######## sw_input_req_flat ########
**sw_input_req_flat: metal 1**

Scale bar: 20 um.
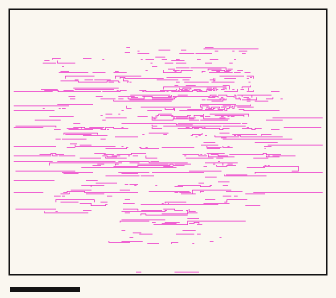

$ cat src/rtl/sw_input_req_if.sv
// Router types and the switch-allocation requester bundle.
// router_pkg: dir_t, NUM_VCS. sw_input_req_if: VC buffer, credit, grant, ST.
package router_pkg;
    typedef enum logic [2:0] {
        DIR_N = 3'd0,
        DIR_E = 3'd1,
        DIR_S = 3'd2,
        DIR_W = 3'd3,
        DIR_L = 3'd4
    } dir_t;

    localparam int NUM_VCS = 4;
endpackage

// Ports (per VC unless noted):
//  master drives flit_valid/head/tail, route_in, credit_avail, grant
//  slave  drives reqsa, route_out, pop, st_valid/st_vc/st_dir (scalar)
interface sw_input_req_if #(
    parameter int NVC = router_pkg::NUM_VCS
) ();
    import router_pkg::*;

    localparam int VW = (NVC > 1) ? $clog2(NVC) : 1;

    logic [NVC-1:0] flit_valid;
    logic [NVC-1:0] flit_head;
    logic [NVC-1:0] flit_tail;
    dir_t [NVC-1:0] route_in;
    logic [NVC-1:0] credit_avail;
    logic [NVC-1:0] grant;
    dir_t [NVC-1:0] reqsa;
    dir_t [NVC-1:0] route_out;
    logic [NVC-1:0] pop;
    logic           st_valid;
    logic [VW-1:0]  st_vc;
    dir_t           st_dir;

    modport master (
        output flit_valid, flit_head, flit_tail,
        output route_in, credit_avail, grant,
        input  reqsa, route_out, pop,
        input  st_valid, st_vc, st_dir
    );

    modport slave (
        input  flit_valid, flit_head, flit_tail,
        input  route_in, credit_avail, grant,
        output reqsa, route_out, pop,
        output st_valid, st_vc, st_dir
    );
endinterface

$ cat src/rtl/sw_input_req.sv
// Input-first SA requester: per-VC packet FSM, RR VC pick, pop, ST register.
// Ports: clk, arst (async active-high), io (sw_input_req_if.slave).
module sw_input_req
    import router_pkg::*;
#(
    parameter dir_t INPUT_PORT = DIR_E,
    parameter int   NVC        = NUM_VCS
) (
    input  logic          clk,
    input  logic          arst,
    sw_input_req_if.slave io
);
    localparam int VW = (NVC > 1) ? $clog2(NVC) : 1;

    typedef enum logic {IDLE, ACTIVE} vc_st_t;

    vc_st_t         st_q [NVC];
    vc_st_t         st_d [NVC];
    dir_t [NVC-1:0] route_q;
    logic [VW-1:0]  rr_q;

    logic [NVC-1:0] elig;
    logic [NVC-1:0] ld;
    logic [NVC-1:0] pop;
    logic [NVC-1:0] sel_oh;
    logic [NVC-1:0] hd_err;
    logic           gnt_err;
    logic [VW-1:0]  sel;
    logic [VW-1:0]  sel_nx;
    logic           any;
    logic [VW:0]    cand;

    logic           st_valid_q;
    logic [VW-1:0]  st_vc_q;
    dir_t           st_dir_q;

    always_comb begin
        for (int v = 0; v < NVC; v++) begin
            elig[v]   = (st_q[v] == ACTIVE)
                      & io.flit_valid[v]
                      & io.credit_avail[v];
            ld[v]     = (st_q[v] == IDLE)
                      & io.flit_valid[v]
                      & io.flit_head[v];
            hd_err[v] = (st_q[v] == IDLE)
                      & io.flit_valid[v]
                      & ~io.flit_head[v];
        end
    end

    // First eligible VC at or after rr, wrapping.
    always_comb begin
        any  = 1'b0;
        sel  = '0;
        cand = '0;
        for (int i = 0; i < NVC; i++) begin
            cand = {1'b0, rr_q} + (VW+1)'(i);
            if (cand >= (VW+1)'(NVC))
                cand = cand - (VW+1)'(NVC);
            if (!any && elig[cand[VW-1:0]]) begin
                any = 1'b1;
                sel = cand[VW-1:0];
            end
        end
    end

    assign sel_nx = (sel == VW'(NVC-1)) ? '0
                  : sel + VW'(1);

    always_comb begin
        for (int v = 0; v < NVC; v++) begin
            sel_oh[v]   = any & (sel == VW'(v));
            pop[v]      = sel_oh[v] & io.grant[v];
            io.reqsa[v] = sel_oh[v] ? route_q[v]
                                    : INPUT_PORT;
        end
        gnt_err = any & (|(io.grant & ~sel_oh));
    end

    always_comb begin
        for (int v = 0; v < NVC; v++) begin
            st_d[v] = st_q[v];
            unique case (st_q[v])
                IDLE: begin
                    if (ld[v])
                        st_d[v] = ACTIVE;
                end
                ACTIVE: begin
                    if (pop[v] && io.flit_tail[v])
                        st_d[v] = IDLE;
                end
                default: st_d[v] = IDLE;
            endcase
        end
    end

    always_ff @(posedge clk or posedge arst) begin
        if (arst) begin
            for (int v = 0; v < NVC; v++) begin
                st_q[v]    <= IDLE;
                route_q[v] <= INPUT_PORT;
            end
            rr_q       <= '0;
            st_valid_q <= 1'b0;
            st_vc_q    <= '0;
            st_dir_q   <= INPUT_PORT;
        end else begin
            for (int v = 0; v < NVC; v++) begin
                st_q[v] <= st_d[v];
                if (ld[v])
                    route_q[v] <= io.route_in[v];
            end
            st_valid_q <= |pop;
            if (|pop) begin
                rr_q     <= sel_nx;
                st_vc_q  <= sel;
                st_dir_q <= route_q[sel];
            end
            // Body flit at the head of an idle VC: protocol error.
            assert (hd_err == '0);
            // Grant to a VC other than the requesting one.
            assert (!gnt_err);
        end
    end

    assign io.pop       = pop;
    assign io.route_out = route_q;
    assign io.st_valid  = st_valid_q;
    assign io.st_vc     = st_vc_q;
    assign io.st_dir    = st_dir_q;
endmodule

$ cat src/flat_wrapper.sv
// flat-port wrapper written by rule: the top's interface ports become plain ports
module sw_input_req_flat import router_pkg::*;
#(
    parameter dir_t INPUT_PORT = DIR_E,
    parameter int   NVC        = NUM_VCS
)
  (clk, arst, io_flit_valid, io_flit_head, io_flit_tail, io_route_in, io_credit_avail, io_grant, io_reqsa, io_route_out, io_pop, io_st_valid, io_st_vc, io_st_dir);
  sw_input_req_if #(.NVC(NVC)) io_i ();
  input  logic clk;
  input  logic arst;
  input wire logic [$bits(io_i.flit_valid)-1:0] io_flit_valid;
  input wire logic [$bits(io_i.flit_head)-1:0] io_flit_head;
  input wire logic [$bits(io_i.flit_tail)-1:0] io_flit_tail;
  input wire logic [$bits(io_i.route_in)-1:0] io_route_in;
  input wire logic [$bits(io_i.credit_avail)-1:0] io_credit_avail;
  input wire logic [$bits(io_i.grant)-1:0] io_grant;
  output wire logic [$bits(io_i.reqsa)-1:0] io_reqsa;
  output wire logic [$bits(io_i.route_out)-1:0] io_route_out;
  output wire logic [$bits(io_i.pop)-1:0] io_pop;
  output wire logic [$bits(io_i.st_valid)-1:0] io_st_valid;
  output wire logic [$bits(io_i.st_vc)-1:0] io_st_vc;
  output wire logic [$bits(io_i.st_dir)-1:0] io_st_dir;
  assign io_i.flit_valid = io_flit_valid;
  assign io_i.flit_head = io_flit_head;
  assign io_i.flit_tail = io_flit_tail;
  assign io_i.route_in = io_route_in;
  assign io_i.credit_avail = io_credit_avail;
  assign io_i.grant = io_grant;
  assign io_reqsa = io_i.reqsa;
  assign io_route_out = io_i.route_out;
  assign io_pop = io_i.pop;
  assign io_st_valid = io_i.st_valid;
  assign io_st_vc = io_i.st_vc;
  assign io_st_dir = io_i.st_dir;
  sw_input_req #(.INPUT_PORT(INPUT_PORT), .NVC(NVC)) u_core (.clk(clk), .arst(arst), .io(io_i));
endmodule
$ cat config.mk
export PLATFORM = sky130hd
export DESIGN_NAME = sw_input_req_flat
export DESIGN_NICKNAME = d
export VERILOG_FILES = /design/src/rtl/sw_input_req_if.sv /design/src/rtl/sw_input_req.sv /design/src/flat_wrapper.sv
export SDC_FILE = /design/constraint.sdc
export NUM_CORES = 1
export LEC_CHECK = 0
export CORE_ASPECT_RATIO = 0.8
export CORE_MARGIN = 8
export CORE_UTILIZATION = 30
export CTS_CLUSTER_DIAMETER = 30
export CTS_CLUSTER_SIZE = 12
export DETAILED_ROUTE_END_ITERATION = 7
export GPL_TIMING_DRIVEN = 0
export SLEW_MARGIN = 20
export SYNTH_ARGS = -nofsm -noshare
export SYNTH_HDL_FRONTEND = slang
export SYNTH_SLANG_ARGS = --single-unit
$ cat constraint.sdc
create_clock -name clk -period 2.9 [get_ports clk]
set_input_delay 0.58 -clock clk [delete_from_list [all_inputs] [get_ports clk]]
set_output_delay 0.58 -clock clk [all_outputs]
set_load 0.03 [all_outputs]
######## lut_config_loader ########
===== config.mk =====
export PLATFORM = sky130hd
export DESIGN_NAME = lut_config_loader
export DESIGN_NICKNAME = d
export VERILOG_FILES = /design/src/rtl/lut_config_loader.sv
export SDC_FILE = /design/constraint.sdc
export NUM_CORES = 1
export LEC_CHECK = 0
export ABC_AREA = 0
export CAP_MARGIN = 20
export CORE_MARGIN = 2
export CORE_UTILIZATION = 40
export DETAILED_ROUTE_END_ITERATION = 8
export GPL_ROUTABILITY_DRIVEN = 0
export PLACE_DENSITY = 0.61
export SLEW_MARGIN = 5
export SYNTH_ARGS = -nofsm -noshare
export SYNTH_HDL_FRONTEND = slang
export SYNTH_SLANG_ARGS = --single-unit

===== constraint.sdc =====
create_clock -name clk -period 2.12 [get_ports clk]
set_input_delay 0.318 -clock clk [delete_from_list [all_inputs] [get_ports clk]]
set_output_delay 0.318 -clock clk [all_outputs]
set_load 0.03 [all_outputs]

===== src/rtl/lut_config_loader.sv =====
// Serial configuration loader for a 16:1 LUT: shifts a bitstream into a shadow
// register, checks even parity, then commits the whole truth table in one edge.
module lut_config_loader #(
    parameter int WIDTH     = 16,
    parameter bit PARITY_EN = 1'b1
) (
    input  logic             clk,
    input  logic             rst,
    input  logic             cfg_start,
    input  logic             cfg_bit,
    input  logic             cfg_valid,
    output logic             cfg_ready,
    output logic             cfg_bit_out,
    input  logic             lut_disable,
    output logic [WIDTH-1:0] lut_config,
    output logic             lut_en,
    output logic             cfg_done,
    output logic             cfg_err,
    output logic             busy
);

    localparam int CW = $clog2(WIDTH) + 1;
    localparam logic [CW-1:0] LAST_BEAT = CW'(WIDTH - 1);

    typedef enum logic [1:0] {
        IDLE   = 2'd0,
        SHIFT  = 2'd1,
        PARITY = 2'd2,
        COMMIT = 2'd3
    } state_t;

    state_t           state_reg;
    logic [WIDTH-1:0] shadow_reg;
    logic [WIDTH-1:0] shadow_next;
    logic [CW-1:0]    count_reg;
    logic             beat;
    logic             parity_ok;

    // New bits enter at the top so the first bit sent ends up in bit 0.
    generate
        for (genvar gi = 0; gi < WIDTH - 1; gi++) begin : g_shift
            assign shadow_next[gi] = shadow_reg[gi+1];
        end
    endgenerate
    assign shadow_next[WIDTH-1] = cfg_bit;

    assign cfg_ready = (state_reg == SHIFT) || (state_reg == PARITY);
    assign busy      = (state_reg != IDLE);
    assign beat      = cfg_valid && cfg_ready;
    assign parity_ok = ((^shadow_reg) ^ cfg_bit) == 1'b0;

    always_ff @(posedge clk) begin
        if (rst) begin
            state_reg   <= IDLE;
            shadow_reg  <= '0;
            count_reg   <= '0;
            lut_config  <= '0;
            lut_en      <= 1'b0;
            cfg_bit_out <= 1'b0;
            cfg_done    <= 1'b0;
            cfg_err     <= 1'b0;
        end else begin
            cfg_done <= 1'b0;
            cfg_err  <= 1'b0;
            if (lut_disable) begin
                lut_en <= 1'b0;
            end

            case (state_reg)
                IDLE: begin
                    if (cfg_start) begin
                        shadow_reg <= '0;
                        count_reg  <= '0;
                        state_reg  <= SHIFT;
                    end
                end

                SHIFT: begin
                    // A restart outranks any beat presented on the same edge.
                    if (cfg_start) begin
                        shadow_reg <= '0;
                        count_reg  <= '0;
                    end else if (beat) begin
                        shadow_reg  <= shadow_next;
                        cfg_bit_out <= shadow_reg[0];
                        count_reg   <= count_reg + CW'(1);
                        if (count_reg == LAST_BEAT) begin
                            state_reg <= PARITY_EN ? PARITY : COMMIT;
                        end
                    end
                end

                PARITY: begin
                    if (cfg_start) begin
                        shadow_reg <= '0;
                        count_reg  <= '0;
                        state_reg  <= SHIFT;
                    end else if (beat) begin
                        if (parity_ok) begin
                            state_reg <= COMMIT;
                        end else begin
                            cfg_err   <= 1'b1;
                            state_reg <= IDLE;
                        end
                    end
                end

                COMMIT: begin
                    // Disable only suppresses the enable; the table still commits.
                    lut_config <= shadow_reg;
                    lut_en     <= ~lut_disable;
                    cfg_done   <= 1'b1;
                    state_reg  <= IDLE;
                end

                default: state_reg <= IDLE;
            endcase
        end
    end

endmodule

######## clmul32_karatsuba_seq ########
===== src/rtl/clmul32_karatsuba_seq.sv =====
// Sequential 2H x 2H carry-less multiplier: one shared H x H clmul core is stepped over the
// three Karatsuba partial products, then an XOR overlap-sum forms the 4H-1 bit product.
module clmul32_karatsuba_seq #(
  parameter int HALF_W = 16
) (
  input  logic                  clk,
  input  logic                  rst,
  input  logic                  in_valid,
  output logic                  in_ready,
  input  logic [2*HALF_W-1:0]   in_a,
  input  logic [2*HALF_W-1:0]   in_b,
  output logic                  out_valid,
  input  logic                  out_ready,
  output logic [4*HALF_W-2:0]   out_p,
  output logic                  busy
);

  localparam int OP_W   = 2 * HALF_W;
  localparam int PP_W   = 2 * HALF_W - 1;
  localparam int PROD_W = 4 * HALF_W - 1;

  typedef enum logic [2:0] {
    ST_IDLE    = 3'd0,
    ST_MUL_LO  = 3'd1,
    ST_MUL_HI  = 3'd2,
    ST_MUL_MID = 3'd3,
    ST_OUT     = 3'd4
  } state_t;

  // Shared combinational H x H carry-less core: shifted copies of x gated by each bit of y.
  function automatic logic [PP_W-1:0] clmul_half(input logic [HALF_W-1:0] x,
                                                 input logic [HALF_W-1:0] y);
    logic [PP_W-1:0] acc;
    acc = {PP_W{1'b0}};
    for (int i = 0; i < HALF_W; i++) begin
      acc = acc ^ (({{(HALF_W-1){1'b0}}, x} & {PP_W{y[i]}}) << i);
    end
    return acc;
  endfunction

  // Karatsuba overlap-sum; the middle term needs no sign fix-up because GF(2) subtraction is XOR.
  function automatic logic [PROD_W-1:0] overlap_sum(input logic [PP_W-1:0] z0,
                                                    input logic [PP_W-1:0] z1,
                                                    input logic [PP_W-1:0] z2);
    logic [PP_W-1:0] mid;
    mid = z0 ^ z1 ^ z2;
    return {z2, {OP_W{1'b0}}}
         ^ {{HALF_W{1'b0}}, mid, {HALF_W{1'b0}}}
         ^ {{OP_W{1'b0}}, z0};
  endfunction

  state_t              state_r;
  logic [OP_W-1:0]     a_r;
  logic [OP_W-1:0]     b_r;
  logic [PP_W-1:0]     z0_r;
  logic [PP_W-1:0]     z2_r;
  logic [PROD_W-1:0]   out_p_r;
  logic                out_valid_r;
  logic                busy_r;

  logic [HALF_W-1:0]   core_x_s;
  logic [HALF_W-1:0]   core_y_s;
  logic [PP_W-1:0]     core_p_s;
  logic [PROD_W-1:0]   prod_s;
  logic                in_ready_s;
  logic                accept_s;

  // Core operand select; held at zero outside the MUL states so the core does not toggle.
  always_comb begin
    core_x_s = {HALF_W{1'b0}};
    core_y_s = {HALF_W{1'b0}};
    case (state_r)
      ST_MUL_LO: begin
        core_x_s = a_r[HALF_W-1:0];
        core_y_s = b_r[HALF_W-1:0];
      end
      ST_MUL_HI: begin
        core_x_s = a_r[OP_W-1:HALF_W];
        core_y_s = b_r[OP_W-1:HALF_W];
      end
      ST_MUL_MID: begin
        core_x_s = a_r[HALF_W-1:0] ^ a_r[OP_W-1:HALF_W];
        core_y_s = b_r[HALF_W-1:0] ^ b_r[OP_W-1:HALF_W];
      end
      default: begin
        core_x_s = {HALF_W{1'b0}};
        core_y_s = {HALF_W{1'b0}};
      end
    endcase
  end

  // Core output, final combine (z1 taken straight from the core) and the input handshake.
  always_comb begin
    core_p_s   = clmul_half(core_x_s, core_y_s);
    prod_s     = overlap_sum(z0_r, core_p_s, z2_r);
    in_ready_s = (state_r == ST_IDLE) | ((state_r == ST_OUT) & out_ready);
    accept_s   = in_valid & in_ready_s;
  end

  // Sequencer FSM with registered product, valid and busy.
  always_ff @(posedge clk) begin
    if (rst) begin
      state_r     <= ST_IDLE;
      a_r         <= {OP_W{1'b0}};
      b_r         <= {OP_W{1'b0}};
      z0_r        <= {PP_W{1'b0}};
      z2_r        <= {PP_W{1'b0}};
      out_p_r     <= {PROD_W{1'b0}};
      out_valid_r <= 1'b0;
      busy_r      <= 1'b0;
    end else begin
      case (state_r)
        ST_IDLE: begin
          if (accept_s) begin
            a_r     <= in_a;
            b_r     <= in_b;
            state_r <= ST_MUL_LO;
            busy_r  <= 1'b1;
          end
        end
        ST_MUL_LO: begin
          z0_r    <= core_p_s;
          state_r <= ST_MUL_HI;
        end
        ST_MUL_HI: begin
          z2_r    <= core_p_s;
          state_r <= ST_MUL_MID;
        end
        ST_MUL_MID: begin
          out_p_r     <= prod_s;
          out_valid_r <= 1'b1;
          state_r     <= ST_OUT;
        end
        ST_OUT: begin
          // Result leaves and, if offered, the next operand pair enters on the same edge.
          if (out_ready) begin
            out_valid_r <= 1'b0;
            if (in_valid) begin
              a_r     <= in_a;
              b_r     <= in_b;
              state_r <= ST_MUL_LO;
            end else begin
              state_r <= ST_IDLE;
              busy_r  <= 1'b0;
            end
          end
        end
        default: begin
          state_r     <= ST_IDLE;
          out_valid_r <= 1'b0;
          busy_r      <= 1'b0;
        end
      endcase
    end
  end

  assign in_ready  = in_ready_s;
  assign out_valid = out_valid_r;
  assign out_p     = out_p_r;
  assign busy      = busy_r;

endmodule


===== config.mk =====
export PLATFORM = sky130hd
export DESIGN_NAME = clmul32_karatsuba_seq
export DESIGN_NICKNAME = d
export VERILOG_FILES = /design/src/rtl/clmul32_karatsuba_seq.sv
export SDC_FILE = /design/constraint.sdc
export NUM_CORES = 1
export LEC_CHECK = 0
export ABC_CLOCK_PERIOD_IN_PS = 2500
export CORE_AREA = 2 2 156 158
export CTS_CLUSTER_SIZE = 12
export DETAILED_ROUTE_END_ITERATION = 12
export DIE_AREA = 0 0 158 160
export PLACE_DENSITY_LB_ADDON = 0.2
export SYNTH_ARGS = -nofsm -noshare
export SYNTH_HDL_FRONTEND = slang
export SYNTH_SLANG_ARGS = --single-unit

===== constraint.sdc =====
create_clock -name clk -period 2.5 [get_ports clk]
set_input_delay 0.75 -clock clk [delete_from_list [all_inputs] [get_ports clk]]
set_output_delay 0.75 -clock clk [all_outputs]
set_load 0.02 [all_outputs]

**clmul32_karatsuba_seq: a small window of the routed layout**

Scale bar: 20 um. Window x 54 to 104, y 87 to 137 um. Cells in gray, sequential cells in the stronger gray; small squares are vias.
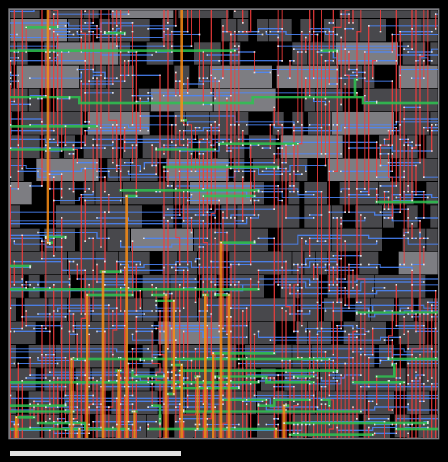
Key: red = M2; green = M3; orange = M4; blue = M1
Sequential cells in the window: 19. Netlist names of flops here include z0_r (8), out_p (6), z2_r (5). 218 logic cells have their middle in the window. Most frequent: nand2_1 (41), nand3_1 (23), xnor2_1 (21).

==> impl_metrics.env, clmul32_karatsuba_seq <==
# source this file to load flow results
export IMPL_status="complete, but fails checks"
export IMPL_failed_checks="negative setup slack"
export IMPL_met3_usage=0.0513
export IMPL_met1_length_mm=16.5
export IMPL_synth_seq_share=0.321
export IMPL_yosys_area_share_aoi=0.0917
export IMPL_power_frac_comb=0.259
export IMPL_final_nonclk_buf_share=0.230
export IMPL_setup_ws_ns=-0.531
export IMPL_vdd_drop_max_mv=0.510
export IMPL_sh_seq_area=0.210
export IMPL_r2r_start="state_r[0]"
export IMPL_setup_viol=55
export IMPL_r2r_end="out_p[32]"
export IMPL_seq_power_mw=3.40
export IMPL_htree_levels=4
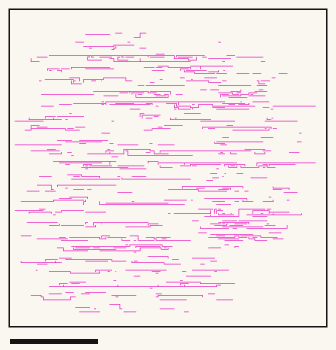
**Above:** lut_config_loader (metal 1).
Scale bar: 20 um.
201 nets have wire on it. The layer carries 1730 um of wire.
drt total wl: 3.52 mm
via count: 1319
GR Layer Usage met1: 0.194

==> impl_metrics.env, lut_config_loader <==
# source this file to load flow results
export IMPL_status="finished, final reports clean"
export IMPL_cts_tree="built"
export IMPL_comb_cells=122
export IMPL_htree_levels=2
export IMPL_path_cells="clkdlybuf4s50_1, xnor2_1, xnor3_1, xnor3_1, a2111oi_2, nor3_1"
export IMPL_hpwl_mm=2.55
export IMPL_cp_max_fo=2
export IMPL_path_common_cell="xnor3_1"
export IMPL_largest_cell_class="logic gates"
export IMPL_endpoint_kind="register"
export IMPL_top_cell_area_share=0.464
export IMPL_n_all_buffers=36
export IMPL_vdd_drop_max_mv=0.371
export IMPL_yosysCellCount=180
export IMPL_adder_share=0.0405
export IMPL_worstPathRequired_ns=2.28
export IMPL_switching_share=0.305
export IMPL_nNonClkInverters=6
export IMPL_fin_area_um2=2360
export IMPL_fin_nets=226
export IMPL_synth_cell_types=32
export IMPL_met3_usage=0.0500
export IMPL_sh_seq_area=0.366
export IMPL_regArea_um2=863
export IMPL_internal_power_mw=1.38
export IMPL_diodes=0
export IMPL_met1_length_mm=1.73
export IMPL_logic_area_um2=951
export IMPL_drive_above_1_share=0.121
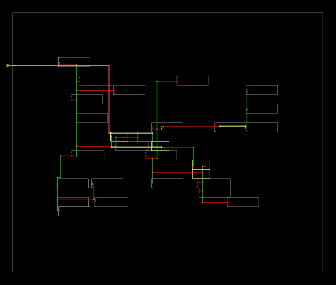
**Above:** sw_input_req_flat (clock nets).
Clock buffer cells: 4
Clock Sinks: 24
Insertion Delay late pin: 0.26 ns

About 'metal 1' of sw_input_req_flat:
The longest straight run is 27.1 um. The layer holds 44% of the routed length. The wires run mostly horizontal. 206 nets have wire on it.

==> impl_metrics.env, sw_input_req_flat <==
# source this file to load flow results
export IMPL_final_nonclk_buf_share=0.303
export IMPL_synth_cells=116
export IMPL_crit_type="in2out"
export IMPL_diodes=0
export IMPL_synth_area_leader_cell="dfrtp_1"
export IMPL_cts_resized=87
export IMPL_hold_path_startpoint="u_core.io.st_vc[1]"
export IMPL_largest_reg_flops=12
export IMPL_post_route_util=0.525
export IMPL_setup_tns_ns=0
export IMPL_vias=1299
export IMPL_start_kind="input port"
export IMPL_status="finished, final reports clean"
export IMPL_setup_viol=0
export IMPL_grt_pass1_wl_mm=7.31
export IMPL_crit_start="io_flit_valid[2]"
export IMPL_r2r_end="u_core.io.st_vc[1]"
export IMPL_place_gp_congestion=0.786
export IMPL_r2r_cells=7
export IMPL_yosys_warnings=0
export IMPL_wl_met2_mm=2.18
export IMPL_initCoreUtil=0.314
export IMPL_layout_top_cell="clkdlybuf4s50_1"
export IMPL_fin_area_um2=2220
export IMPL_endpoint_kind="output pin"

==> screenshots <==
Ports around the boundary.
(a)
Scale bar: 20 um. Pins as bars across the die edge, other pins in gray.
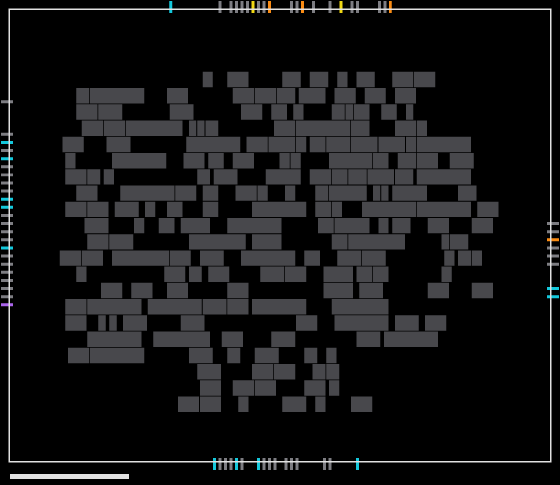
(b)
Scale bar: 50 um. Pins as bars across the die edge, other pins in gray.
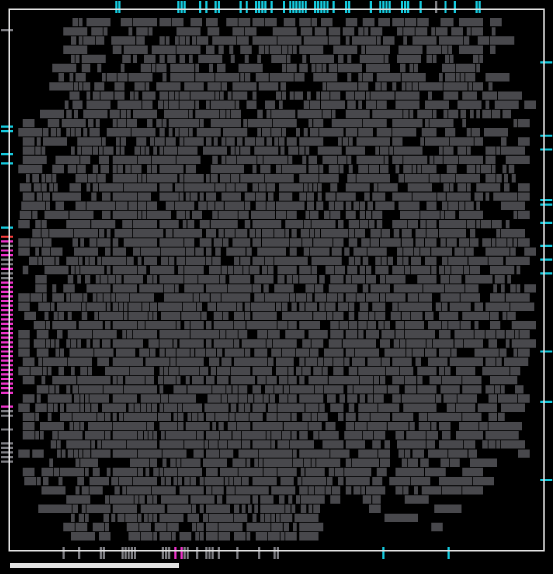
(c)
Scale bar: 20 um. Pins as bars across the die edge, other pins in gray.
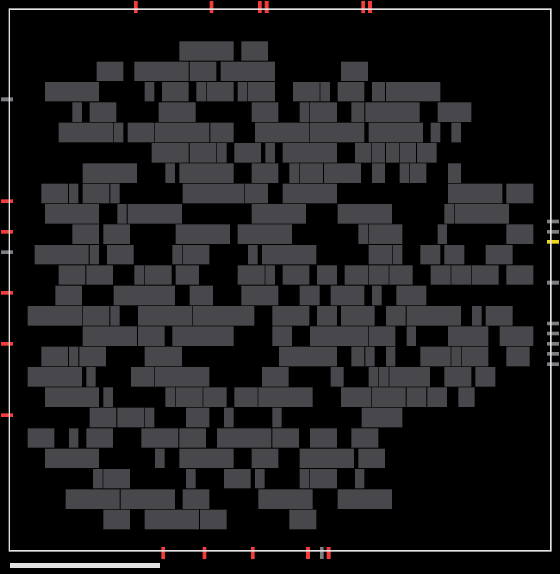
Of these, smallest die: (c)
Of these, most pins: (b)
For sw_input_req_flat, see (a).
For clmul32_karatsuba_seq, see (b).
For lut_config_loader, see (c).

Key to (b):
Key: red = busy [pins 1, direction output, edge west]; magenta = in_a [pins 32, direction input, edge 30 west, 2 south]; cyan = out_p [pins 63, direction output, edge 44 north, 12 east, 5 west, 2 south]


######## stack_calc_core ########
**stack_calc_core: a small window of the routed layout**

Scale bar: 20 um. Window x 88 to 138, y 133 to 183 um. Cells in gray, sequential cells in the stronger gray; small squares are vias.
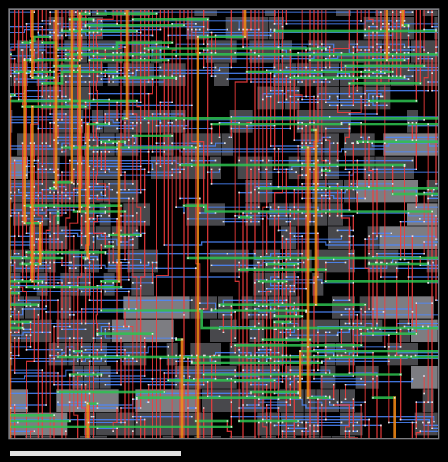

<file path="config.mk">
export PLATFORM = sky130hd
export DESIGN_NAME = stack_calc_core
export DESIGN_NICKNAME = d
export VERILOG_FILES = /design/src/rtl/stack_calc_core.sv
export SDC_FILE = /design/constraint.sdc
export NUM_CORES = 1
export LEC_CHECK = 0
export CAP_MARGIN = 10
export CORE_MARGIN = 4
export CORE_UTILIZATION = 64
export CTS_CLUSTER_SIZE = 40
export DETAILED_ROUTE_END_ITERATION = 6
export HOLD_SLACK_MARGIN = 0.1
export PLACE_DENSITY_LB_ADDON = 0.15
export RECOVER_POWER = 25
export SYNTH_ARGS = -nofsm -noshare
export SYNTH_HDL_FRONTEND = slang
export SYNTH_SLANG_ARGS = --single-unit
</file>
<file path="constraint.sdc">
create_clock -name clk -period 9.35 [get_ports clk]
set_clock_uncertainty 0.05 [all_clocks]
set_input_delay 0.935 -clock clk [delete_from_list [all_inputs] [get_ports clk]]
set_output_delay 0.935 -clock clk [all_outputs]
set_load 0.005 [all_outputs]
</file>
<file path="src/rtl/stack_calc_core.sv">
// stack_calc_core: RPN keypad calculator with entry register and DEPTH-word operand stack.
// Latency: digit/enter/drop/add/sub/clear visible the cycle after acceptance; mul result WIDTH+1 cycles after.
// Backpressure: tok_ready drops while a multiply iterates; offered tokens wait at the source.
module stack_calc_core #(
  parameter int WIDTH = 32,
  parameter int DEPTH = 8
) (
  input  logic                       clk,
  input  logic                       reset,
  input  logic                       tok_valid,
  input  logic [3:0]                 tok,
  output logic                       tok_ready,
  output logic [WIDTH-1:0]           display,
  output logic [$clog2(DEPTH+1)-1:0] depth,
  output logic                       busy,
  output logic                       err_ovf,
  output logic                       err_under,
  output logic                       err_full
);

  localparam int DW = $clog2(DEPTH + 1);
  localparam int AW = $clog2(DEPTH);
  localparam int CW = $clog2(WIDTH);
  localparam logic [CW-1:0] MUL_LAST = CW'(WIDTH - 1);

  localparam logic [3:0] TOK_ADD   = 4'hA;
  localparam logic [3:0] TOK_SUB   = 4'hB;
  localparam logic [3:0] TOK_MUL   = 4'hC;
  localparam logic [3:0] TOK_ENTER = 4'hD;
  localparam logic [3:0] TOK_DROP  = 4'hE;
  localparam logic [3:0] TOK_CLEAR = 4'hF;

  typedef enum logic {S_IDLE, S_MUL} state_t;

  state_t             state;
  logic [WIDTH-1:0]   entry_q;
  logic               entry_act_q;
  logic [WIDTH-1:0]   stack_mem [DEPTH];
  logic [DW-1:0]      depth_q;
  logic               ovf_q, under_q, full_q;

  // Multiplier: shifted multiplicand, remaining multiplier bits, running sum
  logic [2*WIDTH-1:0] mul_cand;
  logic [WIDTH-1:0]   mul_plier;
  logic [2*WIDTH-1:0] mul_acc;
  logic [CW-1:0]      mul_cnt;
  logic               mul_repl;

  logic [AW-1:0]      top_idx, sec_idx, push_idx, dst_idx;
  logic [WIDTH-1:0]   top_word, sec_word, opa, opb, diff;
  logic [WIDTH:0]     sum;
  logic               borrow, ops_ok, is_full, is_empty;
  logic [WIDTH+3:0]   dig_calc;
  logic               dig_ovf;
  logic [2*WIDTH-1:0] prod_next;

  assign top_idx  = AW'(depth_q - DW'(1));
  assign sec_idx  = AW'(depth_q - DW'(2));
  assign push_idx = AW'(depth_q);
  assign top_word = stack_mem[top_idx];
  assign sec_word = stack_mem[sec_idx];
  assign is_full  = (depth_q == DW'(DEPTH));
  assign is_empty = (depth_q == '0);

  // With a live entry the entry is the right operand against top; otherwise second op top
  assign opa     = entry_act_q ? top_word : sec_word;
  assign opb     = entry_act_q ? entry_q  : top_word;
  assign ops_ok  = entry_act_q ? !is_empty : (depth_q >= DW'(2));
  assign dst_idx = entry_act_q ? top_idx : sec_idx;

  assign sum    = {1'b0, opa} + {1'b0, opb};
  assign diff   = opa - opb;
  assign borrow = (opa < opb);

  // entry*10 + d computed wide enough to hold the exact result
  assign dig_calc = ({4'b0, entry_q} << 3) + ({4'b0, entry_q} << 1) + {{WIDTH{1'b0}}, tok};
  assign dig_ovf  = |dig_calc[WIDTH+3:WIDTH];

  assign prod_next = mul_acc + (mul_plier[0] ? mul_cand : '0);

  assign tok_ready = (state == S_IDLE);
  assign busy      = (state == S_MUL);
  assign depth     = depth_q;
  assign err_ovf   = ovf_q;
  assign err_under = under_q;
  assign err_full  = full_q;

  // Display shows the entry being typed, else top of stack, else zero
  always_comb begin
    display = '0;
    if (entry_act_q)
      display = entry_q;
    else if (!is_empty)
      display = top_word;
  end

  // Token decode, stack update and iterative multiply sequencing
  always_ff @(posedge clk) begin
    if (reset) begin
      state       <= S_IDLE;
      entry_q     <= '0;
      entry_act_q <= 1'b0;
      depth_q     <= '0;
      ovf_q       <= 1'b0;
      under_q     <= 1'b0;
      full_q      <= 1'b0;
      mul_cand    <= '0;
      mul_plier   <= '0;
      mul_acc     <= '0;
      mul_cnt     <= '0;
      mul_repl    <= 1'b0;
    end else begin
      case (state)
        S_IDLE: begin
          if (tok_valid) begin
            case (tok)
              TOK_ADD, TOK_SUB: begin
                if (!ops_ok) begin
                  under_q <= 1'b1;
                end else begin
                  stack_mem[dst_idx] <= (tok == TOK_ADD) ? sum[WIDTH-1:0] : diff;
                  if ((tok == TOK_ADD && sum[WIDTH]) || (tok == TOK_SUB && borrow))
                    ovf_q <= 1'b1;
                  if (entry_act_q) begin
                    entry_q     <= '0;
                    entry_act_q <= 1'b0;
                  end else begin
                    depth_q <= depth_q - DW'(1);
                  end
                end
              end
              TOK_MUL: begin
                if (!ops_ok) begin
                  under_q <= 1'b1;
                end else begin
                  state     <= S_MUL;
                  mul_cand  <= {{WIDTH{1'b0}}, opa};
                  mul_plier <= opb;
                  mul_acc   <= '0;
                  mul_cnt   <= '0;
                  mul_repl  <= entry_act_q;
                end
              end
              TOK_ENTER: begin
                if (entry_act_q) begin
                  if (is_full) begin
                    full_q <= 1'b1;
                  end else begin
                    stack_mem[push_idx] <= entry_q;
                    depth_q     <= depth_q + DW'(1);
                    entry_q     <= '0;
                    entry_act_q <= 1'b0;
                  end
                end else if (is_empty) begin
                  under_q <= 1'b1;
                end else if (is_full) begin
                  full_q <= 1'b1;
                end else begin
                  stack_mem[push_idx] <= top_word;
                  depth_q <= depth_q + DW'(1);
                end
              end
              TOK_DROP: begin
                if (entry_act_q) begin
                  entry_q     <= '0;
                  entry_act_q <= 1'b0;
                end else if (is_empty) begin
                  under_q <= 1'b1;
                end else begin
                  depth_q <= depth_q - DW'(1);
                end
              end
              TOK_CLEAR: begin
                depth_q     <= '0;
                entry_q     <= '0;
                entry_act_q <= 1'b0;
                ovf_q       <= 1'b0;
                under_q     <= 1'b0;
                full_q      <= 1'b0;
              end
              default: begin
                if (!entry_act_q) begin
                  entry_q     <= WIDTH'(tok);
                  entry_act_q <= 1'b1;
                end else if (dig_ovf) begin
                  ovf_q <= 1'b1;
                end else begin
                  entry_q <= dig_calc[WIDTH-1:0];
                end
              end
            endcase
          end
        end
        S_MUL: begin
          mul_acc   <= prod_next;
          mul_cand  <= mul_cand << 1;
          mul_plier <= mul_plier >> 1;
          mul_cnt   <= mul_cnt + CW'(1);
          if (mul_cnt == MUL_LAST) begin
            // Stack and entry are untouched during MUL, so dst_idx still names the operand slot
            state <= S_IDLE;
            stack_mem[dst_idx] <= prod_next[WIDTH-1:0];
            if (|prod_next[2*WIDTH-1:WIDTH])
              ovf_q <= 1'b1;
            if (mul_repl) begin
              entry_q     <= '0;
              entry_act_q <= 1'b0;
            end else begin
              depth_q <= depth_q - DW'(1);
            end
          end
        end
        default: state <= S_IDLE;
      endcase
    end
  end

endmodule

</file>
######## pipe_mux_stage ########
--- config.mk ---
export PLATFORM = sky130hd
export DESIGN_NAME = pipe_mux_stage
export DESIGN_NICKNAME = d
export VERILOG_FILES = /design/src/rtl/pipe_mux_pkg.sv /design/src/rtl/mux_nx1.sv /design/src/rtl/pipe_mux_stage.sv
export SDC_FILE = /design/constraint.sdc
export NUM_CORES = 1
export LEC_CHECK = 0
export ABC_AREA = 0
export CORE_ASPECT_RATIO = 0.7
export CORE_MARGIN = 2
export CORE_UTILIZATION = 37
export DETAILED_ROUTE_END_ITERATION = 16
export PLACE_DENSITY = 0.77
export SLEW_MARGIN = 20
export SYNTH_ARGS = -nofsm -noshare
export SYNTH_HDL_FRONTEND = slang
export SYNTH_HIERARCHICAL = 1
export SYNTH_SLANG_ARGS = --single-unit
--- constraint.sdc ---
create_clock -name clk -period 1.5 [get_ports clk]
set_input_delay 0.45 -clock clk [delete_from_list [all_inputs] [get_ports clk]]
set_output_delay 0.45 -clock clk [all_outputs]
set_load 0.005 [all_outputs]
--- src/rtl/pipe_mux_pkg.sv ---
// Shared types and default sizes for the registered NUM_IN:1 pipeline mux stage.
// Latency: n/a (types and constants only).
// Backpressure: n/a.
package pipe_mux_pkg;

    // Occupancy of the stage: nothing held, output register only, or output plus skid entry.
    typedef enum logic [1:0] {
        EMPTY = 2'd0,
        FULL  = 2'd1,
        SKID  = 2'd2
    } state_t;

    localparam int DATA_W = 32;
    localparam int MUX_IN = 4;

endpackage

--- src/rtl/mux_nx1.sv ---
// Combinational NUM_IN:1 select; an out-of-range sel yields zero data and raises err.
// Latency: 0 cycles (pure combinational).
// Backpressure: none; the caller qualifies use of the result.
// Ports: in_data (NUM_IN packed lanes, lane k at [k*WIDTH +: WIDTH]), sel, out_data, err.
module mux_nx1 #(
    parameter int WIDTH  = 32,
    parameter int NUM_IN = 4,
    parameter int SEL_W  = $clog2(NUM_IN)
) (
    input  logic [NUM_IN*WIDTH-1:0] in_data,
    input  logic [SEL_W-1:0]        sel,
    output logic [WIDTH-1:0]        out_data,
    output logic                    err
);

    // Loop compare keeps every part-select in range, even for sel values past NUM_IN-1.
    always_comb begin
        out_data = '0;
        err      = 1'b1;
        for (int k = 0; k < NUM_IN; k++) begin
            if (int'(sel) == k) begin
                out_data = in_data[k*WIDTH +: WIDTH];
                err      = 1'b0;
            end
        end
    end

endmodule

--- src/rtl/pipe_mux_stage.sv ---
// Registered NUM_IN:1 mux stage with valid/ready handshake and a one-entry skid buffer.
// Latency: 1 cycle from accept to out_data when the output register is free.
// Backpressure: in_ready is registered; it drops only when both output and skid are occupied.
// Ports: clk, rst_n (sync, active-low), in_data/sel/in_valid/in_ready upstream,
//        out_data/out_valid/out_ready downstream, flush, sel_err pulse.
// Optional: define PIPE_MUX_PARITY_EN to add out_par (XOR reduction of the held data).
module pipe_mux_stage
    import pipe_mux_pkg::*;
#(
    parameter int  WIDTH  = DATA_W,
    parameter int  NUM_IN = MUX_IN,
    localparam int SEL_W  = $clog2(NUM_IN)
) (
    input  logic                    clk,
    input  logic                    rst_n,
    input  logic [NUM_IN*WIDTH-1:0] in_data,
    input  logic [SEL_W-1:0]        sel,
    input  logic                    in_valid,
    output logic                    in_ready,
    output logic [WIDTH-1:0]        out_data,
    output logic                    out_valid,
    input  logic                    out_ready,
    input  logic                    flush,
    output logic                    sel_err
`ifdef PIPE_MUX_PARITY_EN
    ,
    output logic                    out_par
`endif
);

    state_t           state, state_nxt;
    logic [WIDTH-1:0] mux_dat;
    logic [WIDTH-1:0] skid_data;
    logic             mux_err;
    logic             accept;
    logic             xfer;
    logic             load_out;
    logic             load_skid;
    logic             move_skid;

    mux_nx1 #(
        .WIDTH  (WIDTH),
        .NUM_IN (NUM_IN),
        .SEL_W  (SEL_W)
    ) u_mux (
        .in_data  (in_data),
        .sel      (sel),
        .out_data (mux_dat),
        .err      (mux_err)
    );

    assign accept    = in_valid && in_ready;
    assign out_valid = (state != EMPTY);
    assign xfer      = out_valid && out_ready;

    always_comb begin
        state_nxt = state;
        load_out  = 1'b0;
        load_skid = 1'b0;
        move_skid = 1'b0;
        if (flush) begin
            state_nxt = EMPTY;
        end else begin
            unique case (state)
                EMPTY: begin
                    if (accept) begin
                        state_nxt = FULL;
                        load_out  = 1'b1;
                    end
                end
                FULL: begin
                    if (accept && xfer) begin
                        load_out = 1'b1;
                    end else if (accept) begin
                        state_nxt = SKID;
                        load_skid = 1'b1;
                    end else if (xfer) begin
                        state_nxt = EMPTY;
                    end
                end
                SKID: begin
                    if (xfer) begin
                        state_nxt = FULL;
                        move_skid = 1'b1;
                    end
                end
                default: state_nxt = EMPTY;
            endcase
        end
    end

    always_ff @(posedge clk) begin
        if (!rst_n) begin
            state     <= EMPTY;
            in_ready  <= 1'b1;
            out_data  <= '0;
            skid_data <= '0;
            sel_err   <= 1'b0;
        end else begin
            state     <= state_nxt;
            // in_ready mirrors the next occupancy so no path exists from out_ready.
            in_ready  <= (state_nxt != SKID);
            sel_err   <= accept && mux_err && !flush;
            if (load_out) begin
                out_data <= mux_dat;
            end else if (move_skid) begin
                out_data <= skid_data;
            end
            if (load_skid) begin
                skid_data <= mux_dat;
            end
        end
    end

`ifdef PIPE_MUX_PARITY_EN
    logic skid_par;

    // Parity is taken at capture and travels with its data through the skid entry.
    always_ff @(posedge clk) begin
        if (!rst_n) begin
            out_par  <= 1'b0;
            skid_par <= 1'b0;
        end else begin
            if (load_out) begin
                out_par <= ^mux_dat;
            end else if (move_skid) begin
                out_par <= skid_par;
            end
            if (load_skid) begin
                skid_par <= ^mux_dat;
            end
        end
    end
`endif

endmodule

######## mem_access_unit ########
File: src/rtl/mem_access_unit.sv
// rtl/mem_access_unit.sv - MEM-stage data-cache access sequencer
// Holds the pipeline while one load/store is outstanding on the cache; every output except mem_stall comes from a flop.
module mem_access_unit #(
  parameter int TIMEOUT_CYCLES = 64
) (
  input  logic        CLK,
  input  logic        RST,
  input  logic        valid,
  input  logic        mem_read,
  input  logic        mem_write,
  input  logic [31:0] addr,
  input  logic [31:0] store_data,
  input  logic        halt_in,
  input  logic        flush,
  input  logic        dhit,
  input  logic [31:0] dmemload,
  output logic        dmemREN,
  output logic        dmemWEN,
  output logic [31:0] dmemaddr,
  output logic [31:0] dmemstore,
  output logic [31:0] load_data,
  output logic        mem_stall,
  output logic        mwb_wen,
  output logic        halt_out,
  output logic        timeout_err,
  output logic [31:0] access_count
);

  localparam int CW = $clog2(TIMEOUT_CYCLES + 1);
  localparam logic [CW-1:0] TMO = CW'(TIMEOUT_CYCLES);

  typedef enum logic [1:0] {IDLE, REQ, DONE, HALTED} state_t;

  state_t        state_q, state_d;
  logic [31:0]   addr_q, addr_d;
  logic [31:0]   wdata_q, wdata_d;
  logic [31:0]   load_q, load_d;
  logic [31:0]   count_q, count_d;
  logic          is_write_q, is_write_d;
  logic          halt_pend_q, halt_pend_d;
  logic          tmo_q, tmo_d;
  logic [CW-1:0] wait_q, wait_d;
  logic          ren_q, ren_d;
  logic          wen_q, wen_d;
  logic          stall_q, stall_d;
  logic          mwb_q, mwb_d;
  logic          halted_q, halted_d;
  logic          mem_op;
  logic [CW-1:0] wait_inc;

  assign mem_op   = valid & ~flush & (mem_read | mem_write);
  assign wait_inc = wait_q + CW'(1);

  always_comb begin
    state_d     = state_q;
    addr_d      = addr_q;
    wdata_d     = wdata_q;
    load_d      = load_q;
    count_d     = count_q;
    is_write_d  = is_write_q;
    halt_pend_d = halt_pend_q;
    tmo_d       = tmo_q;
    wait_d      = wait_q;
    case (state_q)
      IDLE: begin
        if (mem_op) begin
          addr_d      = addr;
          wdata_d     = store_data;
          is_write_d  = mem_write;
          halt_pend_d = halt_in;
          wait_d      = '0;
          state_d     = REQ;
        end else if (valid && !flush && halt_in) begin
          state_d = HALTED;
        end
      end
      REQ: begin
        // A hit on the same cycle the counter expires still wins over the timeout.
        if (dhit) begin
          if (!is_write_q) load_d = dmemload;
          count_d = count_q + 32'd1;
          state_d = DONE;
        end else begin
          wait_d = wait_inc;
          if (wait_inc == TMO) begin
            tmo_d = 1'b1;
            if (!is_write_q) load_d = '0;
            state_d = DONE;
          end
        end
      end
      DONE:    state_d = halt_pend_q ? HALTED : IDLE;
      HALTED:  state_d = HALTED;
      default: state_d = IDLE;
    endcase
  end

  // Registered copies of the state decode, so the strobes never glitch.
  always_comb begin
    ren_d    = (state_d == REQ) && !is_write_d;
    wen_d    = (state_d == REQ) && is_write_d;
    stall_d  = (state_d == REQ) || (state_d == HALTED);
    mwb_d    = (state_d == IDLE) || (state_d == DONE);
    halted_d = (state_d == HALTED);
  end

  always_ff @(posedge CLK) begin
    if (RST) begin
      state_q     <= IDLE;
      addr_q      <= '0;
      wdata_q     <= '0;
      load_q      <= '0;
      count_q     <= '0;
      is_write_q  <= 1'b0;
      halt_pend_q <= 1'b0;
      tmo_q       <= 1'b0;
      wait_q      <= '0;
      ren_q       <= 1'b0;
      wen_q       <= 1'b0;
      stall_q     <= 1'b0;
      mwb_q       <= 1'b1;
      halted_q    <= 1'b0;
    end else begin
      state_q     <= state_d;
      addr_q      <= addr_d;
      wdata_q     <= wdata_d;
      load_q      <= load_d;
      count_q     <= count_d;
      is_write_q  <= is_write_d;
      halt_pend_q <= halt_pend_d;
      tmo_q       <= tmo_d;
      wait_q      <= wait_d;
      ren_q       <= ren_d;
      wen_q       <= wen_d;
      stall_q     <= stall_d;
      mwb_q       <= mwb_d;
      halted_q    <= halted_d;
    end
  end

  assign dmemREN      = ren_q;
  assign dmemWEN      = wen_q;
  assign dmemaddr     = addr_q;
  assign dmemstore    = wdata_q;
  assign load_data    = load_q;
  assign mem_stall    = stall_q | ((state_q == IDLE) & mem_op);
  assign mwb_wen      = mwb_q;
  assign halt_out     = halted_q;
  assign timeout_err  = tmo_q;
  assign access_count = count_q;

endmodule

File: config.mk
export PLATFORM = sky130hd
export DESIGN_NAME = mem_access_unit
export DESIGN_NICKNAME = d
export VERILOG_FILES = /design/src/rtl/mem_access_unit.sv
export SDC_FILE = /design/constraint.sdc
export NUM_CORES = 1
export LEC_CHECK = 0
export CORE_MARGIN = 3
export CORE_UTILIZATION = 43
export DETAILED_ROUTE_END_ITERATION = 12
export PLACE_DENSITY_LB_ADDON = 0.25
export REMOVE_ABC_BUFFERS = 1
export SLEW_MARGIN = 20
export SYNTH_ARGS = -nofsm -noshare
export SYNTH_HDL_FRONTEND = slang
export SYNTH_SLANG_ARGS = --single-unit
File: constraint.sdc
create_clock -name CLK -period 2.8 [get_ports CLK]
set_input_delay 0.7 -clock CLK [delete_from_list [all_inputs] [get_ports CLK]]
set_output_delay 0.7 -clock CLK [all_outputs]
set_load 0.03 [all_outputs]
**pipe_mux_stage: clock nets**

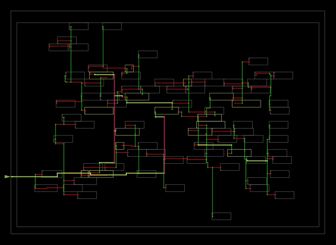
Clock buffer cells: 9
Insertion Delay late pin: 0.32 ns
Clock Sinks: 68
total CTS buffers: 9
worst clock skew: 0.00449 ns

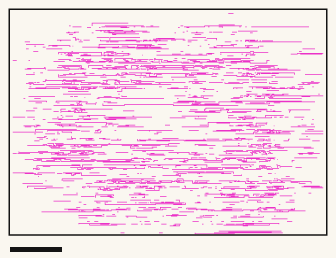
**Above:** pipe_mux_stage (metal 1).
Scale bar: 20 um.
The wires run mostly horizontal. The longest straight run is 43.2 um. The layer holds 41% of the routed length. 616 nets have wire on it.
drt total wl: 12.6 mm
GR Layer Usage met1: 0.287
via count: 3691

==> impl_metrics.env, pipe_mux_stage <==
# source this file to load flow results
export IMPL_drive_above_1_share=0.308
export IMPL_yosysChipArea_um2=3570
export IMPL_ant_nets=0
export IMPL_cp_max_fo=8
export IMPL_most_common_cell="nand2_1"
export IMPL_critPathMaxStageDelay_ns=0.62
export IMPL_status="complete, but fails checks"
export IMPL_hold_viol_final=0
export IMPL_initCoreUtil=0.387
export IMPL_hpwl_mm=7.87
export IMPL_setup_viol=65
export IMPL_grt_pass1_vias=3975
export IMPL_power_frac_comb=0.208
export IMPL_net_switching_power_mw=1.28
export IMPL_flops=68
export IMPL_clkPwrFrac=0.444
export IMPL_failed_checks="negative setup slack"
export IMPL_cp_endpoint="skid_data[15]"
export IMPL_setup_tns_ns=-4.26
export IMPL_cpMaxStageDelayCell="or4_4"
export IMPL_setup_ws_ns=-0.102
export IMPL_synthesis_area_um2=3570
export IMPL_crit_type="in2reg"
export IMPL_grt_max_degree=33
export IMPL_synth_top_flop_cell="dfxtp_1"
export IMPL_whs_path_depth=3
export IMPL_synth_cells=380
export IMPL_portBuffers=169
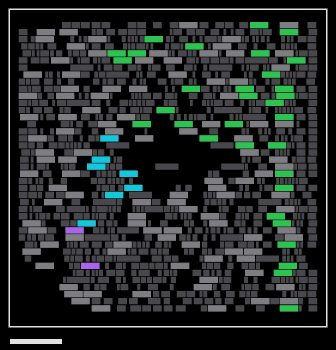
**Above:** mem_access_unit (where the registers sit).
Scale bar: 20 um. Other sequential cells in the stronger gray, the rest of the logic in the fainter gray.
Key: purple = state_q [placed flops 2]; cyan = wait_q [placed flops 7]; green = dmemaddr [placed flops 32]
Sequential Power: 2.17 mW
FF+latch area: 2900 um2
Seq area share: 0.329
Core Util, Final: 0.689

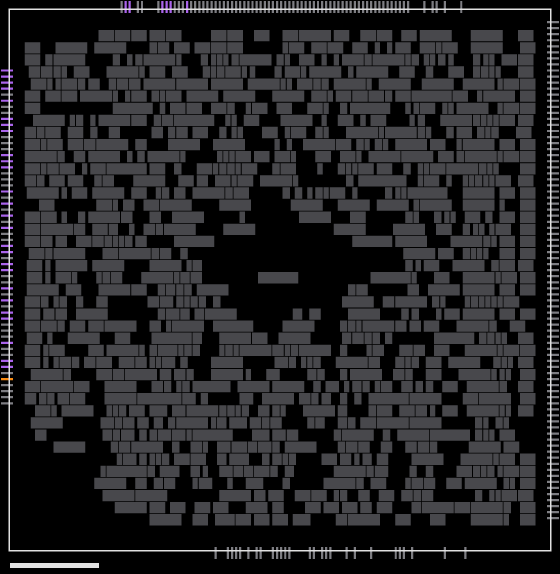
**Above:** mem_access_unit (ports around the boundary).
Scale bar: 20 um. Pins as bars across the die edge, other pins in gray.
Key: orange = mem_read [pins 1, direction input, edge west]; purple = dmemload [pins 32, direction input, edge 26 west, 6 north]
die y size: 121 um
Die W: 121 um
Port Buffers: 237

==> impl_metrics.env, mem_access_unit <==
# source this file to load flow results
export IMPL_synth_cell_types=45
export IMPL_yosysCellCount=694
export IMPL_net_switching_power_mw=1.15
export IMPL_synth_seq_share=0.507
export IMPL_met1_length_mm=7.03
export IMPL_crit_type="in2out"
export IMPL_fin_nets=1024
export IMPL_grt_use_total=0.221
export IMPL_die_area_um2=14700
export IMPL_vias=5834
export IMPL_hold_buffers=0
export IMPL_status="finished, final reports clean"
export IMPL_grt_overflow=0
export IMPL_drv_cap=0
export IMPL_std_cell_rows=41
export IMPL_htree_levels=4
export IMPL_syn_to_final_growth_pct=54.3
export IMPL_setup_viol=0
export IMPL_place_gp_congestion=0.792
export IMPL_power_frac_comb=0.128
export IMPL_cts_setup_buffers=0
export IMPL_layout_top_cell="clkdlybuf4s50_1"
export IMPL_whs_path_depth=2
export IMPL_grt_max_degree=68
export IMPL_grt_use_met1=0.260
export IMPL_r2r_cells=4
export IMPL_grt_pass1_vias=5381
export IMPL_cts_buffer_depth=2
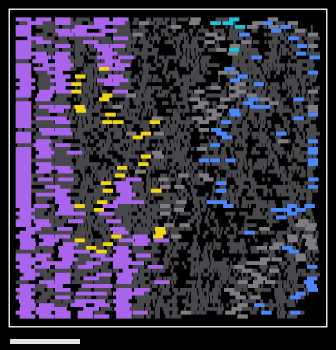
**Above:** stack_calc_core (where the registers sit).
Scale bar: 50 um. Other sequential cells in the stronger gray, the rest of the logic in the fainter gray.
Key: blue = mul_acc [placed flops 64]; yellow = entry_q [placed flops 32]; purple = stack_mem [placed flops 256]; cyan = mul_cnt [placed flops 5]
Another 106 sequential cells are not colored.

Notes on 'a small window of the routed layout' of stack_calc_core above:
Key: green = M3; blue = M1; orange = M4; red = M2
Sequential cells in the window: 9. Most frequent: nor2_1 (23), inv_1 (19), a21oi_1 (17). 207 logic cells have their middle in the window. Netlist names of flops here include mul_plier (4), entry_q (3).

==> impl_metrics.env, stack_calc_core <==
# source this file to load flow results
export IMPL_status="complete, but fails checks"
export IMPL_failed_checks="design-rule violations, max-capacitance violations, max-slew violations"
export IMPL_worstPathArrival_ns=8.32
export IMPL_p_seq_frac=0.381
export IMPL_r2r_start="depth[0]"
export IMPL_grt_pass1_wl_mm=146
export IMPL_hpwl_mm=65.4
export IMPL_grt_pass1_vias=24865
export IMPL_endpoint_kind="register"
export IMPL_viasPerCell=7.16
export IMPL_syn_mean_instance_area_um2=10.0
export IMPL_drv_cap=6
export IMPL_finalMaxSlewViolations=346
export IMPL_setup_ws_ns=1.23
export IMPL_std_cell_rows=79
export IMPL_internal_power_mw=4.28
export IMPL_yosys_top_cells_area="edfxtp_1, dfxtp_1, mux4_2, ha_1, nor2_1"
export IMPL_drc_errors=15
export IMPL_syn_to_final_growth_pct=8.66
export IMPL_largest_cell_class="logic gates"
export IMPL_dp_cells=3513
export IMPL_met1_length_mm=37.1
export IMPL_cts_tree="built"
export IMPL_cts_buffer_depth=3
export IMPL_path_depth=19
export IMPL_crit_type="reg2reg"
export IMPL_yosysCellCount=3022
export IMPL_n_all_buffers=84
export IMPL_rrSetupSlack_ns=1.23
export IMPL_path_cells="inv_1, ha_4, mux4_2, mux2_1, nand2_1, o21ai_0, ha_1, fa_1, nor2b_1, o21ai_0, a21oi_1, o21ai_1, nand2_1, a21oi_1, o211ai_1, a31oi_1, o21ai_0, xnor2_1, a221oi_1"
export IMPL_synth_area_leader_cell="edfxtp_1"
export IMPL_synthTopLogicFamily="AND-OR/OR-AND gates"
export IMPL_tightest_slew_ns=4.32

######## dmem_bridge ########
**dmem_bridge: where the registers sit**

Scale bar: 50 um. Other sequential cells in the stronger gray, the rest of the logic in the fainter gray.
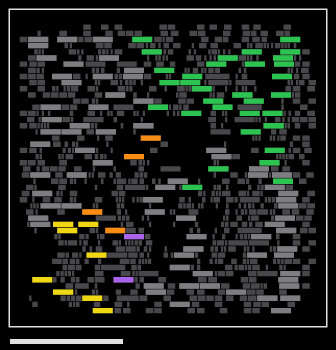

## config.mk

```make
export PLATFORM = sky130hd
export DESIGN_NAME = dmem_bridge
export DESIGN_NICKNAME = d
export VERILOG_FILES = /design/src/rtl/dmem_bridge.sv
export SDC_FILE = /design/constraint.sdc
export NUM_CORES = 1
export LEC_CHECK = 0
export CAP_MARGIN = 20
export CELL_PAD_IN_SITES_DETAIL_PLACEMENT = 0
export CELL_PAD_IN_SITES_GLOBAL_PLACEMENT = 1
export CORE_MARGIN = 4
export CORE_UTILIZATION = 33
export CTS_CLUSTER_SIZE = 25
export DETAILED_ROUTE_END_ITERATION = 6
export GPL_TIMING_DRIVEN = 0
export HOLD_SLACK_MARGIN = 0.02
export PLACE_DENSITY_LB_ADDON = 0.15
export SYNTH_ARGS = -nofsm -noshare
export SYNTH_HDL_FRONTEND = slang
export SYNTH_SLANG_ARGS = --single-unit
```

## constraint.sdc

```tcl
create_clock -name clk -period 5.4 [get_ports clk]
set_input_delay 1.08 -clock clk [delete_from_list [all_inputs] [get_ports clk]]
set_output_delay 1.08 -clock clk [all_outputs]
set_load 0.05 [all_outputs]
```

## src/rtl/dmem_bridge.sv

```systemverilog
// dmem_bridge: adapts a core data-memory port (byte/half/word, sign/zero
// extending loads) onto a word-wide valid/ready bus with byte enables.
// Misaligned and illegal-size accesses fault without touching the bus. A
// wait counter bounds every access and forces a fault on timeout.
//
// Ports:
//   clk, reset           rising-edge clock, asynchronous active-high reset
//   dmem_req             core access request, held while dmem_busy=1
//   dmem_wr_en           1=store, 0=load
//   dmem_size            2'b00 byte, 2'b01 half, 2'b10 word, 2'b11 illegal
//   dmem_zero_extend     load extension: 1=zero, 0=sign
//   dmem_addr            byte address
//   dmem_wr_data         right-aligned store data
//   dmem_rd_data         extended load data, non-zero only in DONE
//   dmem_busy            core stall (combinational)
//   dmem_fault           one-cycle fault pulse in DONE
//   bus_valid/bus_ready  bus request handshake
//   bus_we, bus_addr     bus write flag, word-aligned address
//   bus_be, bus_wdata    byte enables, lane-replicated write data
//   bus_rvalid/bus_rdata read data return
//   bus_err              error, sampled with bus_ready (store) or bus_rvalid (load)
module dmem_bridge #(
  parameter logic [7:0] TIMEOUT_CYCLES = 8'd255
) (
  input  logic        clk,
  input  logic        reset,
  input  logic        dmem_req,
  input  logic        dmem_wr_en,
  input  logic [1:0]  dmem_size,
  input  logic        dmem_zero_extend,
  input  logic [31:0] dmem_addr,
  input  logic [31:0] dmem_wr_data,
  output logic [31:0] dmem_rd_data,
  output logic        dmem_busy,
  output logic        dmem_fault,
  output logic        bus_valid,
  input  logic        bus_ready,
  output logic        bus_we,
  output logic [31:0] bus_addr,
  output logic [3:0]  bus_be,
  output logic [31:0] bus_wdata,
  input  logic        bus_rvalid,
  input  logic [31:0] bus_rdata,
  input  logic        bus_err
);

  localparam int unsigned AW = 32;
  localparam int unsigned DW = 32;
  localparam int unsigned CW = 8;

  localparam logic [1:0] SZ_BYTE = 2'b00;
  localparam logic [1:0] SZ_HALF = 2'b01;
  localparam logic [1:0] SZ_WORD = 2'b10;

  typedef enum logic [1:0] {IDLE, ADDR, RDATA, DONE} state_t;

  state_t          state_q, state_d;
  logic [AW-1:0]   addr_q, addr_d;
  logic [1:0]      size_q, size_d;
  logic            zext_q, zext_d;
  logic            we_q, we_d;
  logic [3:0]      be_q, be_d;
  logic [DW-1:0]   wdata_q, wdata_d;
  logic [CW-1:0]   cnt_q, cnt_d;
  logic            fault_q, fault_d;
  logic [DW-1:0]   rd_q, rd_d;
  logic            valid_q;
  logic            legal_c;
  logic            timeout_c;

  // Shift the returned word down to the addressed lane, then extend.
  function automatic logic [DW-1:0] load_extend(input logic [DW-1:0] word,
                                                input logic [1:0]    off,
                                                input logic [1:0]    sz,
                                                input logic          zx);
    logic [DW-1:0] sh;
    sh = word >> {off, 3'b000};
    case (sz)
      SZ_BYTE: load_extend = zx ? {24'd0, sh[7:0]}  : {{24{sh[7]}}, sh[7:0]};
      SZ_HALF: load_extend = zx ? {16'd0, sh[15:0]} : {{16{sh[15]}}, sh[15:0]};
      default: load_extend = word;
    endcase
  endfunction

  // Alignment and size legality of the presented request.
  always_comb begin
    legal_c = 1'b0;
    case (dmem_size)
      SZ_BYTE: legal_c = 1'b1;
      SZ_HALF: legal_c = ~dmem_addr[0];
      SZ_WORD: legal_c = (dmem_addr[1:0] == 2'b00);
      default: legal_c = 1'b0;
    endcase
  end

  // The counter value this cycle would reach TIMEOUT_CYCLES after incrementing.
  assign timeout_c = ((9'(cnt_q) + 9'd1) == 9'(TIMEOUT_CYCLES));

  // Next-state and datapath capture.
  always_comb begin
    state_d = state_q;
    addr_d  = addr_q;
    size_d  = size_q;
    zext_d  = zext_q;
    we_d    = we_q;
    be_d    = be_q;
    wdata_d = wdata_q;
    cnt_d   = cnt_q;
    fault_d = 1'b0;
    rd_d    = '0;

    case (state_q)
      IDLE: begin
        if (dmem_req) begin
          if (legal_c) begin
            addr_d  = dmem_addr;
            size_d  = dmem_size;
            zext_d  = dmem_zero_extend;
            we_d    = dmem_wr_en;
            cnt_d   = '0;
            case (dmem_size)
              SZ_BYTE: begin
                be_d    = 4'b0001 << dmem_addr[1:0];
                wdata_d = {4{dmem_wr_data[7:0]}};
              end
              SZ_HALF: begin
                be_d    = 4'b0011 << dmem_addr[1:0];
                wdata_d = {2{dmem_wr_data[15:0]}};
              end
              default: begin
                be_d    = 4'b1111;
                wdata_d = dmem_wr_data;
              end
            endcase
            state_d = ADDR;
          end else begin
            fault_d = 1'b1;
            state_d = DONE;
          end
        end
      end

      ADDR: begin
        cnt_d = cnt_q + 8'd1;
        // bus_ready takes priority over a same-cycle timeout.
        if (bus_ready) begin
          if (we_q) begin
            fault_d = bus_err;
            state_d = DONE;
          end else begin
            state_d = RDATA;
          end
        end else if (timeout_c) begin
          fault_d = 1'b1;
          state_d = DONE;
        end
      end

      RDATA: begin
        cnt_d = cnt_q + 8'd1;
        // bus_rvalid takes priority over a same-cycle timeout.
        if (bus_rvalid) begin
          fault_d = bus_err;
          rd_d    = bus_err ? '0 : load_extend(bus_rdata, addr_q[1:0], size_q, zext_q);
          state_d = DONE;
        end else if (timeout_c) begin
          fault_d = 1'b1;
          state_d = DONE;
        end
      end

      DONE: begin
        state_d = IDLE;
      end

      default: begin
        state_d = IDLE;
      end
    endcase
  end

  // State and capture registers.
  always_ff @(posedge clk or posedge reset) begin
    if (reset) begin
      state_q <= IDLE;
      addr_q  <= '0;
      size_q  <= '0;
      zext_q  <= 1'b0;
      we_q    <= 1'b0;
      be_q    <= '0;
      wdata_q <= '0;
      cnt_q   <= '0;
      fault_q <= 1'b0;
      rd_q    <= '0;
      valid_q <= 1'b0;
    end else begin
      state_q <= state_d;
      addr_q  <= addr_d;
      size_q  <= size_d;
      zext_q  <= zext_d;
      we_q    <= we_d;
      be_q    <= be_d;
      wdata_q <= wdata_d;
      cnt_q   <= cnt_d;
      fault_q <= fault_d;
      rd_q    <= rd_d;
      valid_q <= (state_d == ADDR);
    end
  end

  assign dmem_rd_data = rd_q;
  assign dmem_fault   = fault_q;
  assign bus_valid    = valid_q;
  assign bus_we       = we_q;
  assign bus_addr     = {addr_q[31:2], 2'b00};
  assign bus_be       = be_q;
  assign bus_wdata    = wdata_q;

  // Stall the core until DONE; forced low while reset is held.
  assign dmem_busy = dmem_req & (state_q != DONE) & ~reset;

endmodule
```

######## cnn_tx_packer ########
--- config.mk ---
export PLATFORM = sky130hd
export DESIGN_NAME = cnn_tx_packer
export DESIGN_NICKNAME = d
export VERILOG_FILES = /design/src/rtl/cnn_pkg.sv /design/src/rtl/cnn_byte_fifo.sv /design/src/rtl/cnn_tx_packer.sv
export SDC_FILE = /design/constraint.sdc
export NUM_CORES = 1
export LEC_CHECK = 0
export CORE_MARGIN = 8
export CORE_UTILIZATION = 62
export CTS_CLUSTER_DIAMETER = 80
export CTS_CLUSTER_SIZE = 12
export DETAILED_ROUTE_END_ITERATION = 12
export PLACE_DENSITY = 0.83
export SYNTH_ARGS = -nofsm -noshare
export SYNTH_HDL_FRONTEND = slang
export SYNTH_SLANG_ARGS = --single-unit
--- constraint.sdc ---
create_clock -name clk -period 6.8 [get_ports clk]
set_clock_uncertainty 0.15 [all_clocks]
set_input_delay 0.68 -clock clk [delete_from_list [all_inputs] [get_ports clk]]
set_output_delay 0.68 -clock clk [all_outputs]
set_load 0.02 [all_outputs]
--- src/rtl/cnn_pkg.sv ---
// Shared CNN top-level definitions.
// Holds the image/window geometry used by the read sequencer and the result
// packer, the default number of results per frame, and the TX FSM state type.
package cnn_pkg;

    localparam int unsigned IMG_W = 28;
    // A 3x3 window slides over the image without padding.
    localparam int unsigned WIN_W = IMG_W - 2;
    // One classification result per window position.
    localparam int unsigned NUM_BITS_DEFAULT = WIN_W * WIN_W;

    typedef enum logic [0:0] {
        IDLE = 1'b0,
        SEND = 1'b1
    } tx_state_t;

endpackage

--- src/rtl/cnn_byte_fifo.sv ---
// Byte buffer between the result packer and the UART transmitter.
// Ports:
//   clk, rst      clock, synchronous active-high reset
//   push, din     write request and 9-bit entry {last, byte}
//   pop, dout     read request and head entry (valid while !empty)
//   full, empty   occupancy flags
//   drop          pulse: a push was discarded because the buffer was full
// A push into a full buffer is honoured only when a pop happens on the same
// edge; the slot being vacated is the one being written.
module cnn_byte_fifo #(
    parameter int unsigned DEPTH = 4
) (
    input  logic       clk,
    input  logic       rst,
    input  logic       push,
    input  logic       pop,
    input  logic [8:0] din,
    output logic [8:0] dout,
    output logic       full,
    output logic       empty,
    output logic       drop
);

    localparam int unsigned AW = $clog2(DEPTH);
    localparam logic [AW:0] PTR_ONE = (AW + 1)'(1);

    logic [8:0]  mem [DEPTH];
    logic [AW:0] wr_ptr_q;
    logic [AW:0] rd_ptr_q;
    logic        do_push;
    logic        do_pop;

    // Extra pointer MSB distinguishes full from empty when lower bits match.
    assign empty   = (wr_ptr_q == rd_ptr_q);
    assign full    = (wr_ptr_q[AW] != rd_ptr_q[AW]) &&
                     (wr_ptr_q[AW-1:0] == rd_ptr_q[AW-1:0]);
    assign do_pop  = pop && !empty;
    assign do_push = push && (!full || do_pop);
    assign drop    = push && full && !do_pop;
    assign dout    = mem[rd_ptr_q[AW-1:0]];

    always_ff @(posedge clk) begin
        if (rst) begin
            wr_ptr_q <= '0;
            rd_ptr_q <= '0;
        end else begin
            if (do_push) wr_ptr_q <= wr_ptr_q + PTR_ONE;
            if (do_pop)  rd_ptr_q <= rd_ptr_q + PTR_ONE;
        end
    end

    // Storage needs no reset; the pointers define what is valid.
    always_ff @(posedge clk) begin
        if (!rst && do_push) mem[wr_ptr_q[AW-1:0]] <= din;
    end

endmodule

--- src/rtl/cnn_tx_packer.sv ---
// Packs per-window 1-bit results from cnn_core LSB-first into bytes, buffers
// them and feeds the UART transmitter through a trmt/tx_done handshake.
// A frame is NUM_BITS results; its trailing partial byte is zero-padded.
// Ports:
//   clk, rst           clock, synchronous active-high reset
//   bit_vld, bit_in    result strobe and result bit
//   tx_done            UART finished the current byte
//   trmt, tx_data      start pulse and byte to send (held until tx_done)
//   bsy                something is pending in the packer, buffer or UART
//   frame_done         pulse after the last byte of a frame has been sent
//   ovf                sticky: a byte was lost to a full buffer
module cnn_tx_packer
    import cnn_pkg::*;
#(
    parameter int unsigned NUM_BITS   = NUM_BITS_DEFAULT,
    parameter int unsigned FIFO_DEPTH = 4
) (
    input  logic       clk,
    input  logic       rst,
    input  logic       bit_vld,
    input  logic       bit_in,
    input  logic       tx_done,
    output logic       trmt,
    output logic [7:0] tx_data,
    output logic       bsy,
    output logic       frame_done,
    output logic       ovf
);

    localparam int unsigned    FCW       = $clog2(NUM_BITS);
    localparam logic [FCW-1:0] FCNT_LAST = FCW'(NUM_BITS - 1);
    localparam logic [FCW-1:0] FCNT_ONE  = FCW'(1);

    logic [7:0]     sr_q;
    logic [2:0]     idx_q;
    logic [FCW-1:0] fcnt_q;
    logic [7:0]     byte_merged;
    logic           last_bit;
    logic           push;
    logic           pop;
    logic [8:0]     fifo_dout;
    logic           fifo_full;
    logic           fifo_empty;
    logic           fifo_drop;
    tx_state_t      state_q;
    logic           last_q;

    // Bits above idx are still zero from the previous clear, which gives the
    // padding of the frame's final partial byte for free.
    always_comb begin
        byte_merged        = sr_q;
        byte_merged[idx_q] = bit_in;
    end

    assign last_bit = (fcnt_q == FCNT_LAST);
    assign push     = bit_vld && ((idx_q == 3'd7) || last_bit);
    assign pop      = (state_q == IDLE) && !fifo_empty;

    always_ff @(posedge clk) begin
        if (rst) begin
            sr_q   <= '0;
            idx_q  <= '0;
            fcnt_q <= '0;
        end else if (bit_vld) begin
            if (push) begin
                sr_q  <= '0;
                idx_q <= '0;
            end else begin
                sr_q  <= byte_merged;
                idx_q <= idx_q + 3'd1;
            end
            fcnt_q <= last_bit ? '0 : fcnt_q + FCNT_ONE;
        end
    end

    cnn_byte_fifo #(
        .DEPTH (FIFO_DEPTH)
    ) u_fifo (
        .clk   (clk),
        .rst   (rst),
        .push  (push),
        .pop   (pop),
        .din   ({last_bit, byte_merged}),
        .dout  (fifo_dout),
        .full  (fifo_full),
        .empty (fifo_empty),
        .drop  (fifo_drop)
    );

    always_ff @(posedge clk) begin
        if (rst) begin
            ovf <= 1'b0;
        end else if (fifo_drop) begin
            ovf <= 1'b1;
        end
    end

    always_ff @(posedge clk) begin
        if (rst) begin
            state_q    <= IDLE;
            trmt       <= 1'b0;
            tx_data    <= 8'h00;
            last_q     <= 1'b0;
            frame_done <= 1'b0;
        end else begin
            trmt       <= 1'b0;
            frame_done <= 1'b0;
            unique case (state_q)
                IDLE: begin
                    if (!fifo_empty) begin
                        state_q <= SEND;
                        trmt    <= 1'b1;
                        tx_data <= fifo_dout[7:0];
                        last_q  <= fifo_dout[8];
                    end
                end
                SEND: begin
                    if (tx_done) begin
                        state_q    <= IDLE;
                        frame_done <= last_q;
                    end
                end
                default: state_q <= IDLE;
            endcase
        end
    end

    assign bsy = (idx_q != 3'd0) || !fifo_empty || fifo_full || (state_q != IDLE);

endmodule

######## ray_bounce_scheduler ########
## config.mk

```make
export PLATFORM = sky130hd
export DESIGN_NAME = ray_bounce_scheduler
export DESIGN_NICKNAME = d
export VERILOG_FILES = /design/src/rtl/ray_bounce_scheduler_pkg.sv /design/src/rtl/ray_ref_fifo.sv /design/src/rtl/ray_bounce_scheduler.sv
export SDC_FILE = /design/constraint.sdc
export NUM_CORES = 2
export LEC_CHECK = 0
export ABC_AREA = 1
export CAP_MARGIN = 40
export CORE_UTILIZATION = 50
export DETAILED_ROUTE_END_ITERATION = 8
export GPL_TIMING_DRIVEN = 0
export PLACE_DENSITY = 0.8
export SYNTH_ARGS = -nofsm -noshare
export SYNTH_HDL_FRONTEND = slang
export SYNTH_SLANG_ARGS = --single-unit
```

## constraint.sdc

```tcl
create_clock -name clk -period 53.4 [get_ports clk]
set_input_delay 10.68 -clock clk [delete_from_list [all_inputs] [get_ports clk]]
set_output_delay 10.68 -clock clk [all_outputs]
set_load 0.01 [all_outputs]
```

## src/rtl/ray_bounce_scheduler_pkg.sv

```systemverilog
// Shared definitions for the ray bounce scheduler: payload type, bounce-index
// width helper and the starvation limit used by the optional fairness guard.
package ray_bounce_scheduler_pkg;

  localparam int RAY_DATA_W   = 256;
  localparam int STARVE_LIMIT = 4;

  typedef logic [RAY_DATA_W-1:0] ray_payload_t;

  function automatic int bounce_width(input int max_bounce);
    return (max_bounce < 1) ? 1 : $clog2(max_bounce + 1);
  endfunction

endpackage

```

## src/rtl/ray_ref_fifo.sv

```systemverilog
// Synchronous FIFO holding reflected rays (payload plus bounce index).
// The head entry is presented combinationally so the scheduler can grant it in the same cycle.
module ray_ref_fifo #(
  parameter int DATA_W   = 256,
  parameter int BOUNCE_W = 2,
  parameter int DEPTH    = 8,
  localparam int AW      = $clog2(DEPTH),
  localparam int CNT_W   = AW + 1
) (
  input  logic                clk,
  input  logic                resetn,
  input  logic                wr_en,
  input  logic [DATA_W-1:0]   wr_data,
  input  logic [BOUNCE_W-1:0] wr_bounce,
  input  logic                rd_en,
  output logic [DATA_W-1:0]   rd_data,
  output logic [BOUNCE_W-1:0] rd_bounce,
  output logic                full,
  output logic                empty,
  output logic [CNT_W-1:0]    count
);

  logic [DATA_W-1:0]   data_mem   [DEPTH];
  logic [BOUNCE_W-1:0] bounce_mem [DEPTH];
  logic [AW-1:0]       wr_ptr_reg;
  logic [AW-1:0]       rd_ptr_reg;
  logic [CNT_W-1:0]    count_reg;
  logic                wr_ok;
  logic                rd_ok;

  assign empty     = (count_reg == '0);
  assign full      = (count_reg == CNT_W'(DEPTH));
  assign count     = count_reg;
  assign wr_ok     = wr_en && !full;
  assign rd_ok     = rd_en && !empty;
  assign rd_data   = data_mem[rd_ptr_reg];
  assign rd_bounce = bounce_mem[rd_ptr_reg];

  always_ff @(posedge clk) begin
    if (wr_ok) begin
      data_mem[wr_ptr_reg]   <= wr_data;
      bounce_mem[wr_ptr_reg] <= wr_bounce;
    end
  end

  // Pointers wrap naturally because DEPTH is a power of two.
  always_ff @(posedge clk) begin
    if (!resetn) begin
      wr_ptr_reg <= '0;
      rd_ptr_reg <= '0;
      count_reg  <= '0;
    end else begin
      if (wr_ok) wr_ptr_reg <= wr_ptr_reg + AW'(1);
      if (rd_ok) rd_ptr_reg <= rd_ptr_reg + AW'(1);
      if (wr_ok && !rd_ok)      count_reg <= count_reg + CNT_W'(1);
      else if (rd_ok && !wr_ok) count_reg <= count_reg - CNT_W'(1);
    end
  end

endmodule

```

## src/rtl/ray_bounce_scheduler.sv

```systemverilog
// Merges primary rays and re-entering reflections into one output stream, reflections first.
// Define RAY_SCHED_STARVE_GUARD_EN to let a waiting primary through after a run of reflection grants.
module ray_bounce_scheduler
  import ray_bounce_scheduler_pkg::*;
#(
  parameter int NUM_PRIMARY  = 2,
  parameter int DATA_W       = 256,
  parameter int REF_DEPTH    = 8,
  parameter int MAX_BOUNCE   = 3,
  parameter int MAX_INFLIGHT = 16,
  localparam int BOUNCE_W    = bounce_width(MAX_BOUNCE),
  localparam int IF_W        = $clog2(MAX_INFLIGHT + 1),
  localparam int PTR_W       = (NUM_PRIMARY > 1) ? $clog2(NUM_PRIMARY) : 1,
  localparam int CNT_W       = $clog2(REF_DEPTH) + 1
) (
  input  logic                               clk,
  input  logic                               resetn,
  input  logic [NUM_PRIMARY-1:0]             prim_valid,
  input  logic [NUM_PRIMARY-1:0][DATA_W-1:0] prim_data,
  output logic [NUM_PRIMARY-1:0]             prim_ready,
  input  logic                               ref_valid,
  input  logic [DATA_W-1:0]                  ref_data,
  input  logic [BOUNCE_W-1:0]                ref_bounce,
  output logic                               ref_ready,
  output logic                               out_valid,
  output logic [DATA_W-1:0]                  out_data,
  output logic [BOUNCE_W-1:0]                out_bounce,
  input  logic                               out_ready,
  input  logic                               ray_done,
  output logic [IF_W-1:0]                    in_flight,
  output logic                               ref_fifo_full,
  output logic [15:0]                        drop_count
);

  logic                   out_valid_reg;
  logic [DATA_W-1:0]      out_data_reg;
  logic [BOUNCE_W-1:0]    out_bounce_reg;
  logic [IF_W-1:0]        in_flight_reg, in_flight_next;
  logic [15:0]            drop_count_reg;
  logic [PTR_W-1:0]       rr_ptr_reg, prim_sel;
  logic [NUM_PRIMARY-1:0] upper_req, search_req;
  logic                   advance, prim_ok, force_prim, ref_grant, prim_grant;
  logic                   ref_accept, ref_keep, ref_drop;
  logic [DATA_W-1:0]      fifo_rd_data;
  logic [BOUNCE_W-1:0]    fifo_rd_bounce;
  logic                   fifo_full, fifo_empty;
  logic [CNT_W-1:0]       fifo_count;

  assign advance    = !out_valid_reg || out_ready;
  assign prim_ok    = (|prim_valid) && (in_flight_reg < IF_W'(MAX_INFLIGHT));
  assign ref_grant  = advance && !fifo_empty && !force_prim;
  assign prim_grant = advance && prim_ok && (fifo_empty || force_prim);

  assign ref_ready  = resetn && !fifo_full;
  assign ref_accept = ref_valid && ref_ready;
  assign ref_keep   = (ref_bounce < BOUNCE_W'(MAX_BOUNCE));
  assign ref_drop   = ref_accept && !ref_keep;

  // Round robin: prefer requesters at or above the pointer, else wrap to the lowest.
  for (genvar gi = 0; gi < NUM_PRIMARY; gi++) begin : g_chan
    assign upper_req[gi]  = prim_valid[gi] && (gi >= int'(rr_ptr_reg));
    assign prim_ready[gi] = resetn && prim_grant && (prim_sel == PTR_W'(gi));
  end

  always_comb begin
    search_req = (|upper_req) ? upper_req : prim_valid;
    prim_sel   = '0;
    for (int k = NUM_PRIMARY - 1; k >= 0; k--) begin
      if (search_req[k]) prim_sel = PTR_W'(k);
    end
  end

`ifdef RAY_SCHED_STARVE_GUARD_EN
  logic [2:0] starve_cnt_reg;

  assign force_prim = prim_ok && (starve_cnt_reg >= 3'(STARVE_LIMIT));

  always_ff @(posedge clk) begin
    if (!resetn)        starve_cnt_reg <= '0;
    else if (prim_grant) starve_cnt_reg <= '0;
    else if (ref_grant)  starve_cnt_reg <= prim_ok ? starve_cnt_reg + 3'd1 : 3'd0;
  end
`else
  assign force_prim = 1'b0;
`endif

  // Reflection grants are the same ray coming back, so only new primaries add to the count.
  always_comb begin
    in_flight_next = in_flight_reg + IF_W'(prim_grant);
    if (ray_done && in_flight_next != '0) in_flight_next = in_flight_next - IF_W'(1);
    if (ref_drop && in_flight_next != '0) in_flight_next = in_flight_next - IF_W'(1);
  end

  always_ff @(posedge clk) begin
    if (!resetn) begin
      out_valid_reg  <= 1'b0;
      out_data_reg   <= '0;
      out_bounce_reg <= '0;
      in_flight_reg  <= '0;
      drop_count_reg <= '0;
      rr_ptr_reg     <= '0;
    end else begin
      in_flight_reg <= in_flight_next;
      if (ref_drop && drop_count_reg != 16'hFFFF) drop_count_reg <= drop_count_reg + 16'd1;
      if (advance) begin
        out_valid_reg <= ref_grant || prim_grant;
        if (ref_grant) begin
          out_data_reg   <= fifo_rd_data;
          out_bounce_reg <= fifo_rd_bounce;
        end else if (prim_grant) begin
          out_data_reg   <= prim_data[prim_sel];
          out_bounce_reg <= '0;
        end
      end
      if (prim_grant) begin
        if (prim_sel == PTR_W'(NUM_PRIMARY - 1)) rr_ptr_reg <= '0;
        else                                      rr_ptr_reg <= prim_sel + PTR_W'(1);
      end
    end
  end

  ray_ref_fifo #(
    .DATA_W   (DATA_W),
    .BOUNCE_W (BOUNCE_W),
    .DEPTH    (REF_DEPTH)
  ) u_ref_fifo (
    .clk       (clk),
    .resetn    (resetn),
    .wr_en     (ref_accept && ref_keep),
    .wr_data   (ref_data),
    .wr_bounce (ref_bounce + BOUNCE_W'(1)),
    .rd_en     (ref_grant),
    .rd_data   (fifo_rd_data),
    .rd_bounce (fifo_rd_bounce),
    .full      (fifo_full),
    .empty     (fifo_empty),
    .count     (fifo_count)
  );

  assign out_valid     = out_valid_reg;
  assign out_data      = out_data_reg;
  assign out_bounce    = out_bounce_reg;
  assign in_flight     = in_flight_reg;
  assign drop_count    = drop_count_reg;
  assign ref_fifo_full = (fifo_count == CNT_W'(REF_DEPTH));

endmodule
```

######## ram_mode_arbiter ########
--- src/rtl/ram_mode_arbiter.sv ---
// Arbitrates the shared ibuf/wbuf/bbuf/obuf RAM set between the 16-bit and 8-bit paths.
// Optional statistics counters: define RAM_MODE_ARBITER_STATS_EN.
module ram_mode_arbiter #(
  parameter int DRAIN_CYCLES = 2,
  parameter int MAX_HOLD     = 1024,
  parameter int INFLIGHT_W   = 6,
  parameter int CNT_W        = 16
) (
  input  logic             clk,
  input  logic             reset,
  input  logic             req_16,
  input  logic             req_8,
  input  logic             rd_issue,
  input  logic             rd_valid,
  output logic             gnt_16,
  output logic             gnt_8,
  output logic             yield_16,
  output logic             yield_8,
  output logic             choose_mux,
  output logic             busy,
  output logic             err,
  output logic [CNT_W-1:0] switch_cnt,
  output logic [CNT_W-1:0] stall_cnt
);

  typedef enum logic [1:0] {
    IDLE,
    SWITCH,
    GRANT,
    DRAIN
  } state_t;

  localparam int HW =
    (MAX_HOLD > 0) ? $clog2(MAX_HOLD + 1) : 1;
  localparam int DW =
    (DRAIN_CYCLES > 0) ? $clog2(DRAIN_CYCLES + 1) : 1;

  localparam logic [HW-1:0] HMAX = HW'(MAX_HOLD);
  localparam logic [DW-1:0] DLAST = DW'(DRAIN_CYCLES);
  localparam logic [INFLIGHT_W-1:0] IMAX = '1;

  state_t r_state;
  state_t w_next;

  logic r_own_16;
  logic r_rr_16;
  logic r_choose;
  logic r_gnt_16;
  logic r_gnt_8;
  logic r_yield_16;
  logic r_yield_8;
  logic r_err;

  logic [INFLIGHT_W-1:0] r_infl;
  logic [HW-1:0]         r_hold;
  logic [DW-1:0]         r_drain;

  logic [INFLIGHT_W-1:0] w_infl_nxt;
  logic [HW-1:0]         w_hold_nxt;
  logic [DW-1:0]         w_drain_nxt;

  logic w_any_req;
  logic w_win_16;
  logic w_own_nxt;
  logic w_own_req;
  logic w_other_req;
  logic w_infl_zero;
  logic w_drain_done;
  logic w_sw_enter;
  logic w_ovf;
  logic w_unf;
  logic w_err_set;

  assign w_any_req   = req_16 | req_8;
  assign w_win_16    = req_16 & (~req_8 | r_rr_16);
  assign w_own_req   = r_own_16 ? req_16 : req_8;
  assign w_other_req = r_own_16 ? req_8 : req_16;

  always_comb begin
    w_infl_nxt = r_infl;
    w_ovf      = 1'b0;
    case ({rd_issue, rd_valid})
      2'b10: begin
        if (r_infl == IMAX) w_ovf = 1'b1;
        else w_infl_nxt = r_infl + INFLIGHT_W'(1);
      end
      2'b01: begin
        if (r_infl != '0)
          w_infl_nxt = r_infl - INFLIGHT_W'(1);
      end
      default: ;
    endcase
  end

  assign w_unf = rd_valid & (r_infl == '0);
  assign w_err_set = w_unf | w_ovf |
    (rd_issue & ~r_gnt_16 & ~r_gnt_8);

  // Drain timing keys off the post-update count so that
  // a zero-length drain leaves on the last rd_valid edge.
  assign w_infl_zero  = (w_infl_nxt == '0);
  assign w_drain_done = (r_drain == DLAST);

  always_comb begin
    w_next      = r_state;
    w_own_nxt   = r_own_16;
    w_hold_nxt  = r_hold;
    w_drain_nxt = r_drain;
    case (r_state)
      IDLE: begin
        if (w_any_req) begin
          w_own_nxt = w_win_16;
          w_next = (w_win_16 == r_choose) ? GRANT : SWITCH;
        end
      end
      SWITCH: w_next = GRANT;
      GRANT: begin
        if (!w_own_req)
          w_next = DRAIN;
        else if (w_other_req && r_hold != HMAX)
          w_hold_nxt = r_hold + HW'(1);
      end
      DRAIN: begin
        if (!w_infl_zero) begin
          w_drain_nxt = '0;
        end else if (w_drain_done) begin
          w_drain_nxt = '0;
          w_next = IDLE;
        end else begin
          w_drain_nxt = r_drain + DW'(1);
        end
      end
      default: w_next = IDLE;
    endcase
    if (w_next == GRANT && r_state != GRANT)
      w_hold_nxt = '0;
  end

  assign w_sw_enter = (w_next == SWITCH) &&
                      (r_state != SWITCH);

  always_ff @(posedge clk or negedge reset) begin
    if (!reset) begin
      r_state    <= IDLE;
      r_own_16   <= 1'b1;
      r_rr_16    <= 1'b1;
      r_choose   <= 1'b1;
      r_gnt_16   <= 1'b0;
      r_gnt_8    <= 1'b0;
      r_yield_16 <= 1'b0;
      r_yield_8  <= 1'b0;
      r_err      <= 1'b0;
      r_infl     <= '0;
      r_hold     <= '0;
      r_drain    <= '0;
    end else begin
      r_state  <= w_next;
      r_own_16 <= w_own_nxt;
      if (r_state == IDLE && w_any_req)
        r_rr_16 <= ~w_win_16;
      if (w_sw_enter)
        r_choose <= ~r_choose;
      r_gnt_16 <= (w_next == GRANT) & w_own_nxt;
      r_gnt_8  <= (w_next == GRANT) & ~w_own_nxt;
      r_yield_16 <= (w_next == GRANT) & w_own_nxt &
                    (w_hold_nxt == HMAX);
      r_yield_8  <= (w_next == GRANT) & ~w_own_nxt &
                    (w_hold_nxt == HMAX);
      if (w_err_set)
        r_err <= 1'b1;
      r_infl  <= w_infl_nxt;
      r_hold  <= w_hold_nxt;
      r_drain <= w_drain_nxt;
    end
  end

  assign gnt_16     = r_gnt_16;
  assign gnt_8      = r_gnt_8;
  assign yield_16   = r_yield_16;
  assign yield_8    = r_yield_8;
  assign choose_mux = r_choose;
  assign busy       = (r_state != IDLE);
  assign err        = r_err;

`ifdef RAM_MODE_ARBITER_STATS_EN
  logic [CNT_W-1:0] r_sw_cnt;
  logic [CNT_W-1:0] r_stall_cnt;
  logic             w_stall;

  assign w_stall = (req_16 & ~r_gnt_16) |
                   (req_8 & ~r_gnt_8);

  always_ff @(posedge clk or negedge reset) begin
    if (!reset) begin
      r_sw_cnt    <= '0;
      r_stall_cnt <= '0;
    end else begin
      if (w_sw_enter)
        r_sw_cnt <= r_sw_cnt + CNT_W'(1);
      if (w_stall)
        r_stall_cnt <= r_stall_cnt + CNT_W'(1);
    end
  end

  assign switch_cnt = r_sw_cnt;
  assign stall_cnt  = r_stall_cnt;
`else
  assign switch_cnt = '0;
  assign stall_cnt  = '0;
`endif

endmodule

--- config.mk ---
export PLATFORM = sky130hd
export DESIGN_NAME = ram_mode_arbiter
export DESIGN_NICKNAME = d
export VERILOG_FILES = /design/src/rtl/ram_mode_arbiter.sv
export SDC_FILE = /design/constraint.sdc
export NUM_CORES = 1
export LEC_CHECK = 0
export CAP_MARGIN = 5
export CORE_UTILIZATION = 30
export CTS_BUF_LIST = sky130_fd_sc_hd__clkbuf_2
export DETAILED_ROUTE_END_ITERATION = 10
export GPL_ROUTABILITY_DRIVEN = 1
export GPL_TIMING_DRIVEN = 0
export SYNTH_ARGS = -nofsm -noshare
export SYNTH_HDL_FRONTEND = slang
export SYNTH_SLANG_ARGS = --single-unit
--- constraint.sdc ---
create_clock -name clk -period 2.36 [get_ports clk]
set_input_delay 0.236 -clock clk [delete_from_list [all_inputs] [get_ports clk]]
set_output_delay 0.236 -clock clk [all_outputs]
set_load 0.05 [all_outputs]
**ram_mode_arbiter: a small window of the routed layout**

Scale bar: 20 um. Window x 18 to 68, y 35 to 85 um. Cells in gray, sequential cells in the stronger gray; small squares are vias.
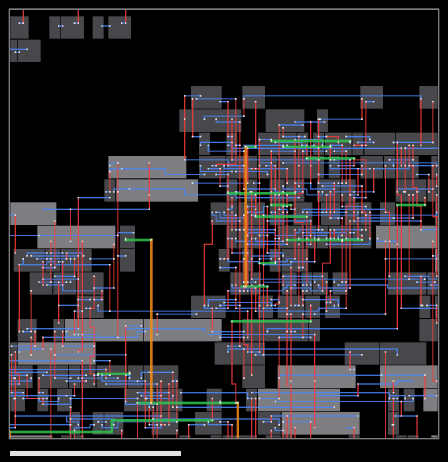
Key: blue = M1; red = M2; orange = M4; green = M3
Most frequent: nor2_1 (16), nand2_1 (11). Sequential cells in the window: 12. Netlist names of flops here include r_infl (5), r_drain (2), r_state (2). 126 logic cells have their middle in the window.

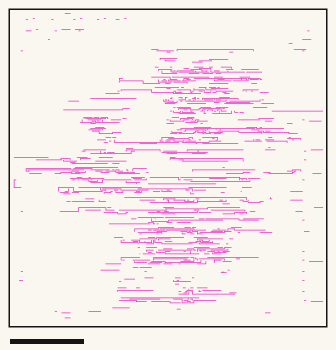
**Above:** ram_mode_arbiter (metal 1).
Scale bar: 20 um.
The longest straight run is 33.1 um. The wires run mostly horizontal. 258 nets have wire on it.

==> impl_metrics.env, ram_mode_arbiter <==
# source this file to load flow results
export IMPL_status="finished, final reports clean"
export IMPL_comb_cells=188
export IMPL_synth_cells=233
export IMPL_most_common_cell="nor2_1"
export IMPL_synth_cell_types=54
export IMPL_initCoreUtil=0.310
export IMPL_layout_top_cell="buf_4"
export IMPL_ant_nets=0
export IMPL_r2r_start="r_infl[3]"
export IMPL_power_frac_comb=0.543
export IMPL_fp_dieW_um=85.7
export IMPL_die_height_um=85.7
export IMPL_mux_share=0.0518
export IMPL_diodes=0
export IMPL_setup_ws_ns=0.0975
export IMPL_std_cell_rows=30
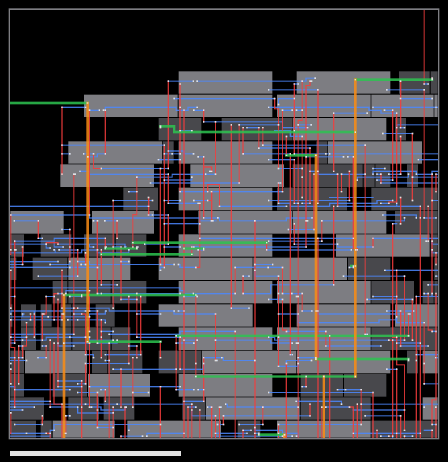
**Above:** cnn_tx_packer (a small window of the routed layout).
Scale bar: 20 um. Window x 19 to 69, y 36 to 86 um. Cells in gray, sequential cells in the stronger gray; small squares are vias.
Key: blue = M1; red = M2; green = M3; orange = M4
87 logic cells have their middle in the window. Netlist names of flops here include u_fifo.mem (30), sr_q (5). Sequential cells in the window: 37. Most frequent: edfxtp_1 (30), mux4_2 (8).

==> impl_metrics.env, cnn_tx_packer <==
# source this file to load flow results
export IMPL_met2_usage=0.234
export IMPL_grt_overflow=0
export IMPL_finalClockPeriodUsage=0.485
export IMPL_place_gp_congestion=0.752
export IMPL_rsz0062_at_grt="no"
export IMPL_start_kind="register"
export IMPL_cts_sinks=76
export IMPL_grt_use_total=0.162
export IMPL_fp_dieW_um=87.7
export IMPL_wl_met2_mm=2.66
export IMPL_std_cell_rows=26
export IMPL_wirelength_mm=5.62
export IMPL_seq_power_mw=0.499
export IMPL_syn_to_final_growth_pct=12.7
export IMPL_hold_path_startpoint="tx_data[4]"
export IMPL_stdcell_count=342
export IMPL_top_layer_used="met4"
export IMPL_top_cell_area_share=0.339
export IMPL_final_clk_cell_share=0.0547
export IMPL_grt_pass1_wl_mm=9.33
export IMPL_htree_levels=3
export IMPL_cts_resized=0
export IMPL_status="finished, final reports clean"
export IMPL_internal_power_mw=0.710
export IMPL_endpoint_kind="register"
export IMPL_sh_seq_area=0.524
export IMPL_initCoreUtil=0.632
export IMPL_yosys_warnings=0
export IMPL_antenna_found_initial=0
export IMPL_synth_simple_area_share=0.133
export IMPL_core_area_um2=5040
export IMPL_slew_headroom=0.142
export IMPL_layout_top_cells="dfxtp_1, edfxtp_1, nand2_1"
export IMPL_cts_buffer_depth=2
export IMPL_cp_max_fo=16
export IMPL_r2r_start="fcnt_q[0]"
export IMPL_crit_family="simple AND/OR/NAND/NOR gates"
export IMPL_crit_type="reg2reg"
export IMPL_ant_nets=0
export IMPL_first_iter_violations=165
export IMPL_comb_cells=157
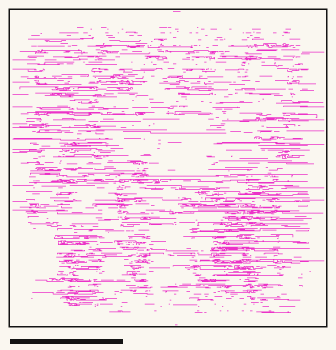
**Above:** dmem_bridge (metal 1).
Scale bar: 50 um.
The longest straight run is 36.8 um. The layer holds 43% of the routed length. The wires run mostly horizontal. The layer carries 7490 um of wire. 850 nets have wire on it.
drt total wl: 17.5 mm
GR Layer Usage met1: 0.225

About 'where the registers sit' of dmem_bridge:
Key: green = addr_q [placed flops 32]; orange = bus_be [placed flops 4]; yellow = cnt_q [placed flops 8, where south-west]; purple = state_q [placed flops 2]
Seq area share: 0.335
Core Util, Final: 0.517
Sequential Power: 1.35 mW
FF+latch area: 2900 um2

==> impl_metrics.env, dmem_bridge <==
# source this file to load flow results
export IMPL_worstPathArrival_ns=2.61
export IMPL_cts_buffer_depth=2
export IMPL_status="finished, final reports clean"
export IMPL_final_clk_cell_share=0.0704
export IMPL_hold_path_class="reg2reg"
export IMPL_synth_seq_share=0.509
export IMPL_crit_family="buffers and inverters"
export IMPL_rsz0062_at_grt="no"
export IMPL_synthesis_area_um2=5710
export IMPL_tightest_slew_ns=0.917
export IMPL_worst_path_buf_inv=2
export IMPL_r2r_cells=7
export IMPL_netlist_top_cells_count="nand2_1, dfrtp_1, o21ai_0, a21oi_1, buf_4"
export IMPL_cts_resized=0
export IMPL_syn_to_final_growth_pct=51.7
export IMPL_finalClockPeriodUsage=0.682
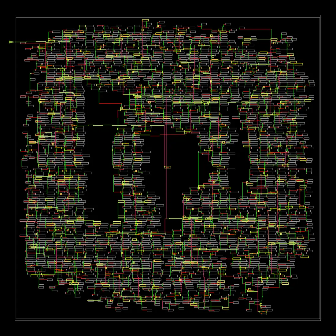
**Above:** ray_bounce_scheduler (clock nets).
Clock Sinks: 2358
total CTS buffers: 225
clock network power: 1.64 mW

==> impl_metrics.env, ray_bounce_scheduler <==
# source this file to load flow results
export IMPL_status="finished, final reports clean"
export IMPL_layout_top_cells="edfxtp_1, o21ai_0, nor2_1"
export IMPL_ios=1061
export IMPL_fin_nets=10068
export IMPL_cp_endpoint="prim_ready[0]"
export IMPL_portBuffers=1058
export IMPL_endpoint_kind="output pin"
export IMPL_setup_ws_ns=29.67
export IMPL_crit_type="in2out"
export IMPL_logic_area_um2=23500
export IMPL_drive_above_1_share=0.0780
export IMPL_tightest_slew_ns=0.900
export IMPL_std_cell_rows=158
export IMPL_vdd_drop_max_mv=0.0305
export IMPL_grt_overflow=0
export IMPL_syn_mean_instance_area_um2=12.0
export IMPL_adder_share=0.00181
export IMPL_cts_buffer_depth=3
export IMPL_synthArstFlopShare=0
export IMPL_nNonClkInverters=54

######## alu_op_sequencer_flat ########
**alu_op_sequencer_flat: ports around the boundary**

Scale bar: 20 um. Pins as bars across the die edge, other pins in gray.
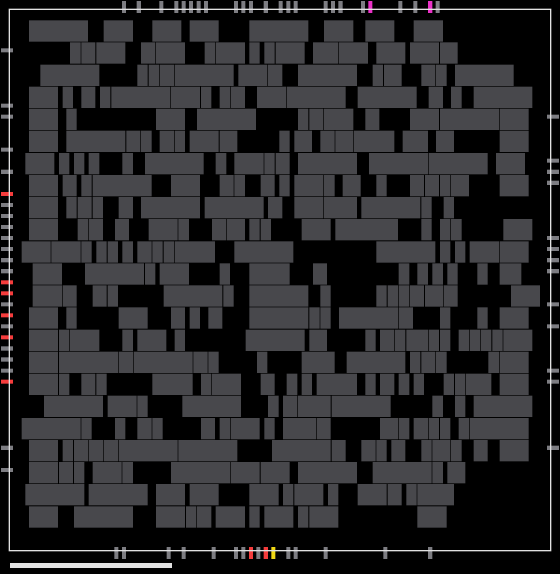

[config.mk]
export PLATFORM = sky130hd
export DESIGN_NAME = alu_op_sequencer_flat
export DESIGN_NICKNAME = d
export VERILOG_FILES = /design/src/rtl/alu_pkg.sv /design/src/rtl/alu_op_sequencer_if.sv /design/src/rtl/sat_counter.sv /design/src/rtl/alu_op_sequencer.sv /design/src/flat_wrapper.sv
export SDC_FILE = /design/constraint.sdc
export NUM_CORES = 1
export LEC_CHECK = 0
export ABC_AREA = 1
export CAP_MARGIN = 15
export CORE_UTILIZATION = 46
export DETAILED_ROUTE_END_ITERATION = 10
export HOLD_SLACK_MARGIN = 0.02
export PLACE_DENSITY_LB_ADDON = 0.08
export SETUP_SLACK_MARGIN = 0.15
export SLEW_MARGIN = 20
export SYNTH_ARGS = -nofsm -noshare
export SYNTH_HDL_FRONTEND = slang
export SYNTH_SLANG_ARGS = --single-unit
export TNS_END_PERCENT = 20
[constraint.sdc]
create_clock -name clk -period 3 [get_ports clk]
set_clock_uncertainty 0.15 [all_clocks]
set_input_delay 0.6 -clock clk [delete_from_list [all_inputs] [get_ports clk]]
set_output_delay 0.6 -clock clk [all_outputs]
set_load 0.05 [all_outputs]
[src/rtl/alu_pkg.sv]
// Shared types for the ALU op sequencer: operand width, ALU opcodes and sequencer FSM states.
package alu_pkg;

  parameter int unsigned BITS = 8;

  typedef enum logic [1:0] {
    OP_AND = 2'b00,
    OP_OR  = 2'b01,
    OP_ADD = 2'b10,
    OP_SUB = 2'b11
  } alu_op_t;

  typedef enum logic [1:0] {
    IDLE = 2'd0,
    EXEC = 2'd1,
    RESP = 2'd2
  } seq_state_t;

endpackage

[src/rtl/alu_op_sequencer_if.sv]
// Request, response and ALU-side signal bundle for the ALU op sequencer.
interface alu_op_sequencer_if #(
  parameter int unsigned BITS = 8
) ();

  logic            req_valid;
  logic            req_ready;
  logic [1:0]      req_op;
  logic [BITS-1:0] req_a;
  logic [BITS-1:0] req_b;
  logic            req_chain;
  logic            req_clr;

  logic [BITS-1:0] alu_a;
  logic [BITS-1:0] alu_b;
  logic [1:0]      alu_f;
  logic [BITS-1:0] alu_result;
  logic            alu_flag;

  logic            rsp_valid;
  logic            rsp_ready;
  logic [BITS-1:0] rsp_result;
  logic            rsp_flag;

  // Environment side: issues requests, consumes responses, hosts the ALU.
  modport master (
    output req_valid, req_op, req_a, req_b, req_chain, req_clr,
    output rsp_ready, alu_result, alu_flag,
    input  req_ready, alu_a, alu_b, alu_f, rsp_valid, rsp_result, rsp_flag
  );

  // Sequencer side.
  modport slave (
    input  req_valid, req_op, req_a, req_b, req_chain, req_clr,
    input  rsp_ready, alu_result, alu_flag,
    output req_ready, alu_a, alu_b, alu_f, rsp_valid, rsp_result, rsp_flag
  );

endinterface

[src/rtl/sat_counter.sv]
// Saturating up-counter with synchronous clear; holds at all-ones instead of wrapping.
module sat_counter #(
  parameter int unsigned CNT_W = 8
) (
  input  logic             clk,
  input  logic             reset,
  input  logic             clr,
  input  logic             inc,
  output logic [CNT_W-1:0] count
);

  logic [CNT_W-1:0] count_q;

  always_ff @(posedge clk) begin
    if (reset || clr) begin
      count_q <= '0;
    end else if (inc && (count_q != {CNT_W{1'b1}})) begin
      count_q <= count_q + 1'b1;
    end
  end

  assign count = count_q;

endmodule

[src/rtl/alu_op_sequencer.sv]
// Initiator-side controller for the 8-bit ALU: registers operands/opcode, captures result and
// flag one cycle later, returns them on a valid/ready response, and tracks acc / overflow count.
module alu_op_sequencer
  import alu_pkg::*;
#(
  parameter int unsigned CNT_W = 8
) (
  input  logic             clk,
  input  logic             reset,
  alu_op_sequencer_if.slave bus,
  output logic [BITS-1:0]  acc,
  output logic [CNT_W-1:0] ovf_count
);

  seq_state_t      state_q, state_d;
  logic [BITS-1:0] alu_a_q, alu_b_q;
  logic [1:0]      alu_f_q;
  logic [BITS-1:0] rsp_result_q;
  logic            rsp_flag_q;
  logic [BITS-1:0] acc_q;
  logic            accept;
  logic            clr_req;
  logic            in_exec;

  always_comb begin
    state_d = state_q;
    accept  = 1'b0;
    clr_req = 1'b0;
    case (state_q)
      IDLE: begin
        if (bus.req_valid) begin
          // A clear request never issues an ALU op, whatever opcode rides along.
          if (bus.req_clr) begin
            clr_req = 1'b1;
          end else begin
            accept  = 1'b1;
            state_d = EXEC;
          end
        end
      end
      EXEC:    state_d = RESP;
      RESP:    if (bus.rsp_ready) state_d = IDLE;
      default: state_d = IDLE;
    endcase
  end

  assign in_exec = (state_q == EXEC);

  always_ff @(posedge clk) begin
    if (reset) begin
      state_q      <= IDLE;
      alu_a_q      <= '0;
      alu_b_q      <= '0;
      alu_f_q      <= 2'b00;
      rsp_result_q <= '0;
      rsp_flag_q   <= 1'b0;
      acc_q        <= '0;
    end else begin
      state_q <= state_d;
      if (accept) begin
        alu_a_q <= bus.req_chain ? acc_q : bus.req_a;
        alu_b_q <= bus.req_b;
        alu_f_q <= bus.req_op;
      end
      if (in_exec) begin
        rsp_result_q <= bus.alu_result;
        rsp_flag_q   <= bus.alu_flag;
        acc_q        <= bus.alu_result;
      end
      if (clr_req) begin
        acc_q <= '0;
      end
    end
  end

  sat_counter #(
    .CNT_W (CNT_W)
  ) u_ovf_counter (
    .clk   (clk),
    .reset (reset),
    .clr   (clr_req),
    .inc   (in_exec && bus.alu_flag),
    .count (ovf_count)
  );

  assign bus.req_ready  = (state_q == IDLE);
  assign bus.rsp_valid  = (state_q == RESP);
  assign bus.alu_a      = alu_a_q;
  assign bus.alu_b      = alu_b_q;
  assign bus.alu_f      = alu_f_q;
  assign bus.rsp_result = rsp_result_q;
  assign bus.rsp_flag   = rsp_flag_q;
  assign acc            = acc_q;

endmodule

[src/flat_wrapper.sv]
// flat-port wrapper written by rule: the top's interface ports become plain ports
module alu_op_sequencer_flat import alu_pkg::*;
#(
  parameter int unsigned CNT_W = 8
)
  (clk, reset, acc, ovf_count, bus_req_valid, bus_req_op, bus_req_a, bus_req_b, bus_req_chain, bus_req_clr, bus_rsp_ready, bus_alu_result, bus_alu_flag, bus_req_ready, bus_alu_a, bus_alu_b, bus_alu_f, bus_rsp_valid, bus_rsp_result, bus_rsp_flag);
  alu_op_sequencer_if #(.BITS(8)) bus_i ();
  input  logic clk;
  input  logic reset;
  output logic [BITS-1:0] acc;
  output logic [CNT_W-1:0] ovf_count;
  input wire logic [$bits(bus_i.req_valid)-1:0] bus_req_valid;
  input wire logic [$bits(bus_i.req_op)-1:0] bus_req_op;
  input wire logic [$bits(bus_i.req_a)-1:0] bus_req_a;
  input wire logic [$bits(bus_i.req_b)-1:0] bus_req_b;
  input wire logic [$bits(bus_i.req_chain)-1:0] bus_req_chain;
  input wire logic [$bits(bus_i.req_clr)-1:0] bus_req_clr;
  input wire logic [$bits(bus_i.rsp_ready)-1:0] bus_rsp_ready;
  input wire logic [$bits(bus_i.alu_result)-1:0] bus_alu_result;
  input wire logic [$bits(bus_i.alu_flag)-1:0] bus_alu_flag;
  output wire logic [$bits(bus_i.req_ready)-1:0] bus_req_ready;
  output wire logic [$bits(bus_i.alu_a)-1:0] bus_alu_a;
  output wire logic [$bits(bus_i.alu_b)-1:0] bus_alu_b;
  output wire logic [$bits(bus_i.alu_f)-1:0] bus_alu_f;
  output wire logic [$bits(bus_i.rsp_valid)-1:0] bus_rsp_valid;
  output wire logic [$bits(bus_i.rsp_result)-1:0] bus_rsp_result;
  output wire logic [$bits(bus_i.rsp_flag)-1:0] bus_rsp_flag;
  assign bus_i.req_valid = bus_req_valid;
  assign bus_i.req_op = bus_req_op;
  assign bus_i.req_a = bus_req_a;
  assign bus_i.req_b = bus_req_b;
  assign bus_i.req_chain = bus_req_chain;
  assign bus_i.req_clr = bus_req_clr;
  assign bus_i.rsp_ready = bus_rsp_ready;
  assign bus_i.alu_result = bus_alu_result;
  assign bus_i.alu_flag = bus_alu_flag;
  assign bus_req_ready = bus_i.req_ready;
  assign bus_alu_a = bus_i.alu_a;
  assign bus_alu_b = bus_i.alu_b;
  assign bus_alu_f = bus_i.alu_f;
  assign bus_rsp_valid = bus_i.rsp_valid;
  assign bus_rsp_result = bus_i.rsp_result;
  assign bus_rsp_flag = bus_i.rsp_flag;
  alu_op_sequencer #(.CNT_W(CNT_W)) u_core (.clk(clk), .reset(reset), .bus(bus_i), .acc(acc), .ovf_count(ovf_count));
endmodule
######## cbd_sampler_flat ########
===== config.mk =====
export PLATFORM = sky130hd
export DESIGN_NAME = cbd_sampler_flat
export DESIGN_NICKNAME = d
export VERILOG_FILES = /design/src/rtl/cbd_sampler_if.sv /design/src/rtl/cbd_sampler.sv /design/src/flat_wrapper.sv
export SDC_FILE = /design/constraint.sdc
export NUM_CORES = 1
export LEC_CHECK = 0
export CORE_UTILIZATION = 40
export CTS_CLUSTER_DIAMETER = 80
export DETAILED_ROUTE_END_ITERATION = 8
export MAX_ROUTING_LAYER = met4
export PLACE_DENSITY = 0.65
export SLEW_MARGIN = 20
export SYNTH_ARGS = -nofsm -noshare
export SYNTH_HDL_FRONTEND = slang
export SYNTH_SLANG_ARGS = --single-unit

===== constraint.sdc =====
create_clock -name clk -period 4.7 [get_ports clk]
set_input_delay 0.94 -clock clk [delete_from_list [all_inputs] [get_ports clk]]
set_output_delay 0.94 -clock clk [all_outputs]
set_load 0.05 [all_outputs]

===== src/rtl/cbd_sampler_if.sv =====
// Stream and control bundle between the CBD sampler, the sponge side and the
// polynomial RAM side.
interface cbd_sampler_if #(
  parameter int IN_W  = 64,
  parameter int LANES = 2
);
  logic                  start;
  logic                  eta3;
  logic [IN_W-1:0]       in_data;
  logic                  in_valid;
  logic                  in_ready;
  logic [16*LANES-1:0]   out_data;
  logic                  out_valid;
  logic                  out_ready;
  logic                  out_last;
  logic                  busy;
  logic                  done;

  modport slave (
    input  start, eta3, in_data, in_valid, out_ready,
    output in_ready, out_data, out_valid, out_last, busy, done
  );

  modport master (
    output start, eta3, in_data, in_valid, out_ready,
    input  in_ready, out_data, out_valid, out_last, busy, done
  );
endinterface


===== src/rtl/cbd_sampler.sv =====
// Centred-binomial sampler (eta=2 or eta=3 per polynomial): packs a sponge
// bit stream into LANES coefficients per beat, reduced into [0, Q).
//
// state | meaning
// IDLE  | waiting for start; buffer and counters cleared
// RUN   | accepting sponge words and emitting coefficient beats
// DONE  | one-cycle done pulse after the final beat handshake
module cbd_sampler #(
  parameter int IN_W  = 64,
  parameter int LANES = 2,
  parameter int N     = 256,
  parameter int Q     = 3329
) (
  input logic         clk,
  input logic         rst_n,
  cbd_sampler_if.slave bus
);
  localparam int BUF_W  = 2 * IN_W;
  localparam int FILL_W = $clog2(BUF_W + 1);
  localparam int WORDS2 = (N * 4) / IN_W;
  localparam int WORDS3 = (N * 6) / IN_W;
  localparam int WCNT_W = $clog2(WORDS3 + 1);
  localparam int BEATS  = N / LANES;
  localparam int BCNT_W = $clog2(BEATS + 1);
  localparam int OUT_W  = 16 * LANES;

  typedef enum logic [1:0] {
    IDLE = 2'd0,
    RUN  = 2'd1,
    DONE = 2'd2
  } state_t;

  state_t             state_q, state_d;
  logic [BUF_W-1:0]   bits_q, bits_d, bits_shifted;
  logic [FILL_W-1:0]  fill_q, fill_d, fill_base, need;
  logic [WCNT_W-1:0]  words_rcvd_q, words_target;
  logic [BCNT_W-1:0]  beats_left_q;
  logic               eta3_q;
  logic [OUT_W-1:0]   out_data_q, lanes_d;
  logic               out_valid_q, out_last_q;
  logic               in_ready, start_ok, accept, load, last_hs;
  logic               busy, done;

  // 6-bit window; for eta=2 only the low 4 bits carry data.
  function automatic logic [15:0] cbd_coef(input logic [5:0] bits, input logic is_eta3);
    logic [1:0] a, b;
    if (is_eta3) begin
      a = 2'(bits[0]) + 2'(bits[1]) + 2'(bits[2]);
      b = 2'(bits[3]) + 2'(bits[4]) + 2'(bits[5]);
    end else begin
      a = 2'(bits[0]) + 2'(bits[1]);
      b = 2'(bits[2]) + 2'(bits[3]);
    end
    if (a >= b) return 16'(a - b);
    else        return 16'(Q) - 16'(b - a);
  endfunction

  assign need         = eta3_q ? FILL_W'(6 * LANES) : FILL_W'(4 * LANES);
  assign words_target = eta3_q ? WCNT_W'(WORDS3) : WCNT_W'(WORDS2);

  // in_ready depends on registered state only, so no path from out_ready.
  assign in_ready = (state_q == RUN) && (words_rcvd_q < words_target) &&
                    (fill_q <= FILL_W'(BUF_W - IN_W));
  assign accept   = in_ready && bus.in_valid;
  assign load     = (state_q == RUN) && (fill_q >= need) && (beats_left_q != '0) &&
                    (!out_valid_q || bus.out_ready);
  assign last_hs  = out_valid_q && out_last_q && bus.out_ready;
  assign start_ok = (state_q == IDLE) && bus.start;

  always_ff @(posedge clk or negedge rst_n) begin
    if (!rst_n) state_q <= IDLE;
    else        state_q <= state_d;
  end

  always_comb begin
    state_d = state_q;
    busy    = 1'b0;
    done    = 1'b0;
    case (state_q)
      IDLE: begin
        if (bus.start) state_d = RUN;
      end
      RUN: begin
        busy = 1'b1;
        if (last_hs) state_d = DONE;
      end
      DONE: begin
        busy    = 1'b1;
        done    = 1'b1;
        state_d = IDLE;
      end
      default: state_d = IDLE;
    endcase
  end

  // Consume first, then append the new word just above the remaining fill.
  always_comb begin
    bits_shifted = load ? (bits_q >> need) : bits_q;
    fill_base    = load ? (fill_q - need) : fill_q;
    bits_d       = bits_shifted;
    fill_d       = fill_base;
    if (accept) begin
      bits_d = bits_shifted | (BUF_W'(bus.in_data) << fill_base);
      fill_d = fill_base + FILL_W'(IN_W);
    end
  end

  always_comb begin
    lanes_d = '0;
    for (int j = 0; j < LANES; j++) begin
      lanes_d[16*j +: 16] = cbd_coef(eta3_q ? bits_q[6*j +: 6] : {2'b00, bits_q[4*j +: 4]},
                                     eta3_q);
    end
  end

  always_ff @(posedge clk or negedge rst_n) begin
    if (!rst_n) begin
      bits_q       <= '0;
      fill_q       <= '0;
      words_rcvd_q <= '0;
      beats_left_q <= '0;
      eta3_q       <= 1'b0;
      out_data_q   <= '0;
      out_valid_q  <= 1'b0;
      out_last_q   <= 1'b0;
    end else if (start_ok) begin
      bits_q       <= '0;
      fill_q       <= '0;
      words_rcvd_q <= '0;
      beats_left_q <= BCNT_W'(BEATS);
      eta3_q       <= bus.eta3;
      out_data_q   <= '0;
      out_valid_q  <= 1'b0;
      out_last_q   <= 1'b0;
    end else if (state_q == DONE) begin
      bits_q       <= '0;
      fill_q       <= '0;
      words_rcvd_q <= '0;
    end else if (state_q == RUN) begin
      bits_q <= bits_d;
      fill_q <= fill_d;
      if (accept) words_rcvd_q <= words_rcvd_q + WCNT_W'(1);
      if (load) begin
        out_data_q   <= lanes_d;
        out_valid_q  <= 1'b1;
        out_last_q   <= (beats_left_q == BCNT_W'(1));
        beats_left_q <= beats_left_q - BCNT_W'(1);
      end else if (out_valid_q && bus.out_ready) begin
        out_valid_q <= 1'b0;
        out_last_q  <= 1'b0;
      end
    end
  end

  assign bus.in_ready  = in_ready;
  assign bus.out_data  = out_data_q;
  assign bus.out_valid = out_valid_q;
  assign bus.out_last  = out_last_q;
  assign bus.busy      = busy;
  assign bus.done      = done;
endmodule


===== src/flat_wrapper.sv =====
// flat-port wrapper written by rule: the top's interface ports become plain ports
module cbd_sampler_flat 
#(
  parameter int IN_W  = 64,
  parameter int LANES = 2,
  parameter int N     = 256,
  parameter int Q     = 3329
)
  (clk, rst_n, bus_start, bus_eta3, bus_in_data, bus_in_valid, bus_out_ready, bus_in_ready, bus_out_data, bus_out_valid, bus_out_last, bus_busy, bus_done);
  cbd_sampler_if #(.IN_W(IN_W), .LANES(LANES)) bus_i ();
  input logic clk;
  input logic rst_n;
  input wire logic [$bits(bus_i.start)-1:0] bus_start;
  input wire logic [$bits(bus_i.eta3)-1:0] bus_eta3;
  input wire logic [$bits(bus_i.in_data)-1:0] bus_in_data;
  input wire logic [$bits(bus_i.in_valid)-1:0] bus_in_valid;
  input wire logic [$bits(bus_i.out_ready)-1:0] bus_out_ready;
  output wire logic [$bits(bus_i.in_ready)-1:0] bus_in_ready;
  output wire logic [$bits(bus_i.out_data)-1:0] bus_out_data;
  output wire logic [$bits(bus_i.out_valid)-1:0] bus_out_valid;
  output wire logic [$bits(bus_i.out_last)-1:0] bus_out_last;
  output wire logic [$bits(bus_i.busy)-1:0] bus_busy;
  output wire logic [$bits(bus_i.done)-1:0] bus_done;
  assign bus_i.start = bus_start;
  assign bus_i.eta3 = bus_eta3;
  assign bus_i.in_data = bus_in_data;
  assign bus_i.in_valid = bus_in_valid;
  assign bus_i.out_ready = bus_out_ready;
  assign bus_in_ready = bus_i.in_ready;
  assign bus_out_data = bus_i.out_data;
  assign bus_out_valid = bus_i.out_valid;
  assign bus_out_last = bus_i.out_last;
  assign bus_busy = bus_i.busy;
  assign bus_done = bus_i.done;
  cbd_sampler #(.IN_W(IN_W), .LANES(LANES), .N(N), .Q(Q)) u_core (.clk(clk), .rst_n(rst_n), .bus(bus_i));
endmodule

**alu_op_sequencer_flat: clock nets**

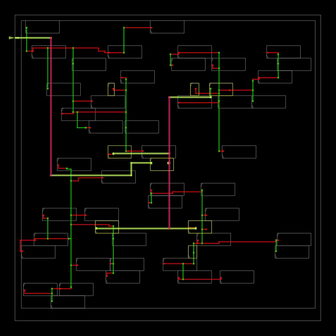
clock network power: 0.355 mW
total CTS buffers: 5
Clock buffer cells: 6
Clock Sinks: 45
flop count: 45

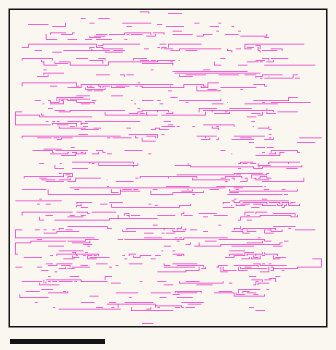
**Above:** alu_op_sequencer_flat (metal 1).
Scale bar: 20 um.
The longest straight run is 32.7 um. The layer holds 43% of the routed length. 299 nets have wire on it. The wires run mostly horizontal.

About 'ports around the boundary' of alu_op_sequencer_flat:
Key: red = acc [pins 8, direction output, edge 6 west, 2 south]; yellow = bus_rsp_valid [pins 1, direction output, edge south]; magenta = bus_req_op [pins 2, direction input, edge north]
Die W: 66.5 um
die y size: 66.5 um
Port Buffers: 77

==> impl_metrics.env, alu_op_sequencer_flat <==
# source this file to load flow results
export IMPL_sh_comb_area=0.310
export IMPL_cts_resized=0
export IMPL_path_cells="inv_1, nor2_1, clkdlybuf4s50_1"
export IMPL_crit_family="buffers and inverters"
export IMPL_cts_setup_buffers=0
export IMPL_grt_pass1_vias=1606
export IMPL_path_depth=3
export IMPL_synthTopLogicFamily="simple AND/OR/NAND/NOR gates"
export IMPL_yosys_area_share_aoi=0.151
export IMPL_switching_share=0.298
export IMPL_cellLeakagePower_nw=1.11
export IMPL_grt_max_degree=20
export IMPL_initCoreUtil=0.479
export IMPL_status="finished, final reports clean"
export IMPL_worstPathArrival_ns=1.82
export IMPL_std_cell_rows=23
export IMPL_synthesis_area_um2=1910
export IMPL_yosysCellCount=251
export IMPL_n_tap_cell=50
export IMPL_wl_per_cell_um=11.9
export IMPL_core_area_um2=4000
export IMPL_powerComb_mw=0.271
export IMPL_rrSetupSlack_ns=1.32
export IMPL_finalMaxSlewViolations=0
export IMPL_hpwl_mm=3.32
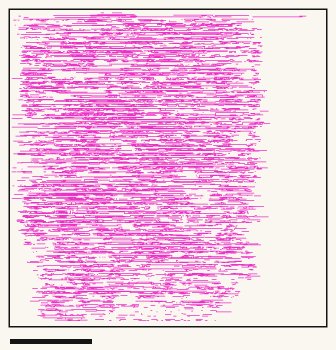
**Above:** cbd_sampler_flat (metal 1).
Scale bar: 50 um.
The layer carries 23.9 mm of wire. 1690 nets have wire on it.

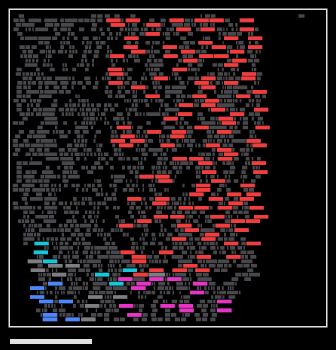
**Above:** cbd_sampler_flat (where the registers sit).
Scale bar: 50 um. Other sequential cells in the stronger gray, the rest of the logic in the fainter gray.
Key: blue = u_core.beats_left_q [placed flops 8, where south-west]; cyan = u_core.fill_q [placed flops 6, where south-west]; magenta = u_core.bus.out_data [placed flops 14, where south]; red = u_core.bits_q [placed flops 128]
Core Util, Final: 0.476
FF+latch area: 4160 um2

==> impl_metrics.env, cbd_sampler_flat <==
# source this file to load flow results
export IMPL_hold_worst_slack_ns=0.473
export IMPL_met2_usage=0.451
export IMPL_synth_xor_area_share=0.00723
export IMPL_place_gp_congestion=1.06
export IMPL_p_clk_mw=1.48
export IMPL_grt_use_total=0.321
export IMPL_stdcell_count=2193
export IMPL_internal_power_mw=6.77
export IMPL_hold_buffers=0
export IMPL_synth_simple_area_share=0.146
export IMPL_powerComb_mw=11.3
export IMPL_syn_mean_instance_area_um2=8.80
export IMPL_drc_errors=0
export IMPL_path_cells="clkdlybuf4s50_1, nor2b_1, a311o_1, buf_4, or2_2, xor2_2, nand2_1, nor4_2, a221oi_1, a21oi_1"
export IMPL_finalMaxSlewViolations=0
export IMPL_largest_cell_class="logic gates"
export IMPL_status="finished, final reports clean"
export IMPL_yosys_warnings=0
export IMPL_crit_type="in2reg"
export IMPL_top_power_group="combinational cells"
export IMPL_r2r_cells=8
export IMPL_mux_share=0.196
export IMPL_cts_sinks=166
export IMPL_n_tap_cell=461
export IMPL_wirelength_mm=57.6
export IMPL_rrSetupSlack_ns=0.72


## Gallery

Ports around the boundary.
panel A
Scale bar: 50 um. Pins as bars across the die edge, other pins in gray.
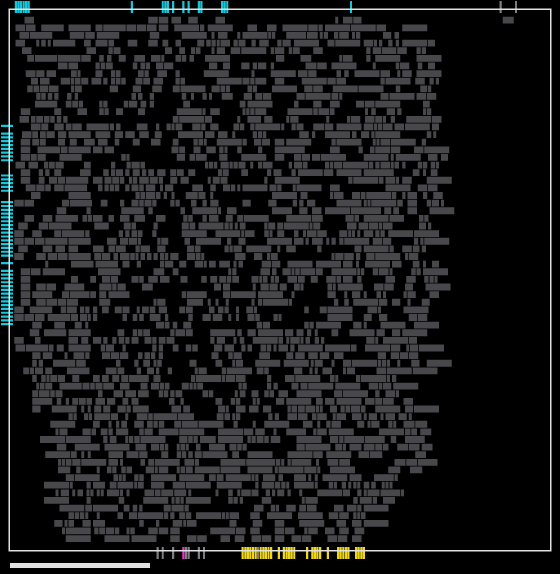
panel B
Scale bar: 20 um. Pins as bars across the die edge, other pins in gray.
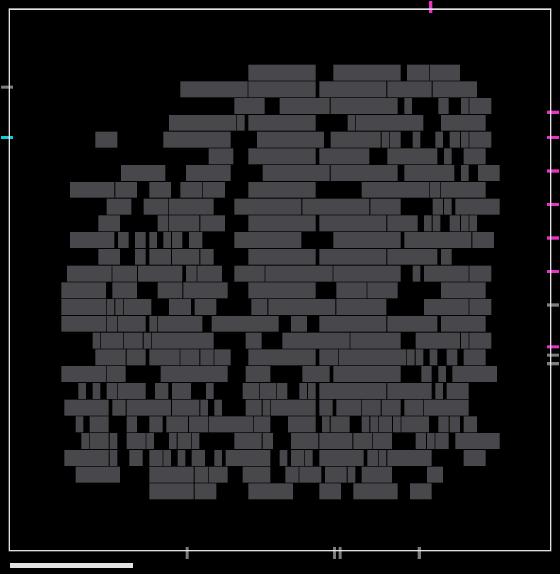
panel C
Scale bar: 20 um. Pins as bars across the die edge, other pins in gray.
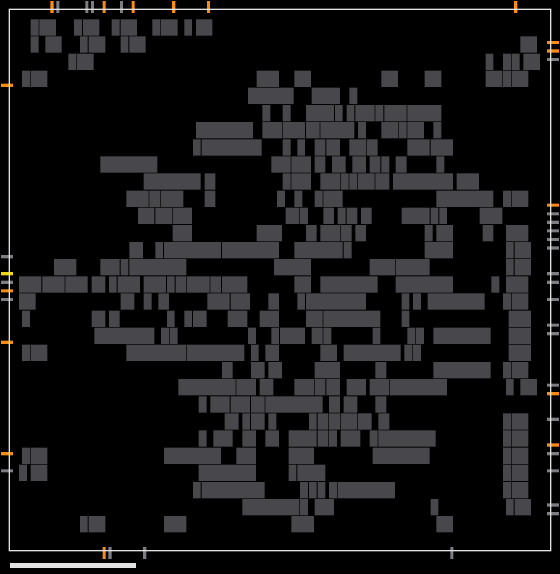
panel D
Scale bar: 100 um. Pins as bars across the die edge, other pins in gray.
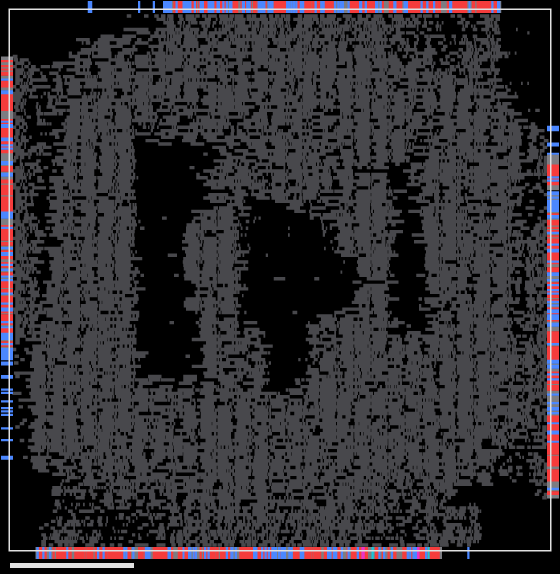
panel E
Scale bar: 50 um. Pins as bars across the die edge, other pins in gray.
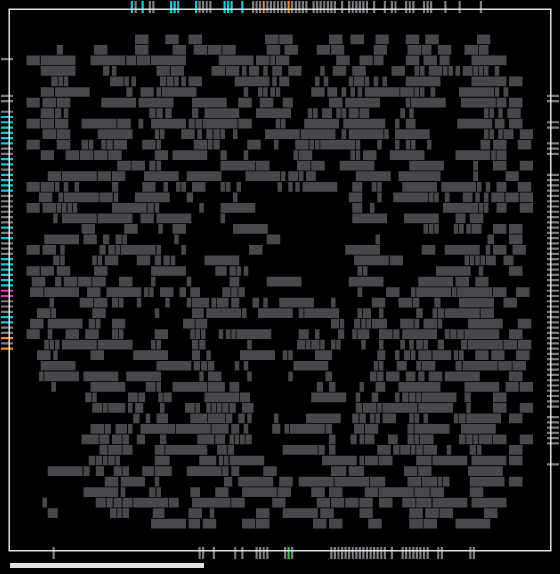
panel F
Scale bar: 20 um. Pins as bars across the die edge, other pins in gray.
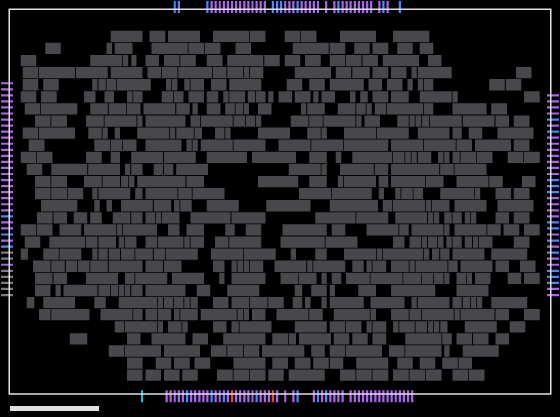
cnn_tx_packer -> panel B
ray_bounce_scheduler -> panel D
pipe_mux_stage -> panel F
cbd_sampler_flat -> panel A
dmem_bridge -> panel E
ram_mode_arbiter -> panel C


## Gallery

Where the registers sit.
Plate I
Scale bar: 50 um. Other sequential cells in the stronger gray, the rest of the logic in the fainter gray.
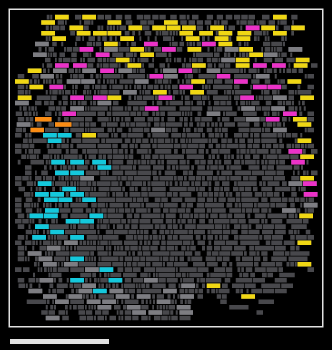
Plate II
Scale bar: 20 um. Other sequential cells in the stronger gray, the rest of the logic in the fainter gray.
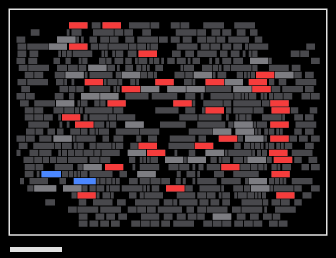
Plate III
Scale bar: 20 um. Other sequential cells in the stronger gray, the rest of the logic in the fainter gray.
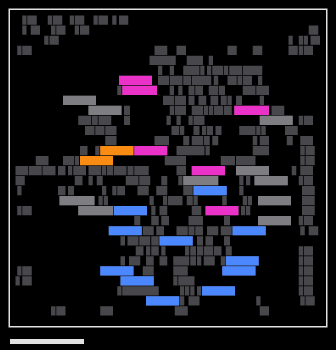
Plate IV
Scale bar: 20 um. Other sequential cells in the stronger gray, the rest of the logic in the fainter gray.
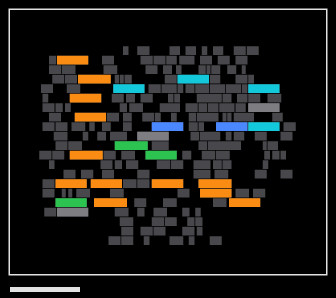
Plate V
Scale bar: 20 um. Other sequential cells in the stronger gray, the rest of the logic in the fainter gray.
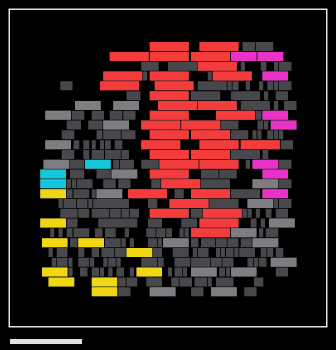
Plate VI
Scale bar: 100 um. Other sequential cells in the stronger gray, the rest of the logic in the fainter gray.
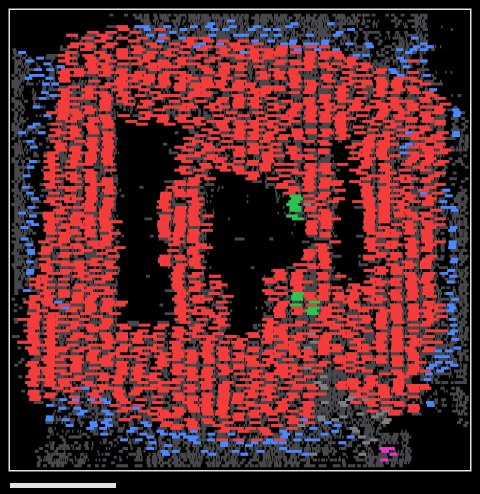
- Plate IV = sw_input_req_flat
- Plate VI = ray_bounce_scheduler
- Plate II = pipe_mux_stage
- Plate I = clmul32_karatsuba_seq
- Plate III = ram_mode_arbiter
- Plate V = cnn_tx_packer
- most cells: Plate VI
- largest die: Plate VI

Key to Plate VI:
Key: green = u_ref_fifo.bounce_mem [placed flops 16]; red = u_ref_fifo.data_mem [placed flops 2048, where spread over the die]; magenta = in_flight [placed flops 5, where south-east]; blue = out_data [placed flops 256, where spread over the die]

Power and IR drop assume default switching activity.
